######## sync_updown_mod_counter ########
sync_updown_mod_counter, placement view:
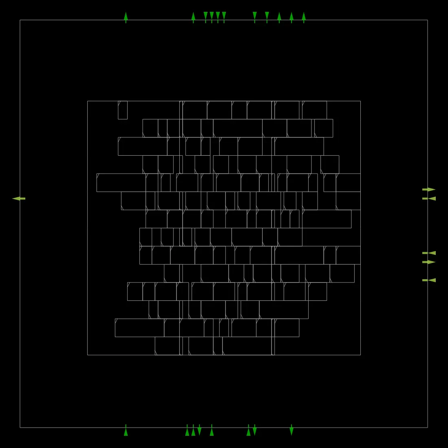

--- src/rtl/sync_updown_mod_counter_pkg.sv ---
// Shared constants and helpers for the up/down modulo counter.
// Direction and mode encodings plus the load clamp.
package sync_cnt_pkg;

    localparam logic DIR_UP    = 1'b1;
    localparam logic DIR_DOWN  = 1'b0;
    localparam int   MODE_WRAP = 0;
    localparam int   MODE_SAT  = 1;

    // Out-of-range load values snap to the top of the count range.
    function automatic logic [63:0] clamp_load(input logic [63:0] val, input logic [63:0] modulo);
        return (val >= modulo) ? modulo - 64'd1 : val;
    endfunction

endpackage

--- src/rtl/sync_updown_mod_counter_cell.sv ---
// One counter bit: synchronous reset, then load (ld/d), then toggle (t).
module cnt_tff_cell (
    input  logic clk,
    input  logic rst,
    input  logic d,
    input  logic ld,
    input  logic t,
    output logic q
);

    always_ff @(posedge clk) begin
        if (rst)     q <= 1'b0;
        else if (ld) q <= d;
        else if (t)  q <= ~q;
    end

endmodule

--- src/rtl/sync_updown_mod_counter.sv ---
// Up/down modulo-N counter built from toggle cells with carry/borrow enable chains.
// Boundary steps (wrap or hold) and loads/clears go through the cells' load path.
module sync_updown_mod_counter
    import sync_cnt_pkg::*;
#(
    parameter int              NBITS    = 8,
    parameter longint unsigned MODULO   = 256,
    parameter int              SATURATE = MODE_WRAP
) (
    input  logic             clk,
    input  logic             rst,
    input  logic             ena,
    input  logic             up_dn,
    input  logic             load,
    input  logic [NBITS-1:0] load_val,
    input  logic             clr,
    output logic [NBITS-1:0] counter,
    output logic             tc,
    output logic             wrap,
    output logic             sat
);

    localparam logic [NBITS-1:0] MAXV = NBITS'(MODULO - 64'd1);

    logic             step, bound, ld;
    logic [NBITS-1:0] d, lv_clamp, bound_val, carry, borrow, tgl;

    assign step      = ena & ~clr & ~load;
    assign bound     = step & ((up_dn == DIR_UP) ? (counter == MAXV) : (counter == '0));
    assign tc        = bound & ~rst;
    assign lv_clamp  = NBITS'(clamp_load(64'(load_val), 64'(MODULO)));
    assign bound_val = (SATURATE == MODE_SAT) ? counter : ((up_dn == DIR_UP) ? '0 : MAXV);
    assign ld        = clr | load | bound;

    always_comb begin
        d = bound_val;
        if (clr)       d = '0;
        else if (load) d = lv_clamp;
    end

    // Bit i toggles when all lower bits are 1 (up) or all 0 (down), except on boundary steps.
    for (genvar i = 0; i < NBITS; i++) begin : g_bit
        if (i == 0) begin : g_lsb
            assign carry[i]  = 1'b1;
            assign borrow[i] = 1'b1;
        end else begin : g_chain
            assign carry[i]  = carry[i-1] & counter[i-1];
            assign borrow[i] = borrow[i-1] & ~counter[i-1];
        end
        assign tgl[i] = step & ~bound & ((up_dn == DIR_UP) ? carry[i] : borrow[i]);

        cnt_tff_cell u_cell (
            .clk (clk),
            .rst (rst),
            .d   (d[i]),
            .ld  (ld),
            .t   (tgl[i]),
            .q   (counter[i])
        );
    end

    always_ff @(posedge clk) begin
        if (rst) begin
            wrap <= 1'b0;
            sat  <= 1'b0;
        end else begin
            wrap <= bound && (SATURATE == MODE_WRAP);
            if (clr || load)
                sat <= 1'b0;
            else if (bound && (SATURATE == MODE_SAT))
                sat <= 1'b1;
        end
    end

endmodule
--- config.mk ---
export PLATFORM = sky130hd
export DESIGN_NAME = sync_updown_mod_counter
export DESIGN_NICKNAME = d
export VERILOG_FILES = /design/src/rtl/sync_updown_mod_counter_pkg.sv /design/src/rtl/sync_updown_mod_counter_cell.sv /design/src/rtl/sync_updown_mod_counter.sv
export SDC_FILE = /design/constraint.sdc
export NUM_CORES = 1
export LEC_CHECK = 0
export CAP_MARGIN = 20
export CORE_MARGIN = 10
export CORE_UTILIZATION = 49
export DETAILED_ROUTE_END_ITERATION = 12
export PLACE_DENSITY = 0.92
export SYNTH_ARGS = -nofsm -noshare
export SYNTH_HDL_FRONTEND = slang
export SYNTH_SLANG_ARGS = --single-unit
--- constraint.sdc ---
create_clock -name clk -period 4.05 [get_ports clk]
set_input_delay 0.81 -clock clk [delete_from_list [all_inputs] [get_ports clk]]
set_output_delay 0.81 -clock clk [all_outputs]
set_load 0.03 [all_outputs]
######## multicycle_ctrl_flat ########
## src/rtl/multicycle_ctrl_pkg.sv

```systemverilog
`default_nettype none
// ============================================================================
// Module      : multicycle_ctrl_pkg
// Description : Shared encodings for the multi-cycle MIPS-subset sequencer.
// Revision    : 1.0 - initial release
// ============================================================================
package multicycle_ctrl_pkg;

    localparam int ALU_OP_LENGTH  = 3;
    localparam int REG_DST_LENGTH = 2;
    localparam int REG_SRC_LENGTH = 3;
    localparam int EXT_OP_LENGTH  = 2;
    localparam int NPC_OP_LENGTH  = 2;

    localparam logic [ALU_OP_LENGTH-1:0] ALU_OP_DEFAULT = 3'd0;
    localparam logic [ALU_OP_LENGTH-1:0] ALU_OP_ADD     = 3'd1;
    localparam logic [ALU_OP_LENGTH-1:0] ALU_OP_SUB     = 3'd2;
    localparam logic [ALU_OP_LENGTH-1:0] ALU_OP_OR      = 3'd3;
    localparam logic [ALU_OP_LENGTH-1:0] ALU_OP_AND     = 3'd4;
    localparam logic [ALU_OP_LENGTH-1:0] ALU_OP_XOR     = 3'd5;
    localparam logic [ALU_OP_LENGTH-1:0] ALU_OP_SLL     = 3'd6;
    localparam logic [ALU_OP_LENGTH-1:0] ALU_OP_SRL     = 3'd7;

    localparam logic [REG_DST_LENGTH-1:0] REG_DST_DEFAULT = 2'd0;
    localparam logic [REG_DST_LENGTH-1:0] REG_DST_RD      = 2'd1;
    localparam logic [REG_DST_LENGTH-1:0] REG_DST_RT      = 2'd2;
    localparam logic [REG_DST_LENGTH-1:0] REG_DST_REG_31  = 2'd3;

    localparam logic [REG_SRC_LENGTH-1:0] REG_SRC_DEFAULT = 3'd0;
    localparam logic [REG_SRC_LENGTH-1:0] REG_SRC_ALU     = 3'd1;
    localparam logic [REG_SRC_LENGTH-1:0] REG_SRC_MEM     = 3'd2;
    localparam logic [REG_SRC_LENGTH-1:0] REG_SRC_IMM     = 3'd3;
    localparam logic [REG_SRC_LENGTH-1:0] REG_SRC_JMP_DST = 3'd4;

    localparam logic [EXT_OP_LENGTH-1:0] EXT_OP_DEFAULT  = 2'd0;
    localparam logic [EXT_OP_LENGTH-1:0] EXT_OP_UNSIGNED = 2'd1;
    localparam logic [EXT_OP_LENGTH-1:0] EXT_OP_SIGNED   = 2'd2;

    localparam logic [NPC_OP_LENGTH-1:0] NPC_OP_DEFAULT = 2'd0;
    localparam logic [NPC_OP_LENGTH-1:0] NPC_OP_NEXT    = 2'd1;
    localparam logic [NPC_OP_LENGTH-1:0] NPC_OP_OFFSET  = 2'd2;
    localparam logic [NPC_OP_LENGTH-1:0] NPC_OP_JUMP    = 2'd3;

    localparam logic [5:0] INST_RTYPE = 6'h00;
    localparam logic [5:0] INST_J     = 6'h02;
    localparam logic [5:0] INST_JAL   = 6'h03;
    localparam logic [5:0] INST_BEQ   = 6'h04;
    localparam logic [5:0] INST_ADDI  = 6'h08;
    localparam logic [5:0] INST_ADDIU = 6'h09;
    localparam logic [5:0] INST_ORI   = 6'h0D;
    localparam logic [5:0] INST_LUI   = 6'h0F;
    localparam logic [5:0] INST_LW    = 6'h23;
    localparam logic [5:0] INST_SW    = 6'h2B;

    localparam logic [5:0] FUNC_SLL  = 6'h00;
    localparam logic [5:0] FUNC_SRL  = 6'h02;
    localparam logic [5:0] FUNC_ADD  = 6'h20;
    localparam logic [5:0] FUNC_ADDU = 6'h21;
    localparam logic [5:0] FUNC_SUB  = 6'h22;
    localparam logic [5:0] FUNC_SUBU = 6'h23;
    localparam logic [5:0] FUNC_AND  = 6'h24;
    localparam logic [5:0] FUNC_OR   = 6'h25;
    localparam logic [5:0] FUNC_XOR  = 6'h26;
    localparam logic [5:0] FUNC_SLT  = 6'h2A;

    typedef enum logic [2:0] {
        ST_FETCH  = 3'd0,
        ST_DECODE = 3'd1,
        ST_EXEC   = 3'd2,
        ST_MEM    = 3'd3,
        ST_WB     = 3'd4,
        ST_TRAP   = 3'd5
    } state_e;

    typedef struct packed {
        logic r_alu;
        logic i_alu;
        logic lui;
        logic lw;
        logic sw;
        logic beq;
        logic j;
        logic jal;
        logic illegal;
    } inst_class_t;

endpackage
`default_nettype wire

```

## src/rtl/multicycle_ctrl_if.sv

```systemverilog
`default_nettype none
// ============================================================================
// Module      : multicycle_ctrl_if
// Description : IR fields, memory handshake and datapath controls of the sequencer.
// Revision    : 1.0 - initial release
// ============================================================================
interface multicycle_ctrl_if;
    import multicycle_ctrl_pkg::*;

    logic [5:0]                opcode;
    logic [5:0]                func;
    logic                      zero;
    logic                      mem_ready;
    logic                      mem_req;
    logic                      mem_we;
    logic                      iord;
    logic                      ir_write;
    logic                      pc_write;
    logic [NPC_OP_LENGTH-1:0]  npc_op;
    logic [ALU_OP_LENGTH-1:0]  alu_op;
    logic                      alu_src;
    logic [EXT_OP_LENGTH-1:0]  ext_op;
    logic                      reg_write;
    logic [REG_DST_LENGTH-1:0] reg_dst;
    logic [REG_SRC_LENGTH-1:0] reg_src;
    logic [2:0]                state;
    logic                      retire;

    modport master (
        input  opcode, func, zero, mem_ready,
        output mem_req, mem_we, iord, ir_write, pc_write, npc_op, alu_op,
               alu_src, ext_op, reg_write, reg_dst, reg_src, state, retire
    );

    modport slave (
        output opcode, func, zero, mem_ready,
        input  mem_req, mem_we, iord, ir_write, pc_write, npc_op, alu_op,
               alu_src, ext_op, reg_write, reg_dst, reg_src, state, retire
    );

endinterface
`default_nettype wire

```

## src/rtl/multicycle_ctrl_inst_class_decode.sv

```systemverilog
`default_nettype none
// ============================================================================
// Module      : inst_class_decode
// Description : Maps opcode/func to one-hot instruction classes plus alu_op/ext_op.
// Revision    : 1.0 - initial release
// ============================================================================
module inst_class_decode
    import multicycle_ctrl_pkg::*;
(
    input  wire logic [5:0]               opcode_i,
    input  wire logic [5:0]               func_i,
    output inst_class_t                   cls_o,
    output logic [ALU_OP_LENGTH-1:0]      alu_op_o,
    output logic [EXT_OP_LENGTH-1:0]      ext_op_o
);

    always_comb begin
        cls_o    = '0;
        alu_op_o = ALU_OP_DEFAULT;
        ext_op_o = EXT_OP_DEFAULT;
        case (opcode_i)
            INST_RTYPE: begin
                cls_o.r_alu = 1'b1;
                case (func_i)
                    FUNC_ADD, FUNC_ADDU:           alu_op_o = ALU_OP_ADD;
                    FUNC_SUB, FUNC_SUBU, FUNC_SLT: alu_op_o = ALU_OP_SUB;
                    FUNC_AND:                      alu_op_o = ALU_OP_AND;
                    FUNC_OR:                       alu_op_o = ALU_OP_OR;
                    FUNC_XOR:                      alu_op_o = ALU_OP_XOR;
                    FUNC_SLL:                      alu_op_o = ALU_OP_SLL;
                    FUNC_SRL:                      alu_op_o = ALU_OP_SRL;
                    default: begin
                        cls_o.r_alu   = 1'b0;
                        cls_o.illegal = 1'b1;
                    end
                endcase
            end
            INST_ADDI, INST_ADDIU: begin
                cls_o.i_alu = 1'b1;
                alu_op_o    = ALU_OP_ADD;
                ext_op_o    = EXT_OP_SIGNED;
            end
            INST_ORI: begin
                cls_o.i_alu = 1'b1;
                alu_op_o    = ALU_OP_OR;
                ext_op_o    = EXT_OP_UNSIGNED;
            end
            INST_LUI: cls_o.lui = 1'b1;
            INST_LW: begin
                cls_o.lw = 1'b1;
                alu_op_o = ALU_OP_ADD;
                ext_op_o = EXT_OP_UNSIGNED;
            end
            INST_SW: begin
                cls_o.sw = 1'b1;
                alu_op_o = ALU_OP_ADD;
                ext_op_o = EXT_OP_UNSIGNED;
            end
            INST_BEQ: begin
                cls_o.beq = 1'b1;
                alu_op_o  = ALU_OP_SUB;
            end
            INST_J:   cls_o.j   = 1'b1;
            INST_JAL: cls_o.jal = 1'b1;
            default:  cls_o.illegal = 1'b1;
        endcase
    end

endmodule
`default_nettype wire

```

## src/rtl/multicycle_ctrl.sv

```systemverilog
`default_nettype none
// ============================================================================
// Module      : multicycle_ctrl
// Description : FETCH/DECODE/EXEC/MEM/WB sequencer with req/ready memory port.
//               Define ILLEGAL_INST_TRAP_EN to trap undefined instructions.
// Revision    : 1.0 - initial release
// ============================================================================
module multicycle_ctrl
    import multicycle_ctrl_pkg::*;
(
    input  wire logic          clk,
    input  wire logic          rst_n,
    multicycle_ctrl_if.master  bus
);

    state_e                    state_q;
    state_e                    state_d;
    inst_class_t               cls;
    logic [ALU_OP_LENGTH-1:0]  dec_alu_op;
    logic [EXT_OP_LENGTH-1:0]  dec_ext_op;

    logic                      mem_req;
    logic                      mem_we;
    logic                      iord;
    logic                      ir_write;
    logic                      pc_write;
    logic [NPC_OP_LENGTH-1:0]  npc_op;
    logic [ALU_OP_LENGTH-1:0]  alu_op;
    logic                      alu_src;
    logic [EXT_OP_LENGTH-1:0]  ext_op;
    logic                      reg_write;
    logic [REG_DST_LENGTH-1:0] reg_dst;
    logic [REG_SRC_LENGTH-1:0] reg_src;
    logic                      retire;

    inst_class_decode u_decode (
        .opcode_i (bus.opcode),
        .func_i   (bus.func),
        .cls_o    (cls),
        .alu_op_o (dec_alu_op),
        .ext_op_o (dec_ext_op)
    );

    always_ff @(posedge clk) begin
        if (!rst_n) begin
            state_q <= ST_FETCH;
        end else begin
            state_q <= state_d;
        end
    end

    always_comb begin
        state_d   = state_q;
        mem_req   = 1'b0;
        mem_we    = 1'b0;
        iord      = 1'b0;
        ir_write  = 1'b0;
        pc_write  = 1'b0;
        npc_op    = NPC_OP_DEFAULT;
        alu_op    = ALU_OP_DEFAULT;
        alu_src   = 1'b0;
        ext_op    = EXT_OP_DEFAULT;
        reg_write = 1'b0;
        reg_dst   = REG_DST_DEFAULT;
        reg_src   = REG_SRC_DEFAULT;
        retire    = 1'b0;

        case (state_q)
            ST_FETCH: begin
                mem_req = 1'b1;
                if (bus.mem_ready) begin
                    ir_write = 1'b1;
                    pc_write = 1'b1;
                    npc_op   = NPC_OP_NEXT;
                    state_d  = ST_DECODE;
                end
            end
            ST_DECODE: begin
                if (cls.j || cls.jal) begin
                    pc_write = 1'b1;
                    npc_op   = NPC_OP_JUMP;
                    retire   = 1'b1;
                    state_d  = ST_FETCH;
                    // PC already holds PC+4 from FETCH, which is the link value
                    if (cls.jal) begin
                        reg_write = 1'b1;
                        reg_dst   = REG_DST_REG_31;
                        reg_src   = REG_SRC_JMP_DST;
                    end
                end else if (cls.lui) begin
                    state_d = ST_WB;
                end else if (cls.illegal) begin
`ifdef ILLEGAL_INST_TRAP_EN
                    state_d = ST_TRAP;
`else
                    retire  = 1'b1;
                    state_d = ST_FETCH;
`endif
                end else begin
                    state_d = ST_EXEC;
                end
            end
            ST_EXEC: begin
                alu_op  = dec_alu_op;
                ext_op  = dec_ext_op;
                alu_src = cls.i_alu | cls.lw | cls.sw;
                if (cls.beq) begin
                    if (bus.zero) begin
                        pc_write = 1'b1;
                        npc_op   = NPC_OP_OFFSET;
                    end
                    retire  = 1'b1;
                    state_d = ST_FETCH;
                end else if (cls.lw || cls.sw) begin
                    state_d = ST_MEM;
                end else begin
                    state_d = ST_WB;
                end
            end
            ST_MEM: begin
                mem_req = 1'b1;
                iord    = 1'b1;
                mem_we  = cls.sw;
                if (bus.mem_ready) begin
                    if (cls.sw) begin
                        retire  = 1'b1;
                        state_d = ST_FETCH;
                    end else begin
                        state_d = ST_WB;
                    end
                end
            end
            ST_WB: begin
                reg_write = 1'b1;
                retire    = 1'b1;
                reg_dst   = cls.r_alu ? REG_DST_RD : REG_DST_RT;
                if (cls.lw) begin
                    reg_src = REG_SRC_MEM;
                end else if (cls.lui) begin
                    reg_src = REG_SRC_IMM;
                end else begin
                    reg_src = REG_SRC_ALU;
                end
                state_d = ST_FETCH;
            end
            ST_TRAP: begin
`ifdef ILLEGAL_INST_TRAP_EN
                state_d = ST_TRAP;
`else
                state_d = ST_FETCH;
`endif
            end
            default: state_d = ST_FETCH;
        endcase

        // Reset kills every strobe, including a request already in flight
        if (!rst_n) begin
            mem_req   = 1'b0;
            ir_write  = 1'b0;
            pc_write  = 1'b0;
            reg_write = 1'b0;
            retire    = 1'b0;
        end
    end

    assign bus.mem_req   = mem_req;
    assign bus.mem_we    = mem_we;
    assign bus.iord      = iord;
    assign bus.ir_write  = ir_write;
    assign bus.pc_write  = pc_write;
    assign bus.npc_op    = npc_op;
    assign bus.alu_op    = alu_op;
    assign bus.alu_src   = alu_src;
    assign bus.ext_op    = ext_op;
    assign bus.reg_write = reg_write;
    assign bus.reg_dst   = reg_dst;
    assign bus.reg_src   = reg_src;
    assign bus.state     = state_q;
    assign bus.retire    = retire;

endmodule
`default_nettype wire
```

## src/flat_wrapper.sv

```systemverilog
// flat-port wrapper written by rule: the top's interface ports become plain ports
module multicycle_ctrl_flat import multicycle_ctrl_pkg::*;
  (clk, rst_n, bus_opcode, bus_func, bus_zero, bus_mem_ready, bus_mem_req, bus_mem_we, bus_iord, bus_ir_write, bus_pc_write, bus_npc_op, bus_alu_op, bus_alu_src, bus_ext_op, bus_reg_write, bus_reg_dst, bus_reg_src, bus_state, bus_retire);
  multicycle_ctrl_if bus_i ();
  input  wire logic clk;
  input  wire logic rst_n;
  input wire logic [$bits(bus_i.opcode)-1:0] bus_opcode;
  input wire logic [$bits(bus_i.func)-1:0] bus_func;
  input wire logic [$bits(bus_i.zero)-1:0] bus_zero;
  input wire logic [$bits(bus_i.mem_ready)-1:0] bus_mem_ready;
  output wire logic [$bits(bus_i.mem_req)-1:0] bus_mem_req;
  output wire logic [$bits(bus_i.mem_we)-1:0] bus_mem_we;
  output wire logic [$bits(bus_i.iord)-1:0] bus_iord;
  output wire logic [$bits(bus_i.ir_write)-1:0] bus_ir_write;
  output wire logic [$bits(bus_i.pc_write)-1:0] bus_pc_write;
  output wire logic [$bits(bus_i.npc_op)-1:0] bus_npc_op;
  output wire logic [$bits(bus_i.alu_op)-1:0] bus_alu_op;
  output wire logic [$bits(bus_i.alu_src)-1:0] bus_alu_src;
  output wire logic [$bits(bus_i.ext_op)-1:0] bus_ext_op;
  output wire logic [$bits(bus_i.reg_write)-1:0] bus_reg_write;
  output wire logic [$bits(bus_i.reg_dst)-1:0] bus_reg_dst;
  output wire logic [$bits(bus_i.reg_src)-1:0] bus_reg_src;
  output wire logic [$bits(bus_i.state)-1:0] bus_state;
  output wire logic [$bits(bus_i.retire)-1:0] bus_retire;
  assign bus_i.opcode = bus_opcode;
  assign bus_i.func = bus_func;
  assign bus_i.zero = bus_zero;
  assign bus_i.mem_ready = bus_mem_ready;
  assign bus_mem_req = bus_i.mem_req;
  assign bus_mem_we = bus_i.mem_we;
  assign bus_iord = bus_i.iord;
  assign bus_ir_write = bus_i.ir_write;
  assign bus_pc_write = bus_i.pc_write;
  assign bus_npc_op = bus_i.npc_op;
  assign bus_alu_op = bus_i.alu_op;
  assign bus_alu_src = bus_i.alu_src;
  assign bus_ext_op = bus_i.ext_op;
  assign bus_reg_write = bus_i.reg_write;
  assign bus_reg_dst = bus_i.reg_dst;
  assign bus_reg_src = bus_i.reg_src;
  assign bus_state = bus_i.state;
  assign bus_retire = bus_i.retire;
  multicycle_ctrl u_core (.clk(clk), .rst_n(rst_n), .bus(bus_i));
endmodule
```

## config.mk

```make
export PLATFORM = sky130hd
export DESIGN_NAME = multicycle_ctrl_flat
export DESIGN_NICKNAME = d
export VERILOG_FILES = /design/src/rtl/multicycle_ctrl_pkg.sv /design/src/rtl/multicycle_ctrl_if.sv /design/src/rtl/multicycle_ctrl_inst_class_decode.sv /design/src/rtl/multicycle_ctrl.sv /design/src/flat_wrapper.sv
export SDC_FILE = /design/constraint.sdc
export NUM_CORES = 1
export LEC_CHECK = 0
export CAP_MARGIN = 20
export CORE_MARGIN = 10
export CORE_UTILIZATION = 25
export CTS_BUF_LIST = sky130_fd_sc_hd__clkbuf_16
export DETAILED_ROUTE_END_ITERATION = 8
export SYNTH_ARGS = -nofsm -noshare
export SYNTH_HDL_FRONTEND = slang
export SYNTH_SLANG_ARGS = --single-unit
```

## constraint.sdc

```tcl
create_clock -name clk -period 1.5 [get_ports clk]
set_clock_uncertainty 0.15 [all_clocks]
set_input_delay 0.225 -clock clk [delete_from_list [all_inputs] [get_ports clk]]
set_output_delay 0.225 -clock clk [all_outputs]
set_load 0.005 [all_outputs]
```


==> screenshots <==
Floorplan with the power grid.
The bar under the picture is 20 um long. Pins as bars on the die edge. Tap cells in gray.
image #1
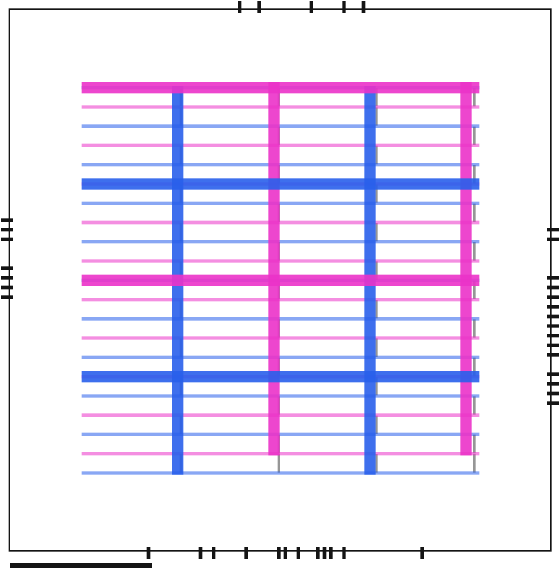
image #2
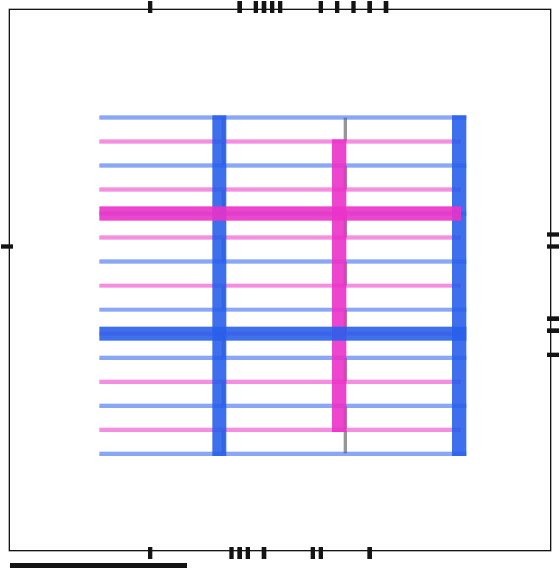
Of these, largest die: image #1
Of these, most pins: image #1
image #2: sync_updown_mod_counter
image #1: multicycle_ctrl_flat

multicycle_ctrl_flat, placement by cell class:
Fill, decap, tap and diode cells in gray.
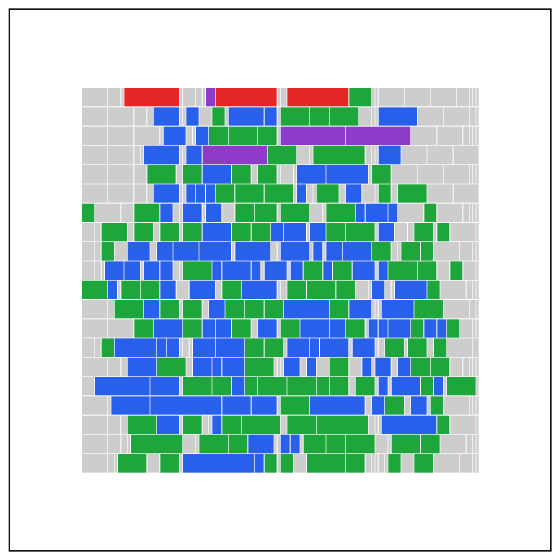
Key: combinational and other logic = blue [cells 112, share of their area 45%]; other buffers and delay cells = green [cells 118, share of their area 48%]; flops = red [cells 3, share of their area 3.3%]; clock drivers and dummy loads = purple [cells 4, share of their area 3.8%]
sequential share of cell area: 3.21%
post-route design area: 0.00215 sq mm
core outline area: 0.00305 sq mm
final design utilization: 70.3%

==> notes.md, multicycle_ctrl_flat <==
The synthesis and place-and-route flow finished, so here is a summary.

The flow ran to the end, but the final reports show violations. The layout cell share with drive strength beyond 1 came out at 69.2%. In this run the VDD rail shows a maximum IR drop of 0.000459 V. Looking at the hold checks, the worst path lands on u_core.bus.state[0]. The checks that failed: setup timing. The horizontal die dimension reported for this design is 76.2 um. The number of gates resized after CTS is ~190.

The number of ports placed on the die boundary is 39. The worst setup path is launched from a flop. The worst setup timing slack at the placement stage is -1130 ps. The largest net degree at the start of global routing came out at 8. Yosys reports the multiplexer fraction of the synthesized area as approximately 2.5%. The count of final setup violators is 22. Setup slack on the critical path of the routed design comes to -456 ps. In the setup report, the worst path falls into the class flop to output port.

The first TritonRoute pass finished after 4 iterations.
[multicycle_ctrl_flat: power groups by stage]
stage | logic [mW] | clock network, mW | registers (mW)
2_1_floorplan | 0.112 | 0 | 0.0861
3_3_place_gp | 0.258 | 0 | 0.0855
3_5_place_dp | 0.263 | 0 | 0.0857
4_1_cts | 0.321 | 0.415 | 0.0848
5_1_grt | 0.405 | 0.441 | 0.0842
6_report | 0.382 | 0.420 | 0.0841
[multicycle_ctrl_flat: worst min-delay path, delay by kind of cell]
kind	cells	cell delay (ps)
buffers and inverters	3	350
AND/OR/NAND/NOR	1	90
AND-OR/OR-AND	1	60
[multicycle_ctrl_flat: layout make-up]
cell class,count,area [sq um]
Clock inverter,1,3.75
Tap cell,44,55.1
Sequential cell,3,68.8
Clock buffer,3,75.1
Multi-Input combinational cell,102,898
Inverter,10,37.5
Fill cell,223,907
Timing Repair Buffer,118,1010
[multicycle_ctrl_flat: per-layer routing]
| metal | up-vias | GRT usage [%] |
|---|---|---|
| met4 | 0 | 3.72 |
| li1 | 679 | - |
| met1 | 678 | 15.9 |
| met3 | 9 | 2.59 |
| met5 | - | 0 |
| met2 | 67 | 23.6 |
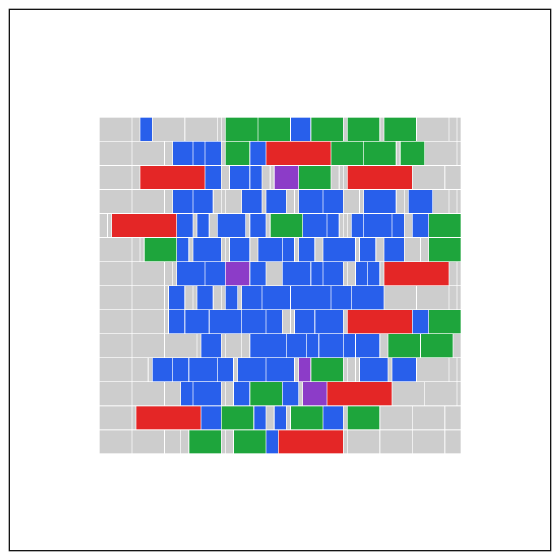
sync_updown_mod_counter: placement by cell class
Fill, decap, tap and diode cells in gray.
Key: combinational and other logic = blue [cells 84, share of their area 54%]; flops = red [cells 9, share of their area 19%]; clock drivers and dummy loads = purple [cells 4, share of their area 2.7%]; other buffers and delay cells = green [cells 24, share of their area 24%]
placement row count: 14
core outline area: 0.00156 sq mm

About 'placement view' of sync_updown_mod_counter:
post-route insts no fill: 137
Well-Tap Cells: 16
number of filler instances in the final layout: 128
final design utilization: 63.2%
sequential share of cell area: 18.3%

==> notes.md, sync_updown_mod_counter <==
The synthesis and place-and-route flow finished, so here is a summary.

The number of vias after detailed routing came out at between 800 and 900. Post-CTS repair ended up resizing 0 cells. The layout has 4 clock buffers. The run finished with clean final reports.

TritonCTS built the clock tree. The detailed router finished its first iteration with 24 violations. The count of cells along the worst hold path is 2.

The final standard cell area without fillers came out at just under 0.001 sq mm. The switching power total came out at about 0.09 mW. The endpoint kind of the worst setup timing path is an output port. The number of unique standard cell types used by synthesis came out at around 46.

Entering global routing, the biggest net connects 24 pins. The insertion delay of the later-clocked pin in the worst-skew pair came out at 270 ps. The kind of start point of the critical path is an input port.

The global route total overflow is 0.
==> sync_updown_mod_counter: cells by family (layout without fill, tap and decap cells) <==
kind of cell    Yosys count  after routing  share of synthesized area [%]
other cells               1              1                          0.453
simple gates             41             41                           28.9
compound gates           33             33                           26.4
xor+xnor                  3              3                           3.17
mux                       2              2                           2.42
flops                     9              9                           21.8
buf+inv                  22             32                           16.9
==> sync_updown_mod_counter: layer usage <==
layer | vias up | share of wire (%) | global-route usage (%) | wire, um
met4 | 0 | 2.3 | 8.47 | 50
met3 | 5 | 6.2 | 2.06 | 134
met2 | 24 | 50 | 19.1 | 1070
met1 | 380 | 42 | 14.2 | 902
li1 | 418 | - | - | -
met5 | - | 0 | 0 | 0
==> sync_updown_mod_counter: power groups by stage <==
stage	clock network (mW)	logic (mW)	registers (mW)
floorplan	0	0.0655	0.0990
global placement	0	0.0812	0.103
detailed placement	0	0.0828	0.104
CTS	0.0751	0.0836	0.102
global route	0.0810	0.0909	0.103
finish	0.0745	0.0838	0.102
==> sync_updown_mod_counter: flip-flops by register name, indices dropped and copies added, names as in the netlist <==
signal	count
g_bit.u_cell.q	8
wrap	1

######## fifo_read_ctrl_flat ########
fifo_read_ctrl_flat, placement by cell class:
Fill, decap, tap and diode cells in gray.
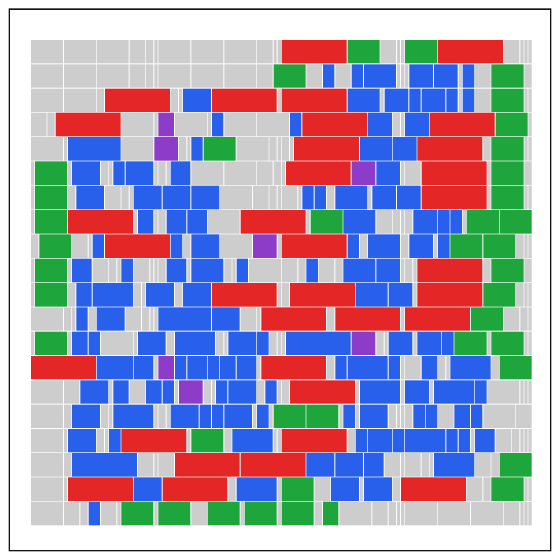

## config.mk

```make
export PLATFORM = sky130hd
export DESIGN_NAME = fifo_read_ctrl_flat
export DESIGN_NICKNAME = d
export VERILOG_FILES = /design/src/rtl/fifo_read_ctrl_if.sv /design/src/rtl/fifo_read_ctrl.sv /design/src/flat_wrapper.sv
export SDC_FILE = /design/constraint.sdc
export NUM_CORES = 1
export LEC_CHECK = 0
export CAP_MARGIN = 20
export CORE_MARGIN = 2
export CORE_UTILIZATION = 52
export DETAILED_ROUTE_END_ITERATION = 6
export PLACE_DENSITY = 0.91
export SETUP_SLACK_MARGIN = 0.15
export SLEW_MARGIN = 20
export SYNTH_ARGS = -nofsm -noshare
export SYNTH_HDL_FRONTEND = slang
export SYNTH_SLANG_ARGS = --single-unit
```

## constraint.sdc

```tcl
create_clock -name rclk -period 10.1 [get_ports rclk]
set_clock_uncertainty 0.05 [all_clocks]
set_input_delay 1.515 -clock rclk [delete_from_list [all_inputs] [get_ports rclk]]
set_output_delay 1.515 -clock rclk [all_outputs]
set_load 0.01 [all_outputs]
```

## src/rtl/fifo_read_ctrl_if.sv

```systemverilog
// Consumer-side valid/ready stream carrying words out of the FIFO read controller.
interface fifo_read_ctrl_if #(
   parameter int DATA_SIZE = 8
);
   logic [DATA_SIZE-1:0] dout;
   logic                 dout_valid;
   logic                 dout_ready;

   modport master (output dout, output dout_valid, input dout_ready);
   modport slave  (input dout, input dout_valid, output dout_ready);
endinterface

```

## src/rtl/fifo_read_ctrl.sv

```systemverilog
// FIFO read-side controller: Gray/binary read pointer, registered empty, 2-entry output buffer.
// Optional almost-empty flag and AE_LEVEL parameter exist only when RD_ALMOST_EMPTY_EN is defined.
module fifo_read_ctrl #(
   parameter int DATA_SIZE = 8,
   parameter int ADDR_SIZE = 4
`ifdef RD_ALMOST_EMPTY_EN
   , parameter int AE_LEVEL = 2
`endif
) (
   input  logic                 rclk,
   input  logic                 rrst,
   input  logic [ADDR_SIZE:0]   rq2_wptr,
   output logic [ADDR_SIZE:0]   rptr,
   output logic [ADDR_SIZE-1:0] raddr,
   output logic                 rinc,
   output logic                 rempty,
   input  logic [DATA_SIZE-1:0] rdata_mem,
   fifo_read_ctrl_if.master     stream,
   output logic [ADDR_SIZE:0]   rlevel
`ifdef RD_ALMOST_EMPTY_EN
   , output logic               almost_empty
`endif
);

   function automatic logic [ADDR_SIZE:0] gray2bin(input logic [ADDR_SIZE:0] g);
      logic [ADDR_SIZE:0] b;
      b[ADDR_SIZE] = g[ADDR_SIZE];
      for (int i = ADDR_SIZE - 1; i >= 0; i--) b[i] = b[i+1] ^ g[i];
      return b;
   endfunction

   logic [ADDR_SIZE:0]   rbin;
   logic [ADDR_SIZE:0]   rbinnext;
   logic [ADDR_SIZE:0]   rgraynext;
   logic [ADDR_SIZE:0]   level_next;
   logic                 in_flight;
   logic [1:0]           buf_count;
   logic [DATA_SIZE-1:0] head;
   logic [DATA_SIZE-1:0] skid;
   logic                 pop;
   logic [2:0]           occ_next;

   assign pop               = stream.dout_valid && stream.dout_ready;
   assign stream.dout       = head;
   assign stream.dout_valid = (buf_count != 2'd0);
   assign raddr             = rbin[ADDR_SIZE-1:0];

   // Occupancy after this edge (buffered + in-flight, minus the word leaving) must stay
   // below 2 before another read is issued, so the buffer can never overflow.
   // NOTE: every always_comb output gets a default on entry so no latch can be inferred.
   always_comb begin
      occ_next   = 3'd0;
      rinc       = 1'b0;
      occ_next   = {1'b0, buf_count} + {2'b0, in_flight} - {2'b0, pop};
      rinc       = !rrst && !rempty && (occ_next < 3'd2);
      rbinnext   = rbin + {{ADDR_SIZE{1'b0}}, rinc};
      rgraynext  = (rbinnext >> 1) ^ rbinnext;
      level_next = gray2bin(rq2_wptr) - rbinnext;
   end

   // NOTE: sequential state uses non-blocking assignments so all registers update together.
   always_ff @(posedge rclk) begin
      if (rrst) begin
         rbin      <= '0;
         rptr      <= '0;
         rempty    <= 1'b1;
         in_flight <= 1'b0;
         rlevel    <= '0;
      end else begin
         rbin      <= rbinnext;
         rptr      <= rgraynext;
         rempty    <= (rgraynext == rq2_wptr);
         in_flight <= rinc;
         rlevel    <= level_next;
      end
   end

   // Word returned by the memory lands at the tail; a simultaneous pop shifts skid to head.
   always_ff @(posedge rclk) begin
      if (rrst) begin
         head      <= '0;
         skid      <= '0;
         buf_count <= 2'd0;
      end else begin
         case ({in_flight, pop})
            2'b10: begin
               if (buf_count == 2'd0) head <= rdata_mem;
               else                   skid <= rdata_mem;
               buf_count <= buf_count + 2'd1;
            end
            2'b01: begin
               head      <= skid;
               buf_count <= buf_count - 2'd1;
            end
            2'b11: begin
               if (buf_count == 2'd1) begin
                  head <= rdata_mem;
               end else begin
                  head <= skid;
                  skid <= rdata_mem;
               end
            end
            default: ;
         endcase
      end
   end

`ifdef RD_ALMOST_EMPTY_EN
   localparam logic [ADDR_SIZE:0] AE_THRESH = (ADDR_SIZE + 1)'(AE_LEVEL);

   always_ff @(posedge rclk) begin
      if (rrst) almost_empty <= 1'b1;
      else      almost_empty <= (level_next <= AE_THRESH);
   end
`endif

endmodule

```

## src/flat_wrapper.sv

```systemverilog
// flat-port wrapper written by rule: the top's interface ports become plain ports
module fifo_read_ctrl_flat 
#(
   parameter int DATA_SIZE = 8,
   parameter int ADDR_SIZE = 4

)
  (rclk, rrst, rq2_wptr, rptr, raddr, rinc, rempty, rdata_mem, rlevel, stream_dout, stream_dout_valid, stream_dout_ready);
  fifo_read_ctrl_if #(.DATA_SIZE(DATA_SIZE)) stream_i ();
  input  logic rclk;
  input  logic rrst;
  input  logic [ADDR_SIZE:0] rq2_wptr;
  output logic [ADDR_SIZE:0] rptr;
  output logic [ADDR_SIZE-1:0] raddr;
  output logic rinc;
  output logic rempty;
  input  logic [DATA_SIZE-1:0] rdata_mem;
  output logic [ADDR_SIZE:0] rlevel;
  output wire logic [$bits(stream_i.dout)-1:0] stream_dout;
  output wire logic [$bits(stream_i.dout_valid)-1:0] stream_dout_valid;
  input wire logic [$bits(stream_i.dout_ready)-1:0] stream_dout_ready;
  assign stream_dout = stream_i.dout;
  assign stream_dout_valid = stream_i.dout_valid;
  assign stream_i.dout_ready = stream_dout_ready;
  fifo_read_ctrl #(.DATA_SIZE(DATA_SIZE), .ADDR_SIZE(ADDR_SIZE)) u_core (.rclk(rclk), .rrst(rrst), .rq2_wptr(rq2_wptr), .rptr(rptr), .raddr(raddr), .rinc(rinc), .rempty(rempty), .rdata_mem(rdata_mem), .stream(stream_i), .rlevel(rlevel));
endmodule
```

######## turn_signal_input_cond_flat ########
==> src/rtl/turn_signal_input_cond_if.sv <==
// Signal bundle between the turn-switch conditioner and its neighbours:
// raw switch inputs in, slow clock / tick / conditioned requests out.
interface turn_signal_input_cond_if;
  logic l_raw;
  logic r_raw;
  logic haz_raw;
  logic slow_clk;
  logic tick;
  logic L;
  logic R;
  logic haz_active;

  modport master (
    output l_raw, r_raw, haz_raw,
    input  slow_clk, tick, L, R, haz_active
  );

  modport slave (
    input  l_raw, r_raw, haz_raw,
    output slow_clk, tick, L, R, haz_active
  );
endinterface

==> src/rtl/turn_signal_input_cond.sv <==
// Turn-switch front end: 2-flop sync + debounce, slow-clock divider, and L/R
// sampled on slow_clk falls. Optional hazard latch under macro HAZARD_LATCH_EN.
module turn_signal_input_cond #(
  parameter int unsigned DIV_COUNT = 12_500_000,
  parameter int unsigned DB_CYCLES = 250_000
) (
  input  logic                      clk,
  input  logic                      reset,
  turn_signal_input_cond_if.slave   bus
);

  localparam int unsigned CW  = $clog2(DIV_COUNT);
  localparam int unsigned DBW = (DB_CYCLES > 1) ? $clog2(DB_CYCLES) : 1;
`ifdef HAZARD_LATCH_EN
  localparam int unsigned NCH = 3;
`else
  localparam int unsigned NCH = 2;
`endif

  // Channel 0 = left, 1 = right, 2 = hazard (when built in)
  logic [NCH-1:0] raw;
  logic [NCH-1:0] sync1_q, sync1_d;
  logic [NCH-1:0] sync2_q, sync2_d;
  logic [NCH-1:0] db_q, db_d;
  logic [DBW-1:0] dbc_q [NCH];
  logic [DBW-1:0] dbc_d [NCH];

  logic [CW-1:0]  cnt_q, cnt_d;
  logic           slow_q, slow_d;
  logic           tick_q, tick_d;
  logic           l_q, l_d;
  logic           r_q, r_d;
  logic           wrap;
  logic           haz_mode;

`ifdef HAZARD_LATCH_EN
  assign raw = {bus.haz_raw, bus.r_raw, bus.l_raw};
`else
  assign raw = {bus.r_raw, bus.l_raw};
  logic unused_haz_raw;
  assign unused_haz_raw = bus.haz_raw;
`endif

  always_comb begin
    sync1_d = raw;
    sync2_d = sync1_q;
    db_d    = db_q;
    for (int unsigned i = 0; i < NCH; i++) begin
      dbc_d[i] = '0;
      if (sync2_q[i] != db_q[i]) begin
        if (dbc_q[i] == DBW'(DB_CYCLES - 1)) begin
          db_d[i] = sync2_q[i];
        end else begin
          dbc_d[i] = dbc_q[i] + DBW'(1);
        end
      end
    end
  end

  // L/R are refreshed only as slow_clk falls, so they are stable around each rise
  always_comb begin
    wrap   = (cnt_q == CW'(DIV_COUNT - 1));
    cnt_d  = wrap ? '0 : cnt_q + CW'(1);
    slow_d = slow_q ^ wrap;
    tick_d = wrap && !slow_q;
    l_d    = l_q;
    r_d    = r_q;
    if (wrap && slow_q) begin
      l_d = db_q[0] | haz_mode;
      r_d = db_q[1] | haz_mode;
    end
  end

  always_ff @(posedge clk or posedge reset) begin
    if (reset) begin
      sync1_q <= '0;
      sync2_q <= '0;
      db_q    <= '0;
      dbc_q   <= '{default: '0};
      cnt_q   <= '0;
      slow_q  <= 1'b0;
      tick_q  <= 1'b0;
      l_q     <= 1'b0;
      r_q     <= 1'b0;
    end else begin
      sync1_q <= sync1_d;
      sync2_q <= sync2_d;
      db_q    <= db_d;
      dbc_q   <= dbc_d;
      cnt_q   <= cnt_d;
      slow_q  <= slow_d;
      tick_q  <= tick_d;
      l_q     <= l_d;
      r_q     <= r_d;
    end
  end

`ifdef HAZARD_LATCH_EN
  logic haz_mode_q, haz_mode_d;

  // Toggle on each accepted 0->1 of the debounced hazard button
  always_comb begin
    haz_mode_d = haz_mode_q ^ (db_d[2] & ~db_q[2]);
  end

  always_ff @(posedge clk or posedge reset) begin
    if (reset) begin
      haz_mode_q <= 1'b0;
    end else begin
      haz_mode_q <= haz_mode_d;
    end
  end

  assign haz_mode = haz_mode_q;
`else
  assign haz_mode = 1'b0;
`endif

  assign bus.slow_clk   = slow_q;
  assign bus.tick       = tick_q;
  assign bus.L          = l_q;
  assign bus.R          = r_q;
  assign bus.haz_active = haz_mode;

endmodule

==> src/flat_wrapper.sv <==
// flat-port wrapper written by rule: the top's interface ports become plain ports
module turn_signal_input_cond_flat 
#(
  parameter int unsigned DIV_COUNT = 12_500_000,
  parameter int unsigned DB_CYCLES = 250_000
)
  (clk, reset, bus_l_raw, bus_r_raw, bus_haz_raw, bus_slow_clk, bus_tick, bus_L, bus_R, bus_haz_active);
  turn_signal_input_cond_if bus_i ();
  input  logic clk;
  input  logic reset;
  input wire logic [$bits(bus_i.l_raw)-1:0] bus_l_raw;
  input wire logic [$bits(bus_i.r_raw)-1:0] bus_r_raw;
  input wire logic [$bits(bus_i.haz_raw)-1:0] bus_haz_raw;
  output wire logic [$bits(bus_i.slow_clk)-1:0] bus_slow_clk;
  output wire logic [$bits(bus_i.tick)-1:0] bus_tick;
  output wire logic [$bits(bus_i.L)-1:0] bus_L;
  output wire logic [$bits(bus_i.R)-1:0] bus_R;
  output wire logic [$bits(bus_i.haz_active)-1:0] bus_haz_active;
  assign bus_i.l_raw = bus_l_raw;
  assign bus_i.r_raw = bus_r_raw;
  assign bus_i.haz_raw = bus_haz_raw;
  assign bus_slow_clk = bus_i.slow_clk;
  assign bus_tick = bus_i.tick;
  assign bus_L = bus_i.L;
  assign bus_R = bus_i.R;
  assign bus_haz_active = bus_i.haz_active;
  turn_signal_input_cond #(.DIV_COUNT(DIV_COUNT), .DB_CYCLES(DB_CYCLES)) u_core (.clk(clk), .reset(reset), .bus(bus_i));
endmodule
==> config.mk <==
export PLATFORM = sky130hd
export DESIGN_NAME = turn_signal_input_cond_flat
export DESIGN_NICKNAME = d
export VERILOG_FILES = /design/src/rtl/turn_signal_input_cond_if.sv /design/src/rtl/turn_signal_input_cond.sv /design/src/flat_wrapper.sv
export SDC_FILE = /design/constraint.sdc
export NUM_CORES = 1
export LEC_CHECK = 0
export ABC_AREA = 1
export CORE_MARGIN = 2
export CORE_UTILIZATION = 50
export DETAILED_ROUTE_END_ITERATION = 8
export GPL_TIMING_DRIVEN = 0
export PLACE_DENSITY = 0.67
export SLEW_MARGIN = 15
export SYNTH_ARGS = -nofsm -noshare
export SYNTH_HDL_FRONTEND = slang
export SYNTH_SLANG_ARGS = --single-unit
export TNS_END_PERCENT = 1
==> constraint.sdc <==
create_clock -name clk -period 2.9 [get_ports clk]
set_clock_uncertainty 0.15 [all_clocks]
set_input_delay 0.29 -clock clk [delete_from_list [all_inputs] [get_ports clk]]
set_output_delay 0.29 -clock clk [all_outputs]
set_load 0.01 [all_outputs]
######## dot_acc_s8 ########
File: src/rtl/dot_acc_s8.sv
// Streaming signed dot-product accumulator for 8-bit products.
// Saturating group sums are returned on a valid/ready port with a sticky overflow flag.
module dot_acc_s8 #(
    parameter  int LEN   = 4,
    parameter  int ACC_W = 12,
    localparam int CNT_W = $clog2(LEN + 1)
) (
    input  logic                    clk,
    input  logic                    rst,
    input  logic                    in_valid,
    output logic                    in_ready,
    input  logic        [7:0]       in_prod,
    input  logic                    in_last,
    output logic                    out_valid,
    input  logic                    out_ready,
    output logic signed [ACC_W-1:0] out_sum,
    output logic                    out_ovf
);

    typedef enum logic {
        S_ACC,
        S_HOLD
    } state_t;

    localparam logic signed [ACC_W-1:0] SUM_MAX = {1'b0, {(ACC_W-1){1'b1}}};
    localparam logic signed [ACC_W-1:0] SUM_MIN = {1'b1, {(ACC_W-1){1'b0}}};
    localparam logic [CNT_W-1:0] CNT_END = CNT_W'(LEN - 1);

    state_t                    state;
    state_t                    state_n;
    logic signed [ACC_W-1:0]   acc;
    logic signed [ACC_W-1:0]   acc_n;
    logic        [CNT_W-1:0]   cnt;
    logic        [CNT_W-1:0]   cnt_n;
    logic                      sticky;
    logic                      sticky_n;
    logic                      valid_n;
    logic signed [ACC_W-1:0]   sum_n;
    logic                      ovf_n;

    logic                      accept;
    logic                      xfer;
    logic                      final_beat;
    logic signed [ACC_W:0]     term;
    logic signed [ACC_W:0]     raw;
    logic                      clamp_hi;
    logic                      clamp_lo;
    logic                      clamp;
    logic signed [ACC_W-1:0]   sat;

    assign in_ready   = !out_valid || out_ready;
    assign accept     = in_valid && in_ready;
    assign xfer       = out_valid && out_ready;
    assign final_beat = in_last || (cnt == CNT_END);

    // acc is always zero at the start of a group, so it doubles as the base
    assign term     = {{(ACC_W + 1 - 8){in_prod[7]}}, in_prod};
    assign raw      = {acc[ACC_W-1], acc} + term;
    assign clamp_hi = !raw[ACC_W] && raw[ACC_W-1];
    assign clamp_lo = raw[ACC_W] && !raw[ACC_W-1];
    assign clamp    = clamp_hi || clamp_lo;

    always_comb begin
        sat = raw[ACC_W-1:0];
        if (clamp_hi) begin
            sat = SUM_MAX;
        end else if (clamp_lo) begin
            sat = SUM_MIN;
        end
    end

    always_comb begin
        state_n  = state;
        acc_n    = acc;
        cnt_n    = cnt;
        sticky_n = sticky;
        valid_n  = out_valid;
        sum_n    = out_sum;
        ovf_n    = out_ovf;
        unique case (state)
            S_ACC: begin
                if (accept && final_beat) begin
                    state_n = S_HOLD;
                end
            end
            S_HOLD: begin
                if (xfer) begin
                    valid_n = 1'b0;
                    state_n = (accept && final_beat) ? S_HOLD : S_ACC;
                end
            end
            default: state_n = S_ACC;
        endcase
        if (accept) begin
            if (final_beat) begin
                sum_n    = sat;
                ovf_n    = sticky || clamp;
                valid_n  = 1'b1;
                acc_n    = '0;
                cnt_n    = '0;
                sticky_n = 1'b0;
            end else begin
                acc_n    = sat;
                cnt_n    = cnt + CNT_W'(1);
                sticky_n = sticky || clamp;
            end
        end
    end

    always_ff @(posedge clk or posedge rst) begin
        if (rst) begin
            state     <= S_ACC;
            acc       <= '0;
            cnt       <= '0;
            sticky    <= 1'b0;
            out_valid <= 1'b0;
            out_sum   <= '0;
            out_ovf   <= 1'b0;
        end else begin
            state     <= state_n;
            acc       <= acc_n;
            cnt       <= cnt_n;
            sticky    <= sticky_n;
            out_valid <= valid_n;
            out_sum   <= sum_n;
            out_ovf   <= ovf_n;
        end
    end

endmodule

File: config.mk
export PLATFORM = sky130hd
export DESIGN_NAME = dot_acc_s8
export DESIGN_NICKNAME = d
export VERILOG_FILES = /design/src/rtl/dot_acc_s8.sv
export SDC_FILE = /design/constraint.sdc
export NUM_CORES = 1
export LEC_CHECK = 0
export ABC_AREA = 1
export CORE_UTILIZATION = 56
export CTS_BUF_LIST = sky130_fd_sc_hd__clkbuf_8
export DETAILED_ROUTE_END_ITERATION = 8
export GPL_ROUTABILITY_DRIVEN = 0
export PLACE_DENSITY = 0.82
export REMOVE_ABC_BUFFERS = 1
export SYNTH_ARGS = -nofsm -noshare
export SYNTH_HDL_FRONTEND = slang
export SYNTH_SLANG_ARGS = --single-unit
File: constraint.sdc
create_clock -name clk -period 2.6 [get_ports clk]
set_input_delay 0.26 -clock clk [delete_from_list [all_inputs] [get_ports clk]]
set_output_delay 0.26 -clock clk [all_outputs]
set_load 0.02 [all_outputs]
######## sram_fifo_ctrl ########
**src/rtl/sram_fifo_pkg.sv**
```systemverilog
// Shared sizing constants for the SRAM-backed FIFO controller.
package sram_fifo_pkg;
   localparam int WIDTH    = 144;
   localparam int DEPTH    = 32;
   localparam int AW       = 5;
   localparam int OB_DEPTH = 3;
   localparam int CNT_W    = 6;
endpackage

```
**src/rtl/sram_fifo_outbuf.sv**
```systemverilog
// Small in-order register FIFO that receives SRAM read data and presents the head word.
module sram_fifo_outbuf #(
   parameter  int WIDTH = 144,
   parameter  int DEPTH = 3,
   localparam int PW    = (DEPTH > 1) ? $clog2(DEPTH) : 1,
   localparam int OW    = $clog2(DEPTH + 1)
) (
   input  logic             clk,
   input  logic             reset,
   input  logic             i_push,
   input  logic [WIDTH-1:0] i_data,
   input  logic             i_pop,
   output logic             o_valid,
   output logic [WIDTH-1:0] o_data,
   output logic [OW-1:0]    o_occ
);
   logic [WIDTH-1:0] r_mem [DEPTH];
   logic [PW-1:0]    r_head;
   logic [PW-1:0]    r_tail;
   logic [OW-1:0]    r_occ;
   logic             w_push;
   logic             w_pop;

   function automatic logic [PW-1:0] ptr_inc(input logic [PW-1:0] p);
      return (p == PW'(DEPTH - 1)) ? '0 : p + PW'(1);
   endfunction

   assign w_push = i_push && (r_occ != OW'(DEPTH));
   assign w_pop  = i_pop && (r_occ != '0);

   always_ff @(posedge clk or posedge reset) begin
      if (reset) begin
         r_head <= '0;
         r_tail <= '0;
         r_occ  <= '0;
      end else begin
         if (w_push) r_tail <= ptr_inc(r_tail);
         if (w_pop)  r_head <= ptr_inc(r_head);
         r_occ <= r_occ + OW'(w_push) - OW'(w_pop);
      end
   end

   // Data storage carries no reset; occupancy alone decides what is valid.
   always_ff @(posedge clk) begin
      if (w_push) r_mem[r_tail] <= i_data;
   end

   assign o_valid = (r_occ != '0);
   assign o_data  = r_mem[r_head];
   assign o_occ   = r_occ;
endmodule

```
**src/rtl/sram_fifo_ctrl.sv**
```systemverilog
// FIFO controller over a dual-port synchronous SRAM (port 2 write, port 1 read)
// with a small output buffer that hides the one-cycle SRAM read latency.
module sram_fifo_ctrl #(
   parameter int WIDTH    = sram_fifo_pkg::WIDTH,
   parameter int DEPTH    = sram_fifo_pkg::DEPTH,
   parameter int AW       = sram_fifo_pkg::AW,
   parameter int OB_DEPTH = sram_fifo_pkg::OB_DEPTH
) (
   input  logic                           clk,
   input  logic                           reset,
   input  logic                           in_valid,
   output logic                           in_ready,
   input  logic [WIDTH-1:0]               in_data,
   output logic                           out_valid,
   input  logic                           out_ready,
   output logic [WIDTH-1:0]               out_data,
   output logic [sram_fifo_pkg::CNT_W-1:0] count,
   output logic [AW-1:0]                  sram_a2,
   output logic                           sram_csb2,
   output logic                           sram_web2,
   output logic [WIDTH-1:0]               sram_i2,
   output logic [AW-1:0]                  sram_a1,
   output logic                           sram_csb1,
   output logic                           sram_oeb1,
   input  logic [WIDTH-1:0]               sram_o1
);
   import sram_fifo_pkg::*;

   localparam int OB_OW = $clog2(OB_DEPTH + 1);

   logic [AW-1:0]    r_wptr;
   logic [AW-1:0]    r_rptr;
   logic [AW:0]      r_sram_used;
   logic             r_rd_pend;
   logic [CNT_W-1:0] r_count;
   logic             w_push;
   logic             w_rd_issue;
   logic             w_pop;
   logic [OB_OW-1:0] w_ob_occ;
   logic [OB_OW-1:0] w_ob_occ_next;
   logic [AW:0]      w_sram_used_next;

   function automatic logic [AW-1:0] addr_inc(input logic [AW-1:0] p);
      return (p == AW'(DEPTH - 1)) ? '0 : p + AW'(1);
   endfunction

   assign in_ready = !reset && (r_sram_used < (AW+1)'(DEPTH));
   assign w_push   = in_valid && in_ready;

   // Reserve an output-buffer slot for every read in flight, so issue never depends on out_ready.
   assign w_rd_issue = (r_sram_used != '0) && ((int'(w_ob_occ) + int'(r_rd_pend)) < OB_DEPTH);
   assign w_pop      = out_valid && out_ready;

   assign w_sram_used_next = r_sram_used + (AW+1)'(w_push) - (AW+1)'(w_rd_issue);
   assign w_ob_occ_next    = w_ob_occ + OB_OW'(r_rd_pend) - OB_OW'(w_pop);

   always_ff @(posedge clk or posedge reset) begin
      if (reset) begin
         r_wptr      <= '0;
         r_rptr      <= '0;
         r_sram_used <= '0;
         r_rd_pend   <= 1'b0;
         r_count     <= '0;
      end else begin
         if (w_push)     r_wptr <= addr_inc(r_wptr);
         if (w_rd_issue) r_rptr <= addr_inc(r_rptr);
         r_sram_used <= w_sram_used_next;
         r_rd_pend   <= w_rd_issue;
         r_count     <= CNT_W'(w_sram_used_next) + CNT_W'(w_rd_issue) + CNT_W'(w_ob_occ_next);
      end
   end

   assign sram_a2   = r_wptr;
   assign sram_i2   = in_data;
   assign sram_csb2 = !w_push;
   assign sram_web2 = !w_push;
   assign sram_a1   = r_rptr;
   assign sram_csb1 = !w_rd_issue;
   assign sram_oeb1 = 1'b0;
   assign count     = r_count;

   sram_fifo_outbuf #(
      .WIDTH (WIDTH),
      .DEPTH (OB_DEPTH)
   ) u_outbuf (
      .clk     (clk),
      .reset   (reset),
      .i_push  (r_rd_pend),
      .i_data  (sram_o1),
      .i_pop   (w_pop),
      .o_valid (out_valid),
      .o_data  (out_data),
      .o_occ   (w_ob_occ)
   );
endmodule
```
**config.mk**
```make
export PLATFORM = sky130hd
export DESIGN_NAME = sram_fifo_ctrl
export DESIGN_NICKNAME = d
export VERILOG_FILES = /design/src/rtl/sram_fifo_pkg.sv /design/src/rtl/sram_fifo_outbuf.sv /design/src/rtl/sram_fifo_ctrl.sv
export SDC_FILE = /design/constraint.sdc
export NUM_CORES = 1
export LEC_CHECK = 0
export CELL_PAD_IN_SITES_DETAIL_PLACEMENT = 1
export CELL_PAD_IN_SITES_GLOBAL_PLACEMENT = 1
export CORE_MARGIN = 10
export CORE_UTILIZATION = 41
export CTS_BUF_LIST = sky130_fd_sc_hd__clkbuf_4 sky130_fd_sc_hd__clkbuf_8
export CTS_CLUSTER_DIAMETER = 40
export DETAILED_ROUTE_END_ITERATION = 16
export GPL_TIMING_DRIVEN = 1
export HOLD_SLACK_MARGIN = 0.06
export PLACE_DENSITY_LB_ADDON = 0.1
export SYNTH_ARGS = -nofsm -noshare
export SYNTH_HDL_FRONTEND = slang
export SYNTH_SLANG_ARGS = --single-unit
```
**constraint.sdc**
```tcl
create_clock -name clk -period 32.2 [get_ports clk]
set_clock_uncertainty 0.2 [all_clocks]
set_input_delay 6.44 -clock clk [delete_from_list [all_inputs] [get_ports clk]]
set_output_delay 6.44 -clock clk [all_outputs]
set_load 0.005 [all_outputs]
```
sram_fifo_ctrl, signal metal coverage by tile:
23 x 23 tiles, from dark blue (low) to red (high), scaled to the fullest tile. Values are wire area over tile area, all layers added.
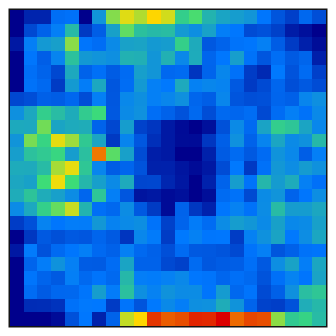
6.0% of the tiles are over half the peak. The mean over all tiles is 0.16. The emptiest ninth of the die: center. 3.8% of the tiles are nearly empty. The densest ninth of the die: middle left. The fullest tile reaches 0.58.
detailed-route wire length per cell: 22.7 um
Total Wirelength: 47400 um
Tot GR Track Use: 16.9%
number of vias in the routed layout: 10300

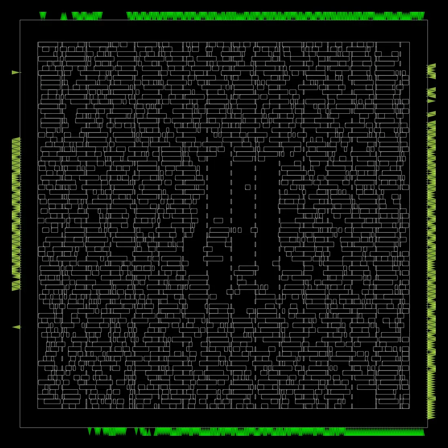
sram_fifo_ctrl: placement view
Well-Tap Cells: 592
core outline area: 0.0445 sq mm
sequential share of cell area: 59.5%
count of flip-flops and latches: 461
placement row count: 77

==> notes.md, sram_fifo_ctrl <==
The synthesis and place-and-route flow finished, so here is a summary.

The post-layout utilization of the core came out at between 50% and 60%. For the clock group, total power comes out at approximately 0.58 mW. The synthesis run shows the most used standard cells to be sky130_fd_sc_hd__edfxtp_1 (432), sky130_fd_sc_hd__nand2_1 (162), sky130_fd_sc_hd__buf_4 (161). The clock network burns around a quarter of the power. The area taken by flip-flops and latches came out at ~0.014 sq mm.

Checking hold timing, the worst path is listed with class flop to flop. The signal on the critical path passes through clkdlybuf4s50_1 > nor2_1 > nand2_1 > clkdlybuf4s50_1. The number of gates resized after CTS came out at 0. The basic-gate share of the synthesized area counting and, or, nand and nor cells came out at 4.00%.

The worst setup timing slack at the placement stage is about 18000 ps. The maximum vdd drop is approximately 0.000083 V. Net switching is a little under a third of the power. Before any placement, the netlist area is recorded as 0.0186 sq mm. The instance tally after logic synthesis came out at ~1200. The number of cells in the finished layout apart from fillers is roughly 2100. The synthesized design spends more area on one cell type than any other, namely sky130_fd_sc_hd__edfxtp_1. The worst setup path is launched from an input port. The dominant synthesized flop cell is sky130_fd_sc_hd__edfxtp_1.

Per the detail_route log, met2 wirelength is approximately 21000 um. The number of unique standard cell types used by synthesis is 36. The top layer reached by signal wires is met5. The run finished with clean final reports. The area reported by Yosys stat came out at between 0.015 and 0.02 sq mm. Based on the critical path, the design can be clocked at up to a little under 0.07 GHz. The sum of met3 wire segment lengths after detailed routing is between 6000 and 7000 um. STA classifies the critical path endpoint as an output port. The cell sitting at the root of the clock tree is a sky130_fd_sc_hd__clkbuf_8. The met2 track utilization from global routing is between 20% and 30%.

The number of flops mapped to enable cells by yosys came out at about 430. Sequential cells consume a total of between 0.9 and 1 mW. The layout cell share with drive strength beyond 1 is between 10% and 20%.
sram_fifo_ctrl: cell type report:
cell class              instances  share of cell area, %
clock buffers                 115                   6.08
repair buffers                326                   14.1
flip-flops and latches        461                   59.5
clock inverters                38                   1.62
well taps                     592                   3.21
inverters                      15                  0.244
diodes                          5                 0.0543
multi-input cells             534                   15.2
sram_fifo_ctrl: stage by stage:
| step | area, sq um | total power, mW |
|---|---|---|
| detailed placement | 21300 | 1.86 |
| global route | 23000 | 2.56 |
| CTS | 23000 | 2.45 |
| global placement | 21300 | 1.85 |
| floorplan | 18600 | 1.46 |
| finish | 23100 | 2.40 |
sram_fifo_ctrl: path summary, 6_finish.rpt:
kind | start | to | depth (start not counted) | slack (ps)
worst max-delay path | reset | sram_web2 | 4 | 17670
worst min-delay path | sram_a1[4] | sram_a1[4] | 2 | 320
worst max register to register | r_rd_pend | count[5] | 17 | 28550
worst min register to register | sram_a1[4] | sram_a1[4] | 2 | 320
max in group asynchronous | reset | u_outbuf.r_head[1] | 3 | 25460
min in group asynchronous | reset | r_sram_used[5] | 3 | 6030
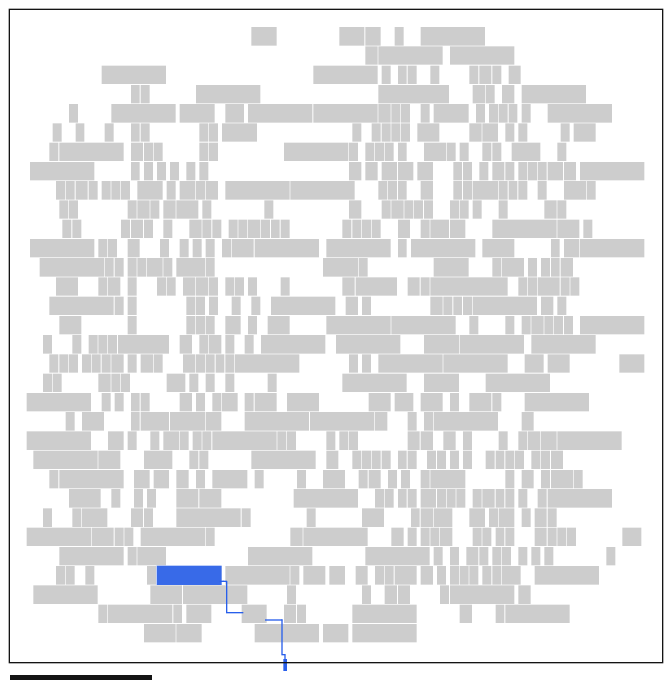
turn_signal_input_cond_flat: wires at chosen ports, followed through buffers
The bar under the picture is 20 um long.
Key: `bus_tick` = blue [bits 1, direction output, edge bottom, end cells 1, buffers 1, wire 16.0 um]
number of I/O pins: 10
count of buffers inserted at the top-level ports: 7

==> notes.md, turn_signal_input_cond_flat <==
The synthesis and place-and-route flow finished, so here is a summary.

Summing over the stages, the warning tally comes to 28. The number of iterations in the first detailed-routing pass is 4. The count of sequential standard cells came out at 70.

The final wirelength is 7560 um. In this run, the synthesized area fraction spent on AND-OR/OR-AND gates is recorded as under 10%. The later pin in the worst-skew pair is clocked with a latency of between 300 and 400 ps. The length of routed wiring on met1 is roughly 3600 um. Counting every net in the synthesized netlist gives around 540. The run finished with clean final reports. The clock passes through at most 2 buffers. Per the area breakdown, the dominant cell category is combinational gates. The number of antenna-violating nets in the routed design came out at 0.

The number of inverters outside the clock class in the layout came out at 66. The cell with the largest stage delay on the worst path is sky130_fd_sc_hd__dfrtp_1. For reference, the critical path cell chain is ha_1 > nand4_1 > nor2_1 > nand3b_4 > inv_1 > ha_1 > nor2_1 > a21oi_1. Multi-input combinational cells in the finished layout were counted as 390. The arrival time of the worst setup path came out at 2090 ps. In the final layout, the clock buffer count is 10. The timing report attributes the biggest portion of critical-path delay to simple AND/OR/NAND/NOR gates. The synthesis report lists the most area-consuming cells as sky130_fd_sc_hd__dfrtp_1 (45%), sky130_fd_sc_hd__nor2_1 (12%), sky130_fd_sc_hd__nand2_1 (12%). The standard cell core area came out at ~0.0076 sq mm.

The clock-pin transition on the worst setup and hold timing paths is 80 ps. The maximum operating frequency came out at between 0.5 and 0.6 GHz. Detailed routing inserted a total of approximately 3200 vias. Global routing consumed, on the met1 layer, 25.7% of the routing resources.
-- turn_signal_input_cond_flat: stage by stage --
| step | utilization (%) | total power, mW | area [sq um] | instances | setup slack (ps) |
|---|---|---|---|---|---|
| 5_1_grt | 56.8 | 1.94 | 4320 | 654 | 689 |
| 2_1_floorplan | - | 1.05 | 3880 | 528 | 692 |
| 6_report | 56.8 | 1.86 | 4320 | 654 | 933 |
| 3_5_place_dp | 54.0 | 1.07 | 4110 | 638 | 882 |
| 4_1_cts | 56.8 | 1.90 | 4320 | 654 | 859 |
| 3_3_place_gp | 53.6 | 1.06 | 4080 | 637 | -477 |
-- turn_signal_input_cond_flat: state kept, by name (all words and copies together), names as in the netlist --
| name | cells |
|---|---|
| u_core.bus.slow_clk | 1 |
| u_core.sync1_q | 2 |
| u_core.bus.L | 1 |
| u_core.db_q | 2 |
| u_core.bus.R | 1 |
| u_core.cnt_q | 24 |
| u_core.bus.tick | 1 |
| u_core.dbc_q | 36 |
| u_core.sync2_q | 2 |
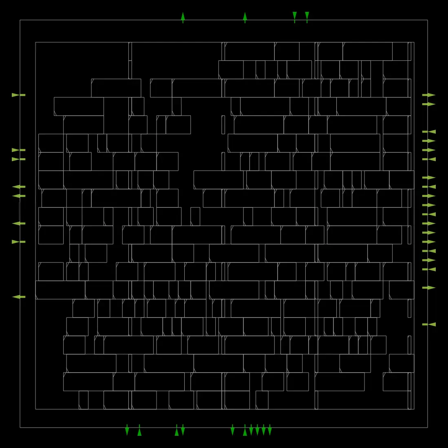
fifo_read_ctrl_flat: placement view
final design utilization: 69.7%
count of flip-flops and latches: 34

About 'placement by cell class' of fifo_read_ctrl_flat:
Key: other buffers and delay cells = green [cells 40, share of their area 19%]; clock drivers and dummy loads = purple [cells 7, share of their area 2.3%]; flops = red [cells 34, share of their area 33%]; combinational and other logic = blue [cells 133, share of their area 46%]
post-route design area: 0.00213 sq mm
placement row count: 20
core outline area: 0.00305 sq mm
sequential share of cell area: 32.0%

==> notes.md, fifo_read_ctrl_flat <==
The synthesis and place-and-route flow finished, so here is a summary.

The die boundary width is a little over 60 um. Summed over all sequential cells, the power is approximately 0.19 mW. The clock drives 34 sinks. Timing would allow up to 0.172 GHz. The number of iterations in the first detailed-routing pass came out at 6. The number of flops mapped to enable cells by yosys came out at 0.

The final clock period utilization by the worst path came out at around 58%. The run finished with clean final reports. Counting tap cells, the placed design contains a total of between 200 and 300 instances. The leakage power summed over all cells is approximately 0.87 nW. The number of buffer and inverter instances along the worst setup path came out at 2.

The end point of the worst hold path is u_core.stream.dout[2]. The area reported by Yosys stat came out at around 0.0017 sq mm. The count of cells along the worst hold path came out at 2. TritonCTS built the clock tree. The overall power came out at approximately 0.52 mW. The number of ports placed on the die boundary is between 40 and 50. The worst-case IR drop observed on VDD is roughly 0.00011 V.

The net count entering floorplan is roughly 200.
==> fifo_read_ctrl_flat: cell families after synthesis <==
| kind of cell | after synthesis | synth area share [%] |
|---|---|---|
| adders and majority gates | 13 | 10.7 |
| DFF | 34 | 41.1 |
| xor gates and xnor gates | 26 | 14.7 |
| and+or+nand+nor | 48 | 12.7 |
| buffers and inverters | 15 | 3.55 |
| AOI/OAI and AO/OA | 29 | 12.5 |
| muxes | 8 | 4.84 |
==> fifo_read_ctrl_flat: placed cells by master (no fill, tap or decap), drive strengths merged, types with 2 or more instances in the layout <==
cell type	count
a211oi	9
a22oi	8
a31oi	2
clkbuf	5
clkdlybuf4s50	39
clkinv	2
dfxtp	34
fa	2
ha	10
inv	9
mux2i	8
nand2	5
nand2b	3
nor2	32
nor2b	3
nor4b	2
o21ai	5
xnor2	16
xor2	10
==> fifo_read_ctrl_flat: sequential cells by signal (all words and copies together), names as in the netlist <==
register and count:
u_core.rempty 1, u_core.in_flight 1, u_core.rptr 5, u_core.stream.dout 8, u_core.rbin 4, u_core.buf_count 2, u_core.rlevel 5, u_core.skid 8
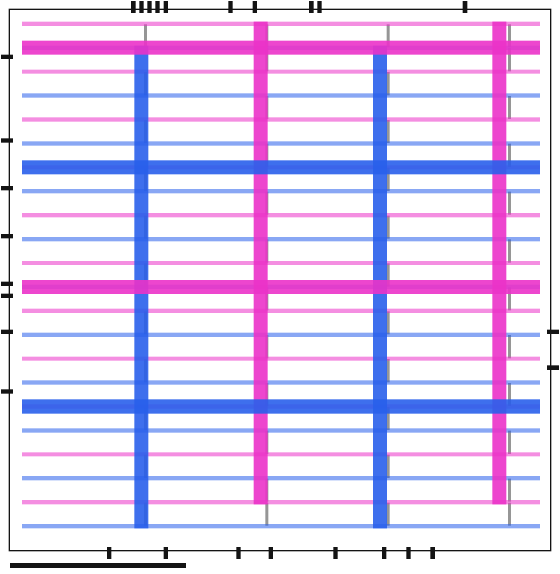
dot_acc_s8: floorplan with the power grid
The bar under the picture is 20 um long. Pins as bars on the die edge. Tap cells in gray.
Key: VDD = magenta; VSS = blue
4 straps on met4. 46 tap cells. The core has 21 rows. 4 straps on met5.
maximum ir drop on the vdd rail: 0.000800 V
core outline area: 0.00336 sq mm
die span in x: 61.4 um
Die Ht: 61.4 um

==> notes.md, dot_acc_s8 <==
The synthesis and place-and-route flow finished, so here is a summary.

On the final layout, the worst hold slack is roughly 360 ps. The number of max-slew violations in the final report came out at 0. The timing report attributes the biggest portion of critical-path delay to adder cells. The later pin in the worst-skew pair is clocked with a latency of approximately 280 ps. Including well taps, the total number of placed cells is approximately 380.

Routing resource usage on met1 recorded by global route was about 44%. The actual transition at the worst max-transition pin came out at around 390 ps. The HPWL after detailed placement came out at 3680 um. The die footprint came out at roughly 0.0038 sq mm. The number of iterations in the first detailed-routing pass is 5.

Of all nets on the critical path, the largest fanout is 10. The number of standard cells reported by yosys came out at roughly 270. The layout report lists the non-clock buffer share of cell area as between 20% and 30%.

STA classifies the critical path endpoint as a flop. The area growth from synthesis to layout came out at 37.1%. By area the synthesized netlist is led by sky130_fd_sc_hd__dfrtp_1 (39%), sky130_fd_sc_hd__nand2_1 (22%), sky130_fd_sc_hd__ha_1 (10%). The run finished with clean final reports. Before placement the cells fill 58.8% of the core. Fill cells in the final layout number roughly 240.

Among the stages of the critical path, the cell type that occurs most often is sky130_fd_sc_hd__nand2_2.
==> dot_acc_s8: Yosys cell counts <==
master,number
sky130_fd_sc_hd__inv_1,28
sky130_fd_sc_hd__buf_4,1
sky130_fd_sc_hd__a22o_1,2
sky130_fd_sc_hd__a31oi_1,1
sky130_fd_sc_hd__nor2_1,15
sky130_fd_sc_hd__o21ai_1,5
sky130_fd_sc_hd__xnor2_1,1
sky130_fd_sc_hd__dfrtp_1,31
sky130_fd_sc_hd__nor3_1,2
sky130_fd_sc_hd__nor2_2,2
sky130_fd_sc_hd__nand3_1,16
sky130_fd_sc_hd__ha_1,16
sky130_fd_sc_hd__nand2_2,5
sky130_fd_sc_hd__nand3_2,2
sky130_fd_sc_hd__a21oi_2,1
sky130_fd_sc_hd__o22ai_1,1
sky130_fd_sc_hd__clkbuf_1,1
sky130_fd_sc_hd__o21ai_0,11
sky130_fd_sc_hd__nand4_1,3
sky130_fd_sc_hd__nand2_1,115
sky130_fd_sc_hd__a21oi_1,5
sky130_fd_sc_hd__inv_2,3
sky130_fd_sc_hd__nand3b_1,2
sky130_fd_sc_hd__buf_6,1
sky130_fd_sc_hd__clkinv_1,2
sky130_fd_sc_hd__or2_2,1
sky130_fd_sc_hd__fa_1,1

==> layout pictures side by side <==
Placement by cell class.
Fill, decap, tap and diode cells in gray.
(a)
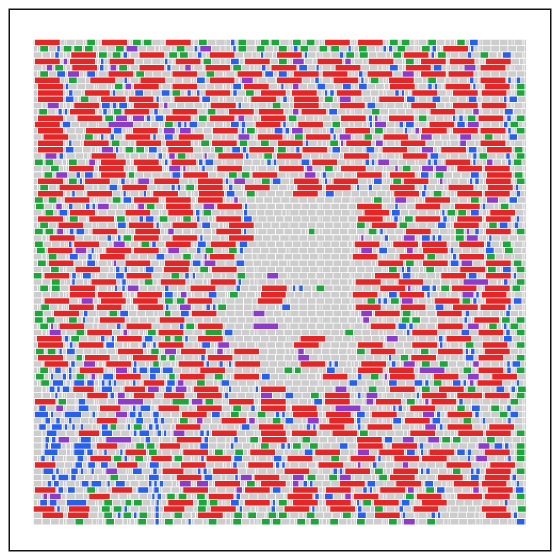
(b)
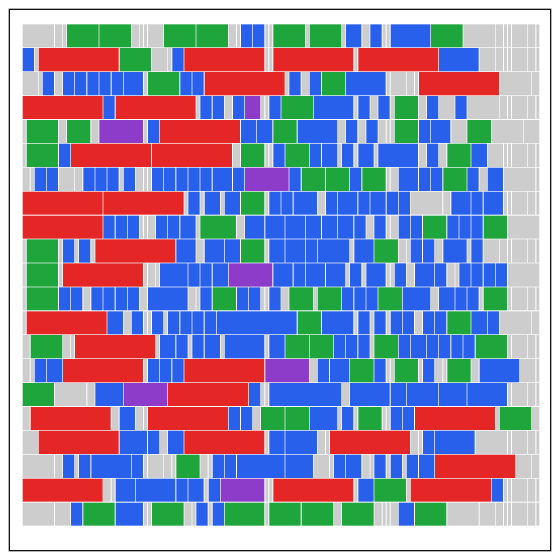
(c)
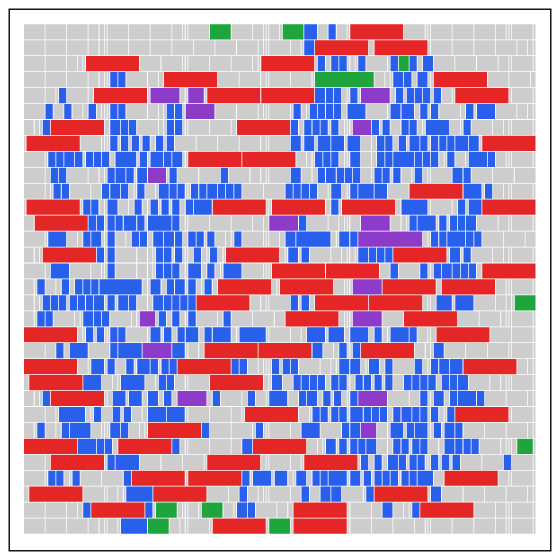
sram_fifo_ctrl -> (a)
turn_signal_input_cond_flat -> (c)
dot_acc_s8 -> (b)

Key to (c):
Key: clock drivers and dummy loads = purple [cells 16, share of their area 5.0%]; flops = red [cells 70, share of their area 42%]; combinational and other logic = blue [cells 456, share of their area 51%]; other buffers and delay cells = green [cells 10, share of their area 2.6%]



==> notes/layouts.md <==
Pictures saved along the way, in no particular order.

Signal metal coverage by tile.
picture 1
12 x 12 tiles, from dark blue (low) to red (high), scaled to the fullest tile. Values are wire area over tile area, all layers added.
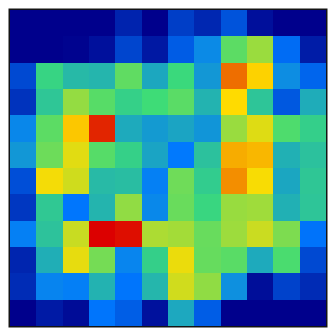
picture 2
12 x 12 tiles, from dark blue (low) to red (high), scaled to the fullest tile. Values are wire area over tile area, all layers added.
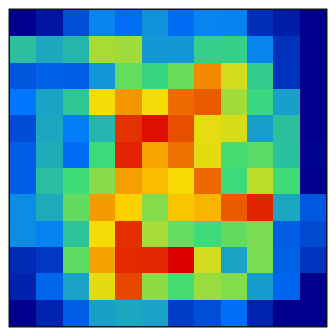
picture 3
18 x 18 tiles, from dark blue (low) to red (high), scaled to the fullest tile. Values are wire area over tile area, all layers added.
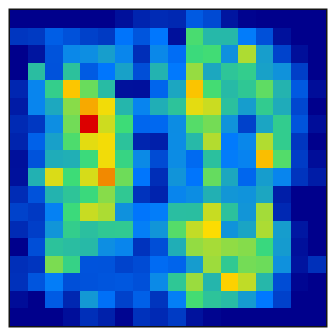
picture 4
12 x 12 tiles, from dark blue (low) to red (high), scaled to the fullest tile. Values are wire area over tile area, all layers added.
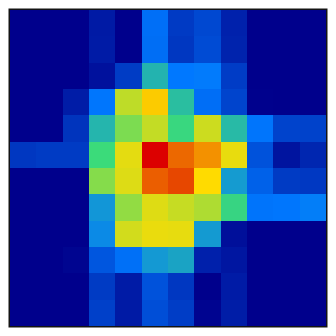
picture 5
15 x 15 tiles, from dark blue (low) to red (high), scaled to the fullest tile. Values are wire area over tile area, all layers added.
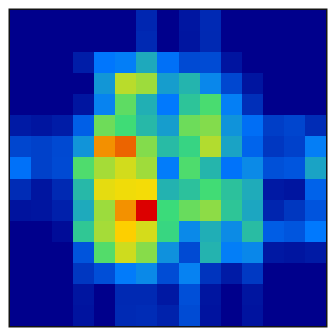
- multicycle_ctrl_flat = picture 5
- dot_acc_s8 = picture 2
- sync_updown_mod_counter = picture 4
- fifo_read_ctrl_flat = picture 1
- turn_signal_input_cond_flat = picture 3


==> layout pictures side by side <==
Wires at chosen ports, followed through buffers.
panel A
The bar under the picture is 20 um long.
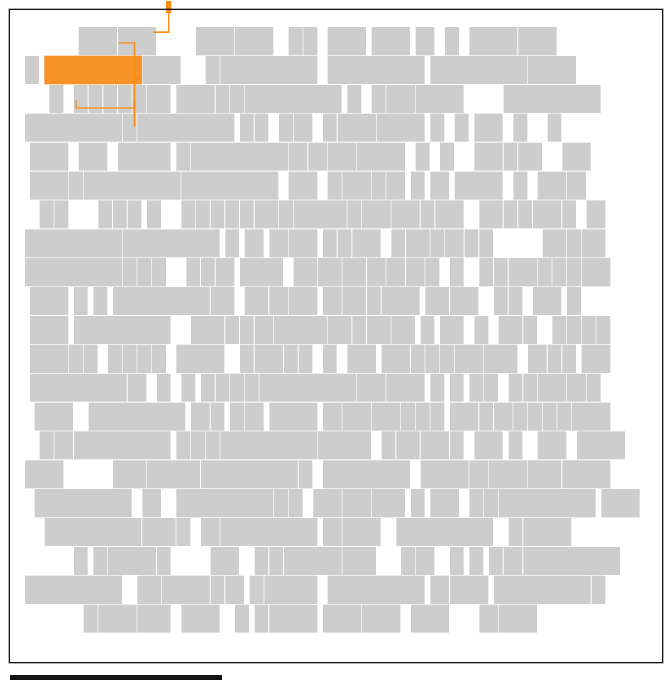
panel B
The bar under the picture is 20 um long.
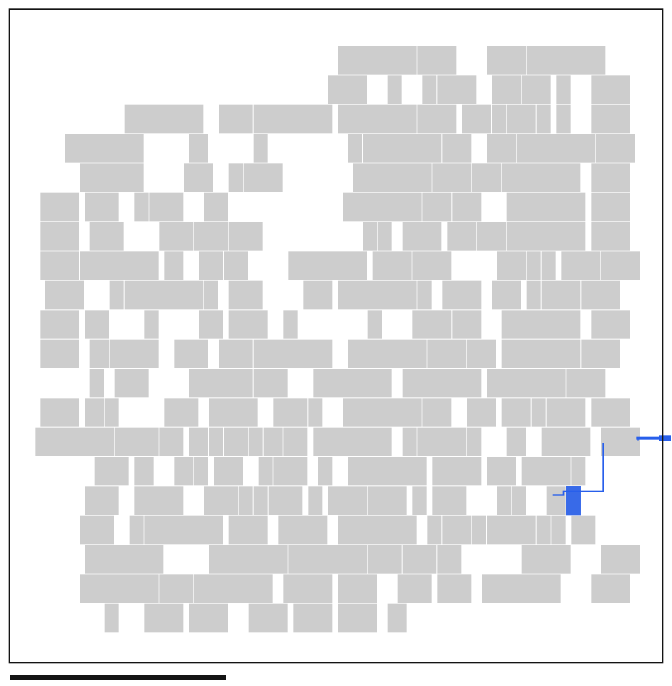
panel C
The bar under the picture is 20 um long.
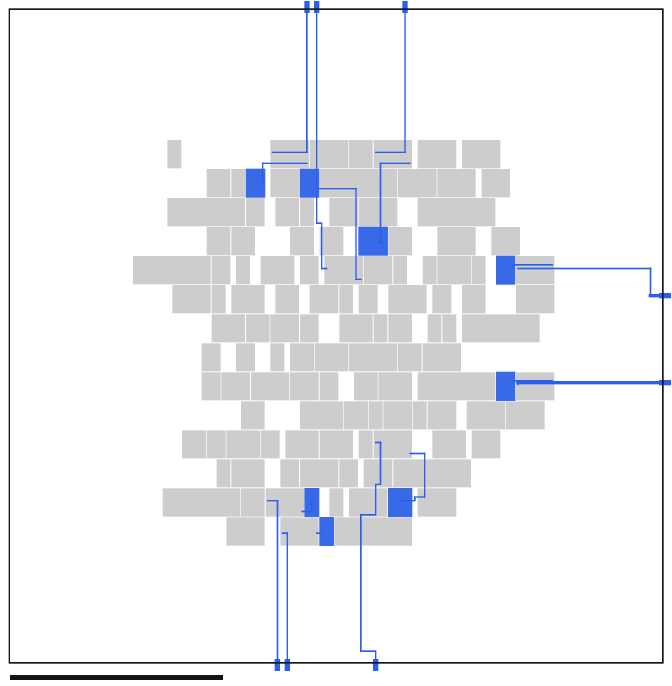
panel D
The bar under the picture is 20 um long.
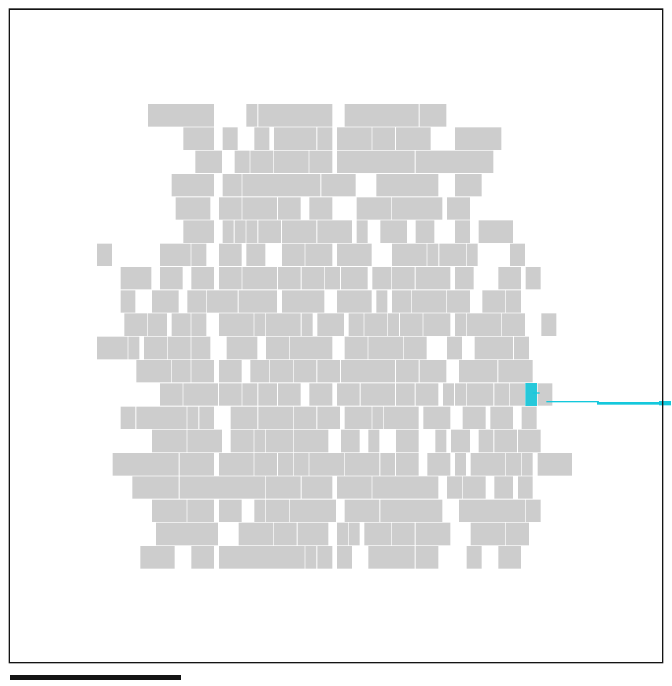
panel E
The bar under the picture is 50 um long.
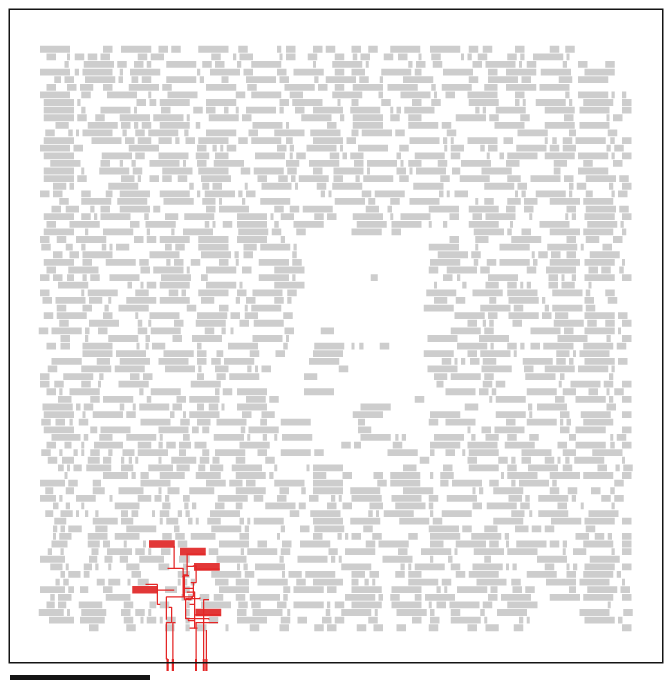
fifo_read_ctrl_flat -> panel B
sram_fifo_ctrl -> panel E
sync_updown_mod_counter -> panel C
dot_acc_s8 -> panel A
multicycle_ctrl_flat -> panel D
Of these, fewest cells: panel C

Key to panel A:
Key: `out_valid` = orange [bits 1, direction output, edge top, end cells 1, buffers 1, wire 19.8 um]

No activity file was given, so power comes from the tool's default toggle rates.
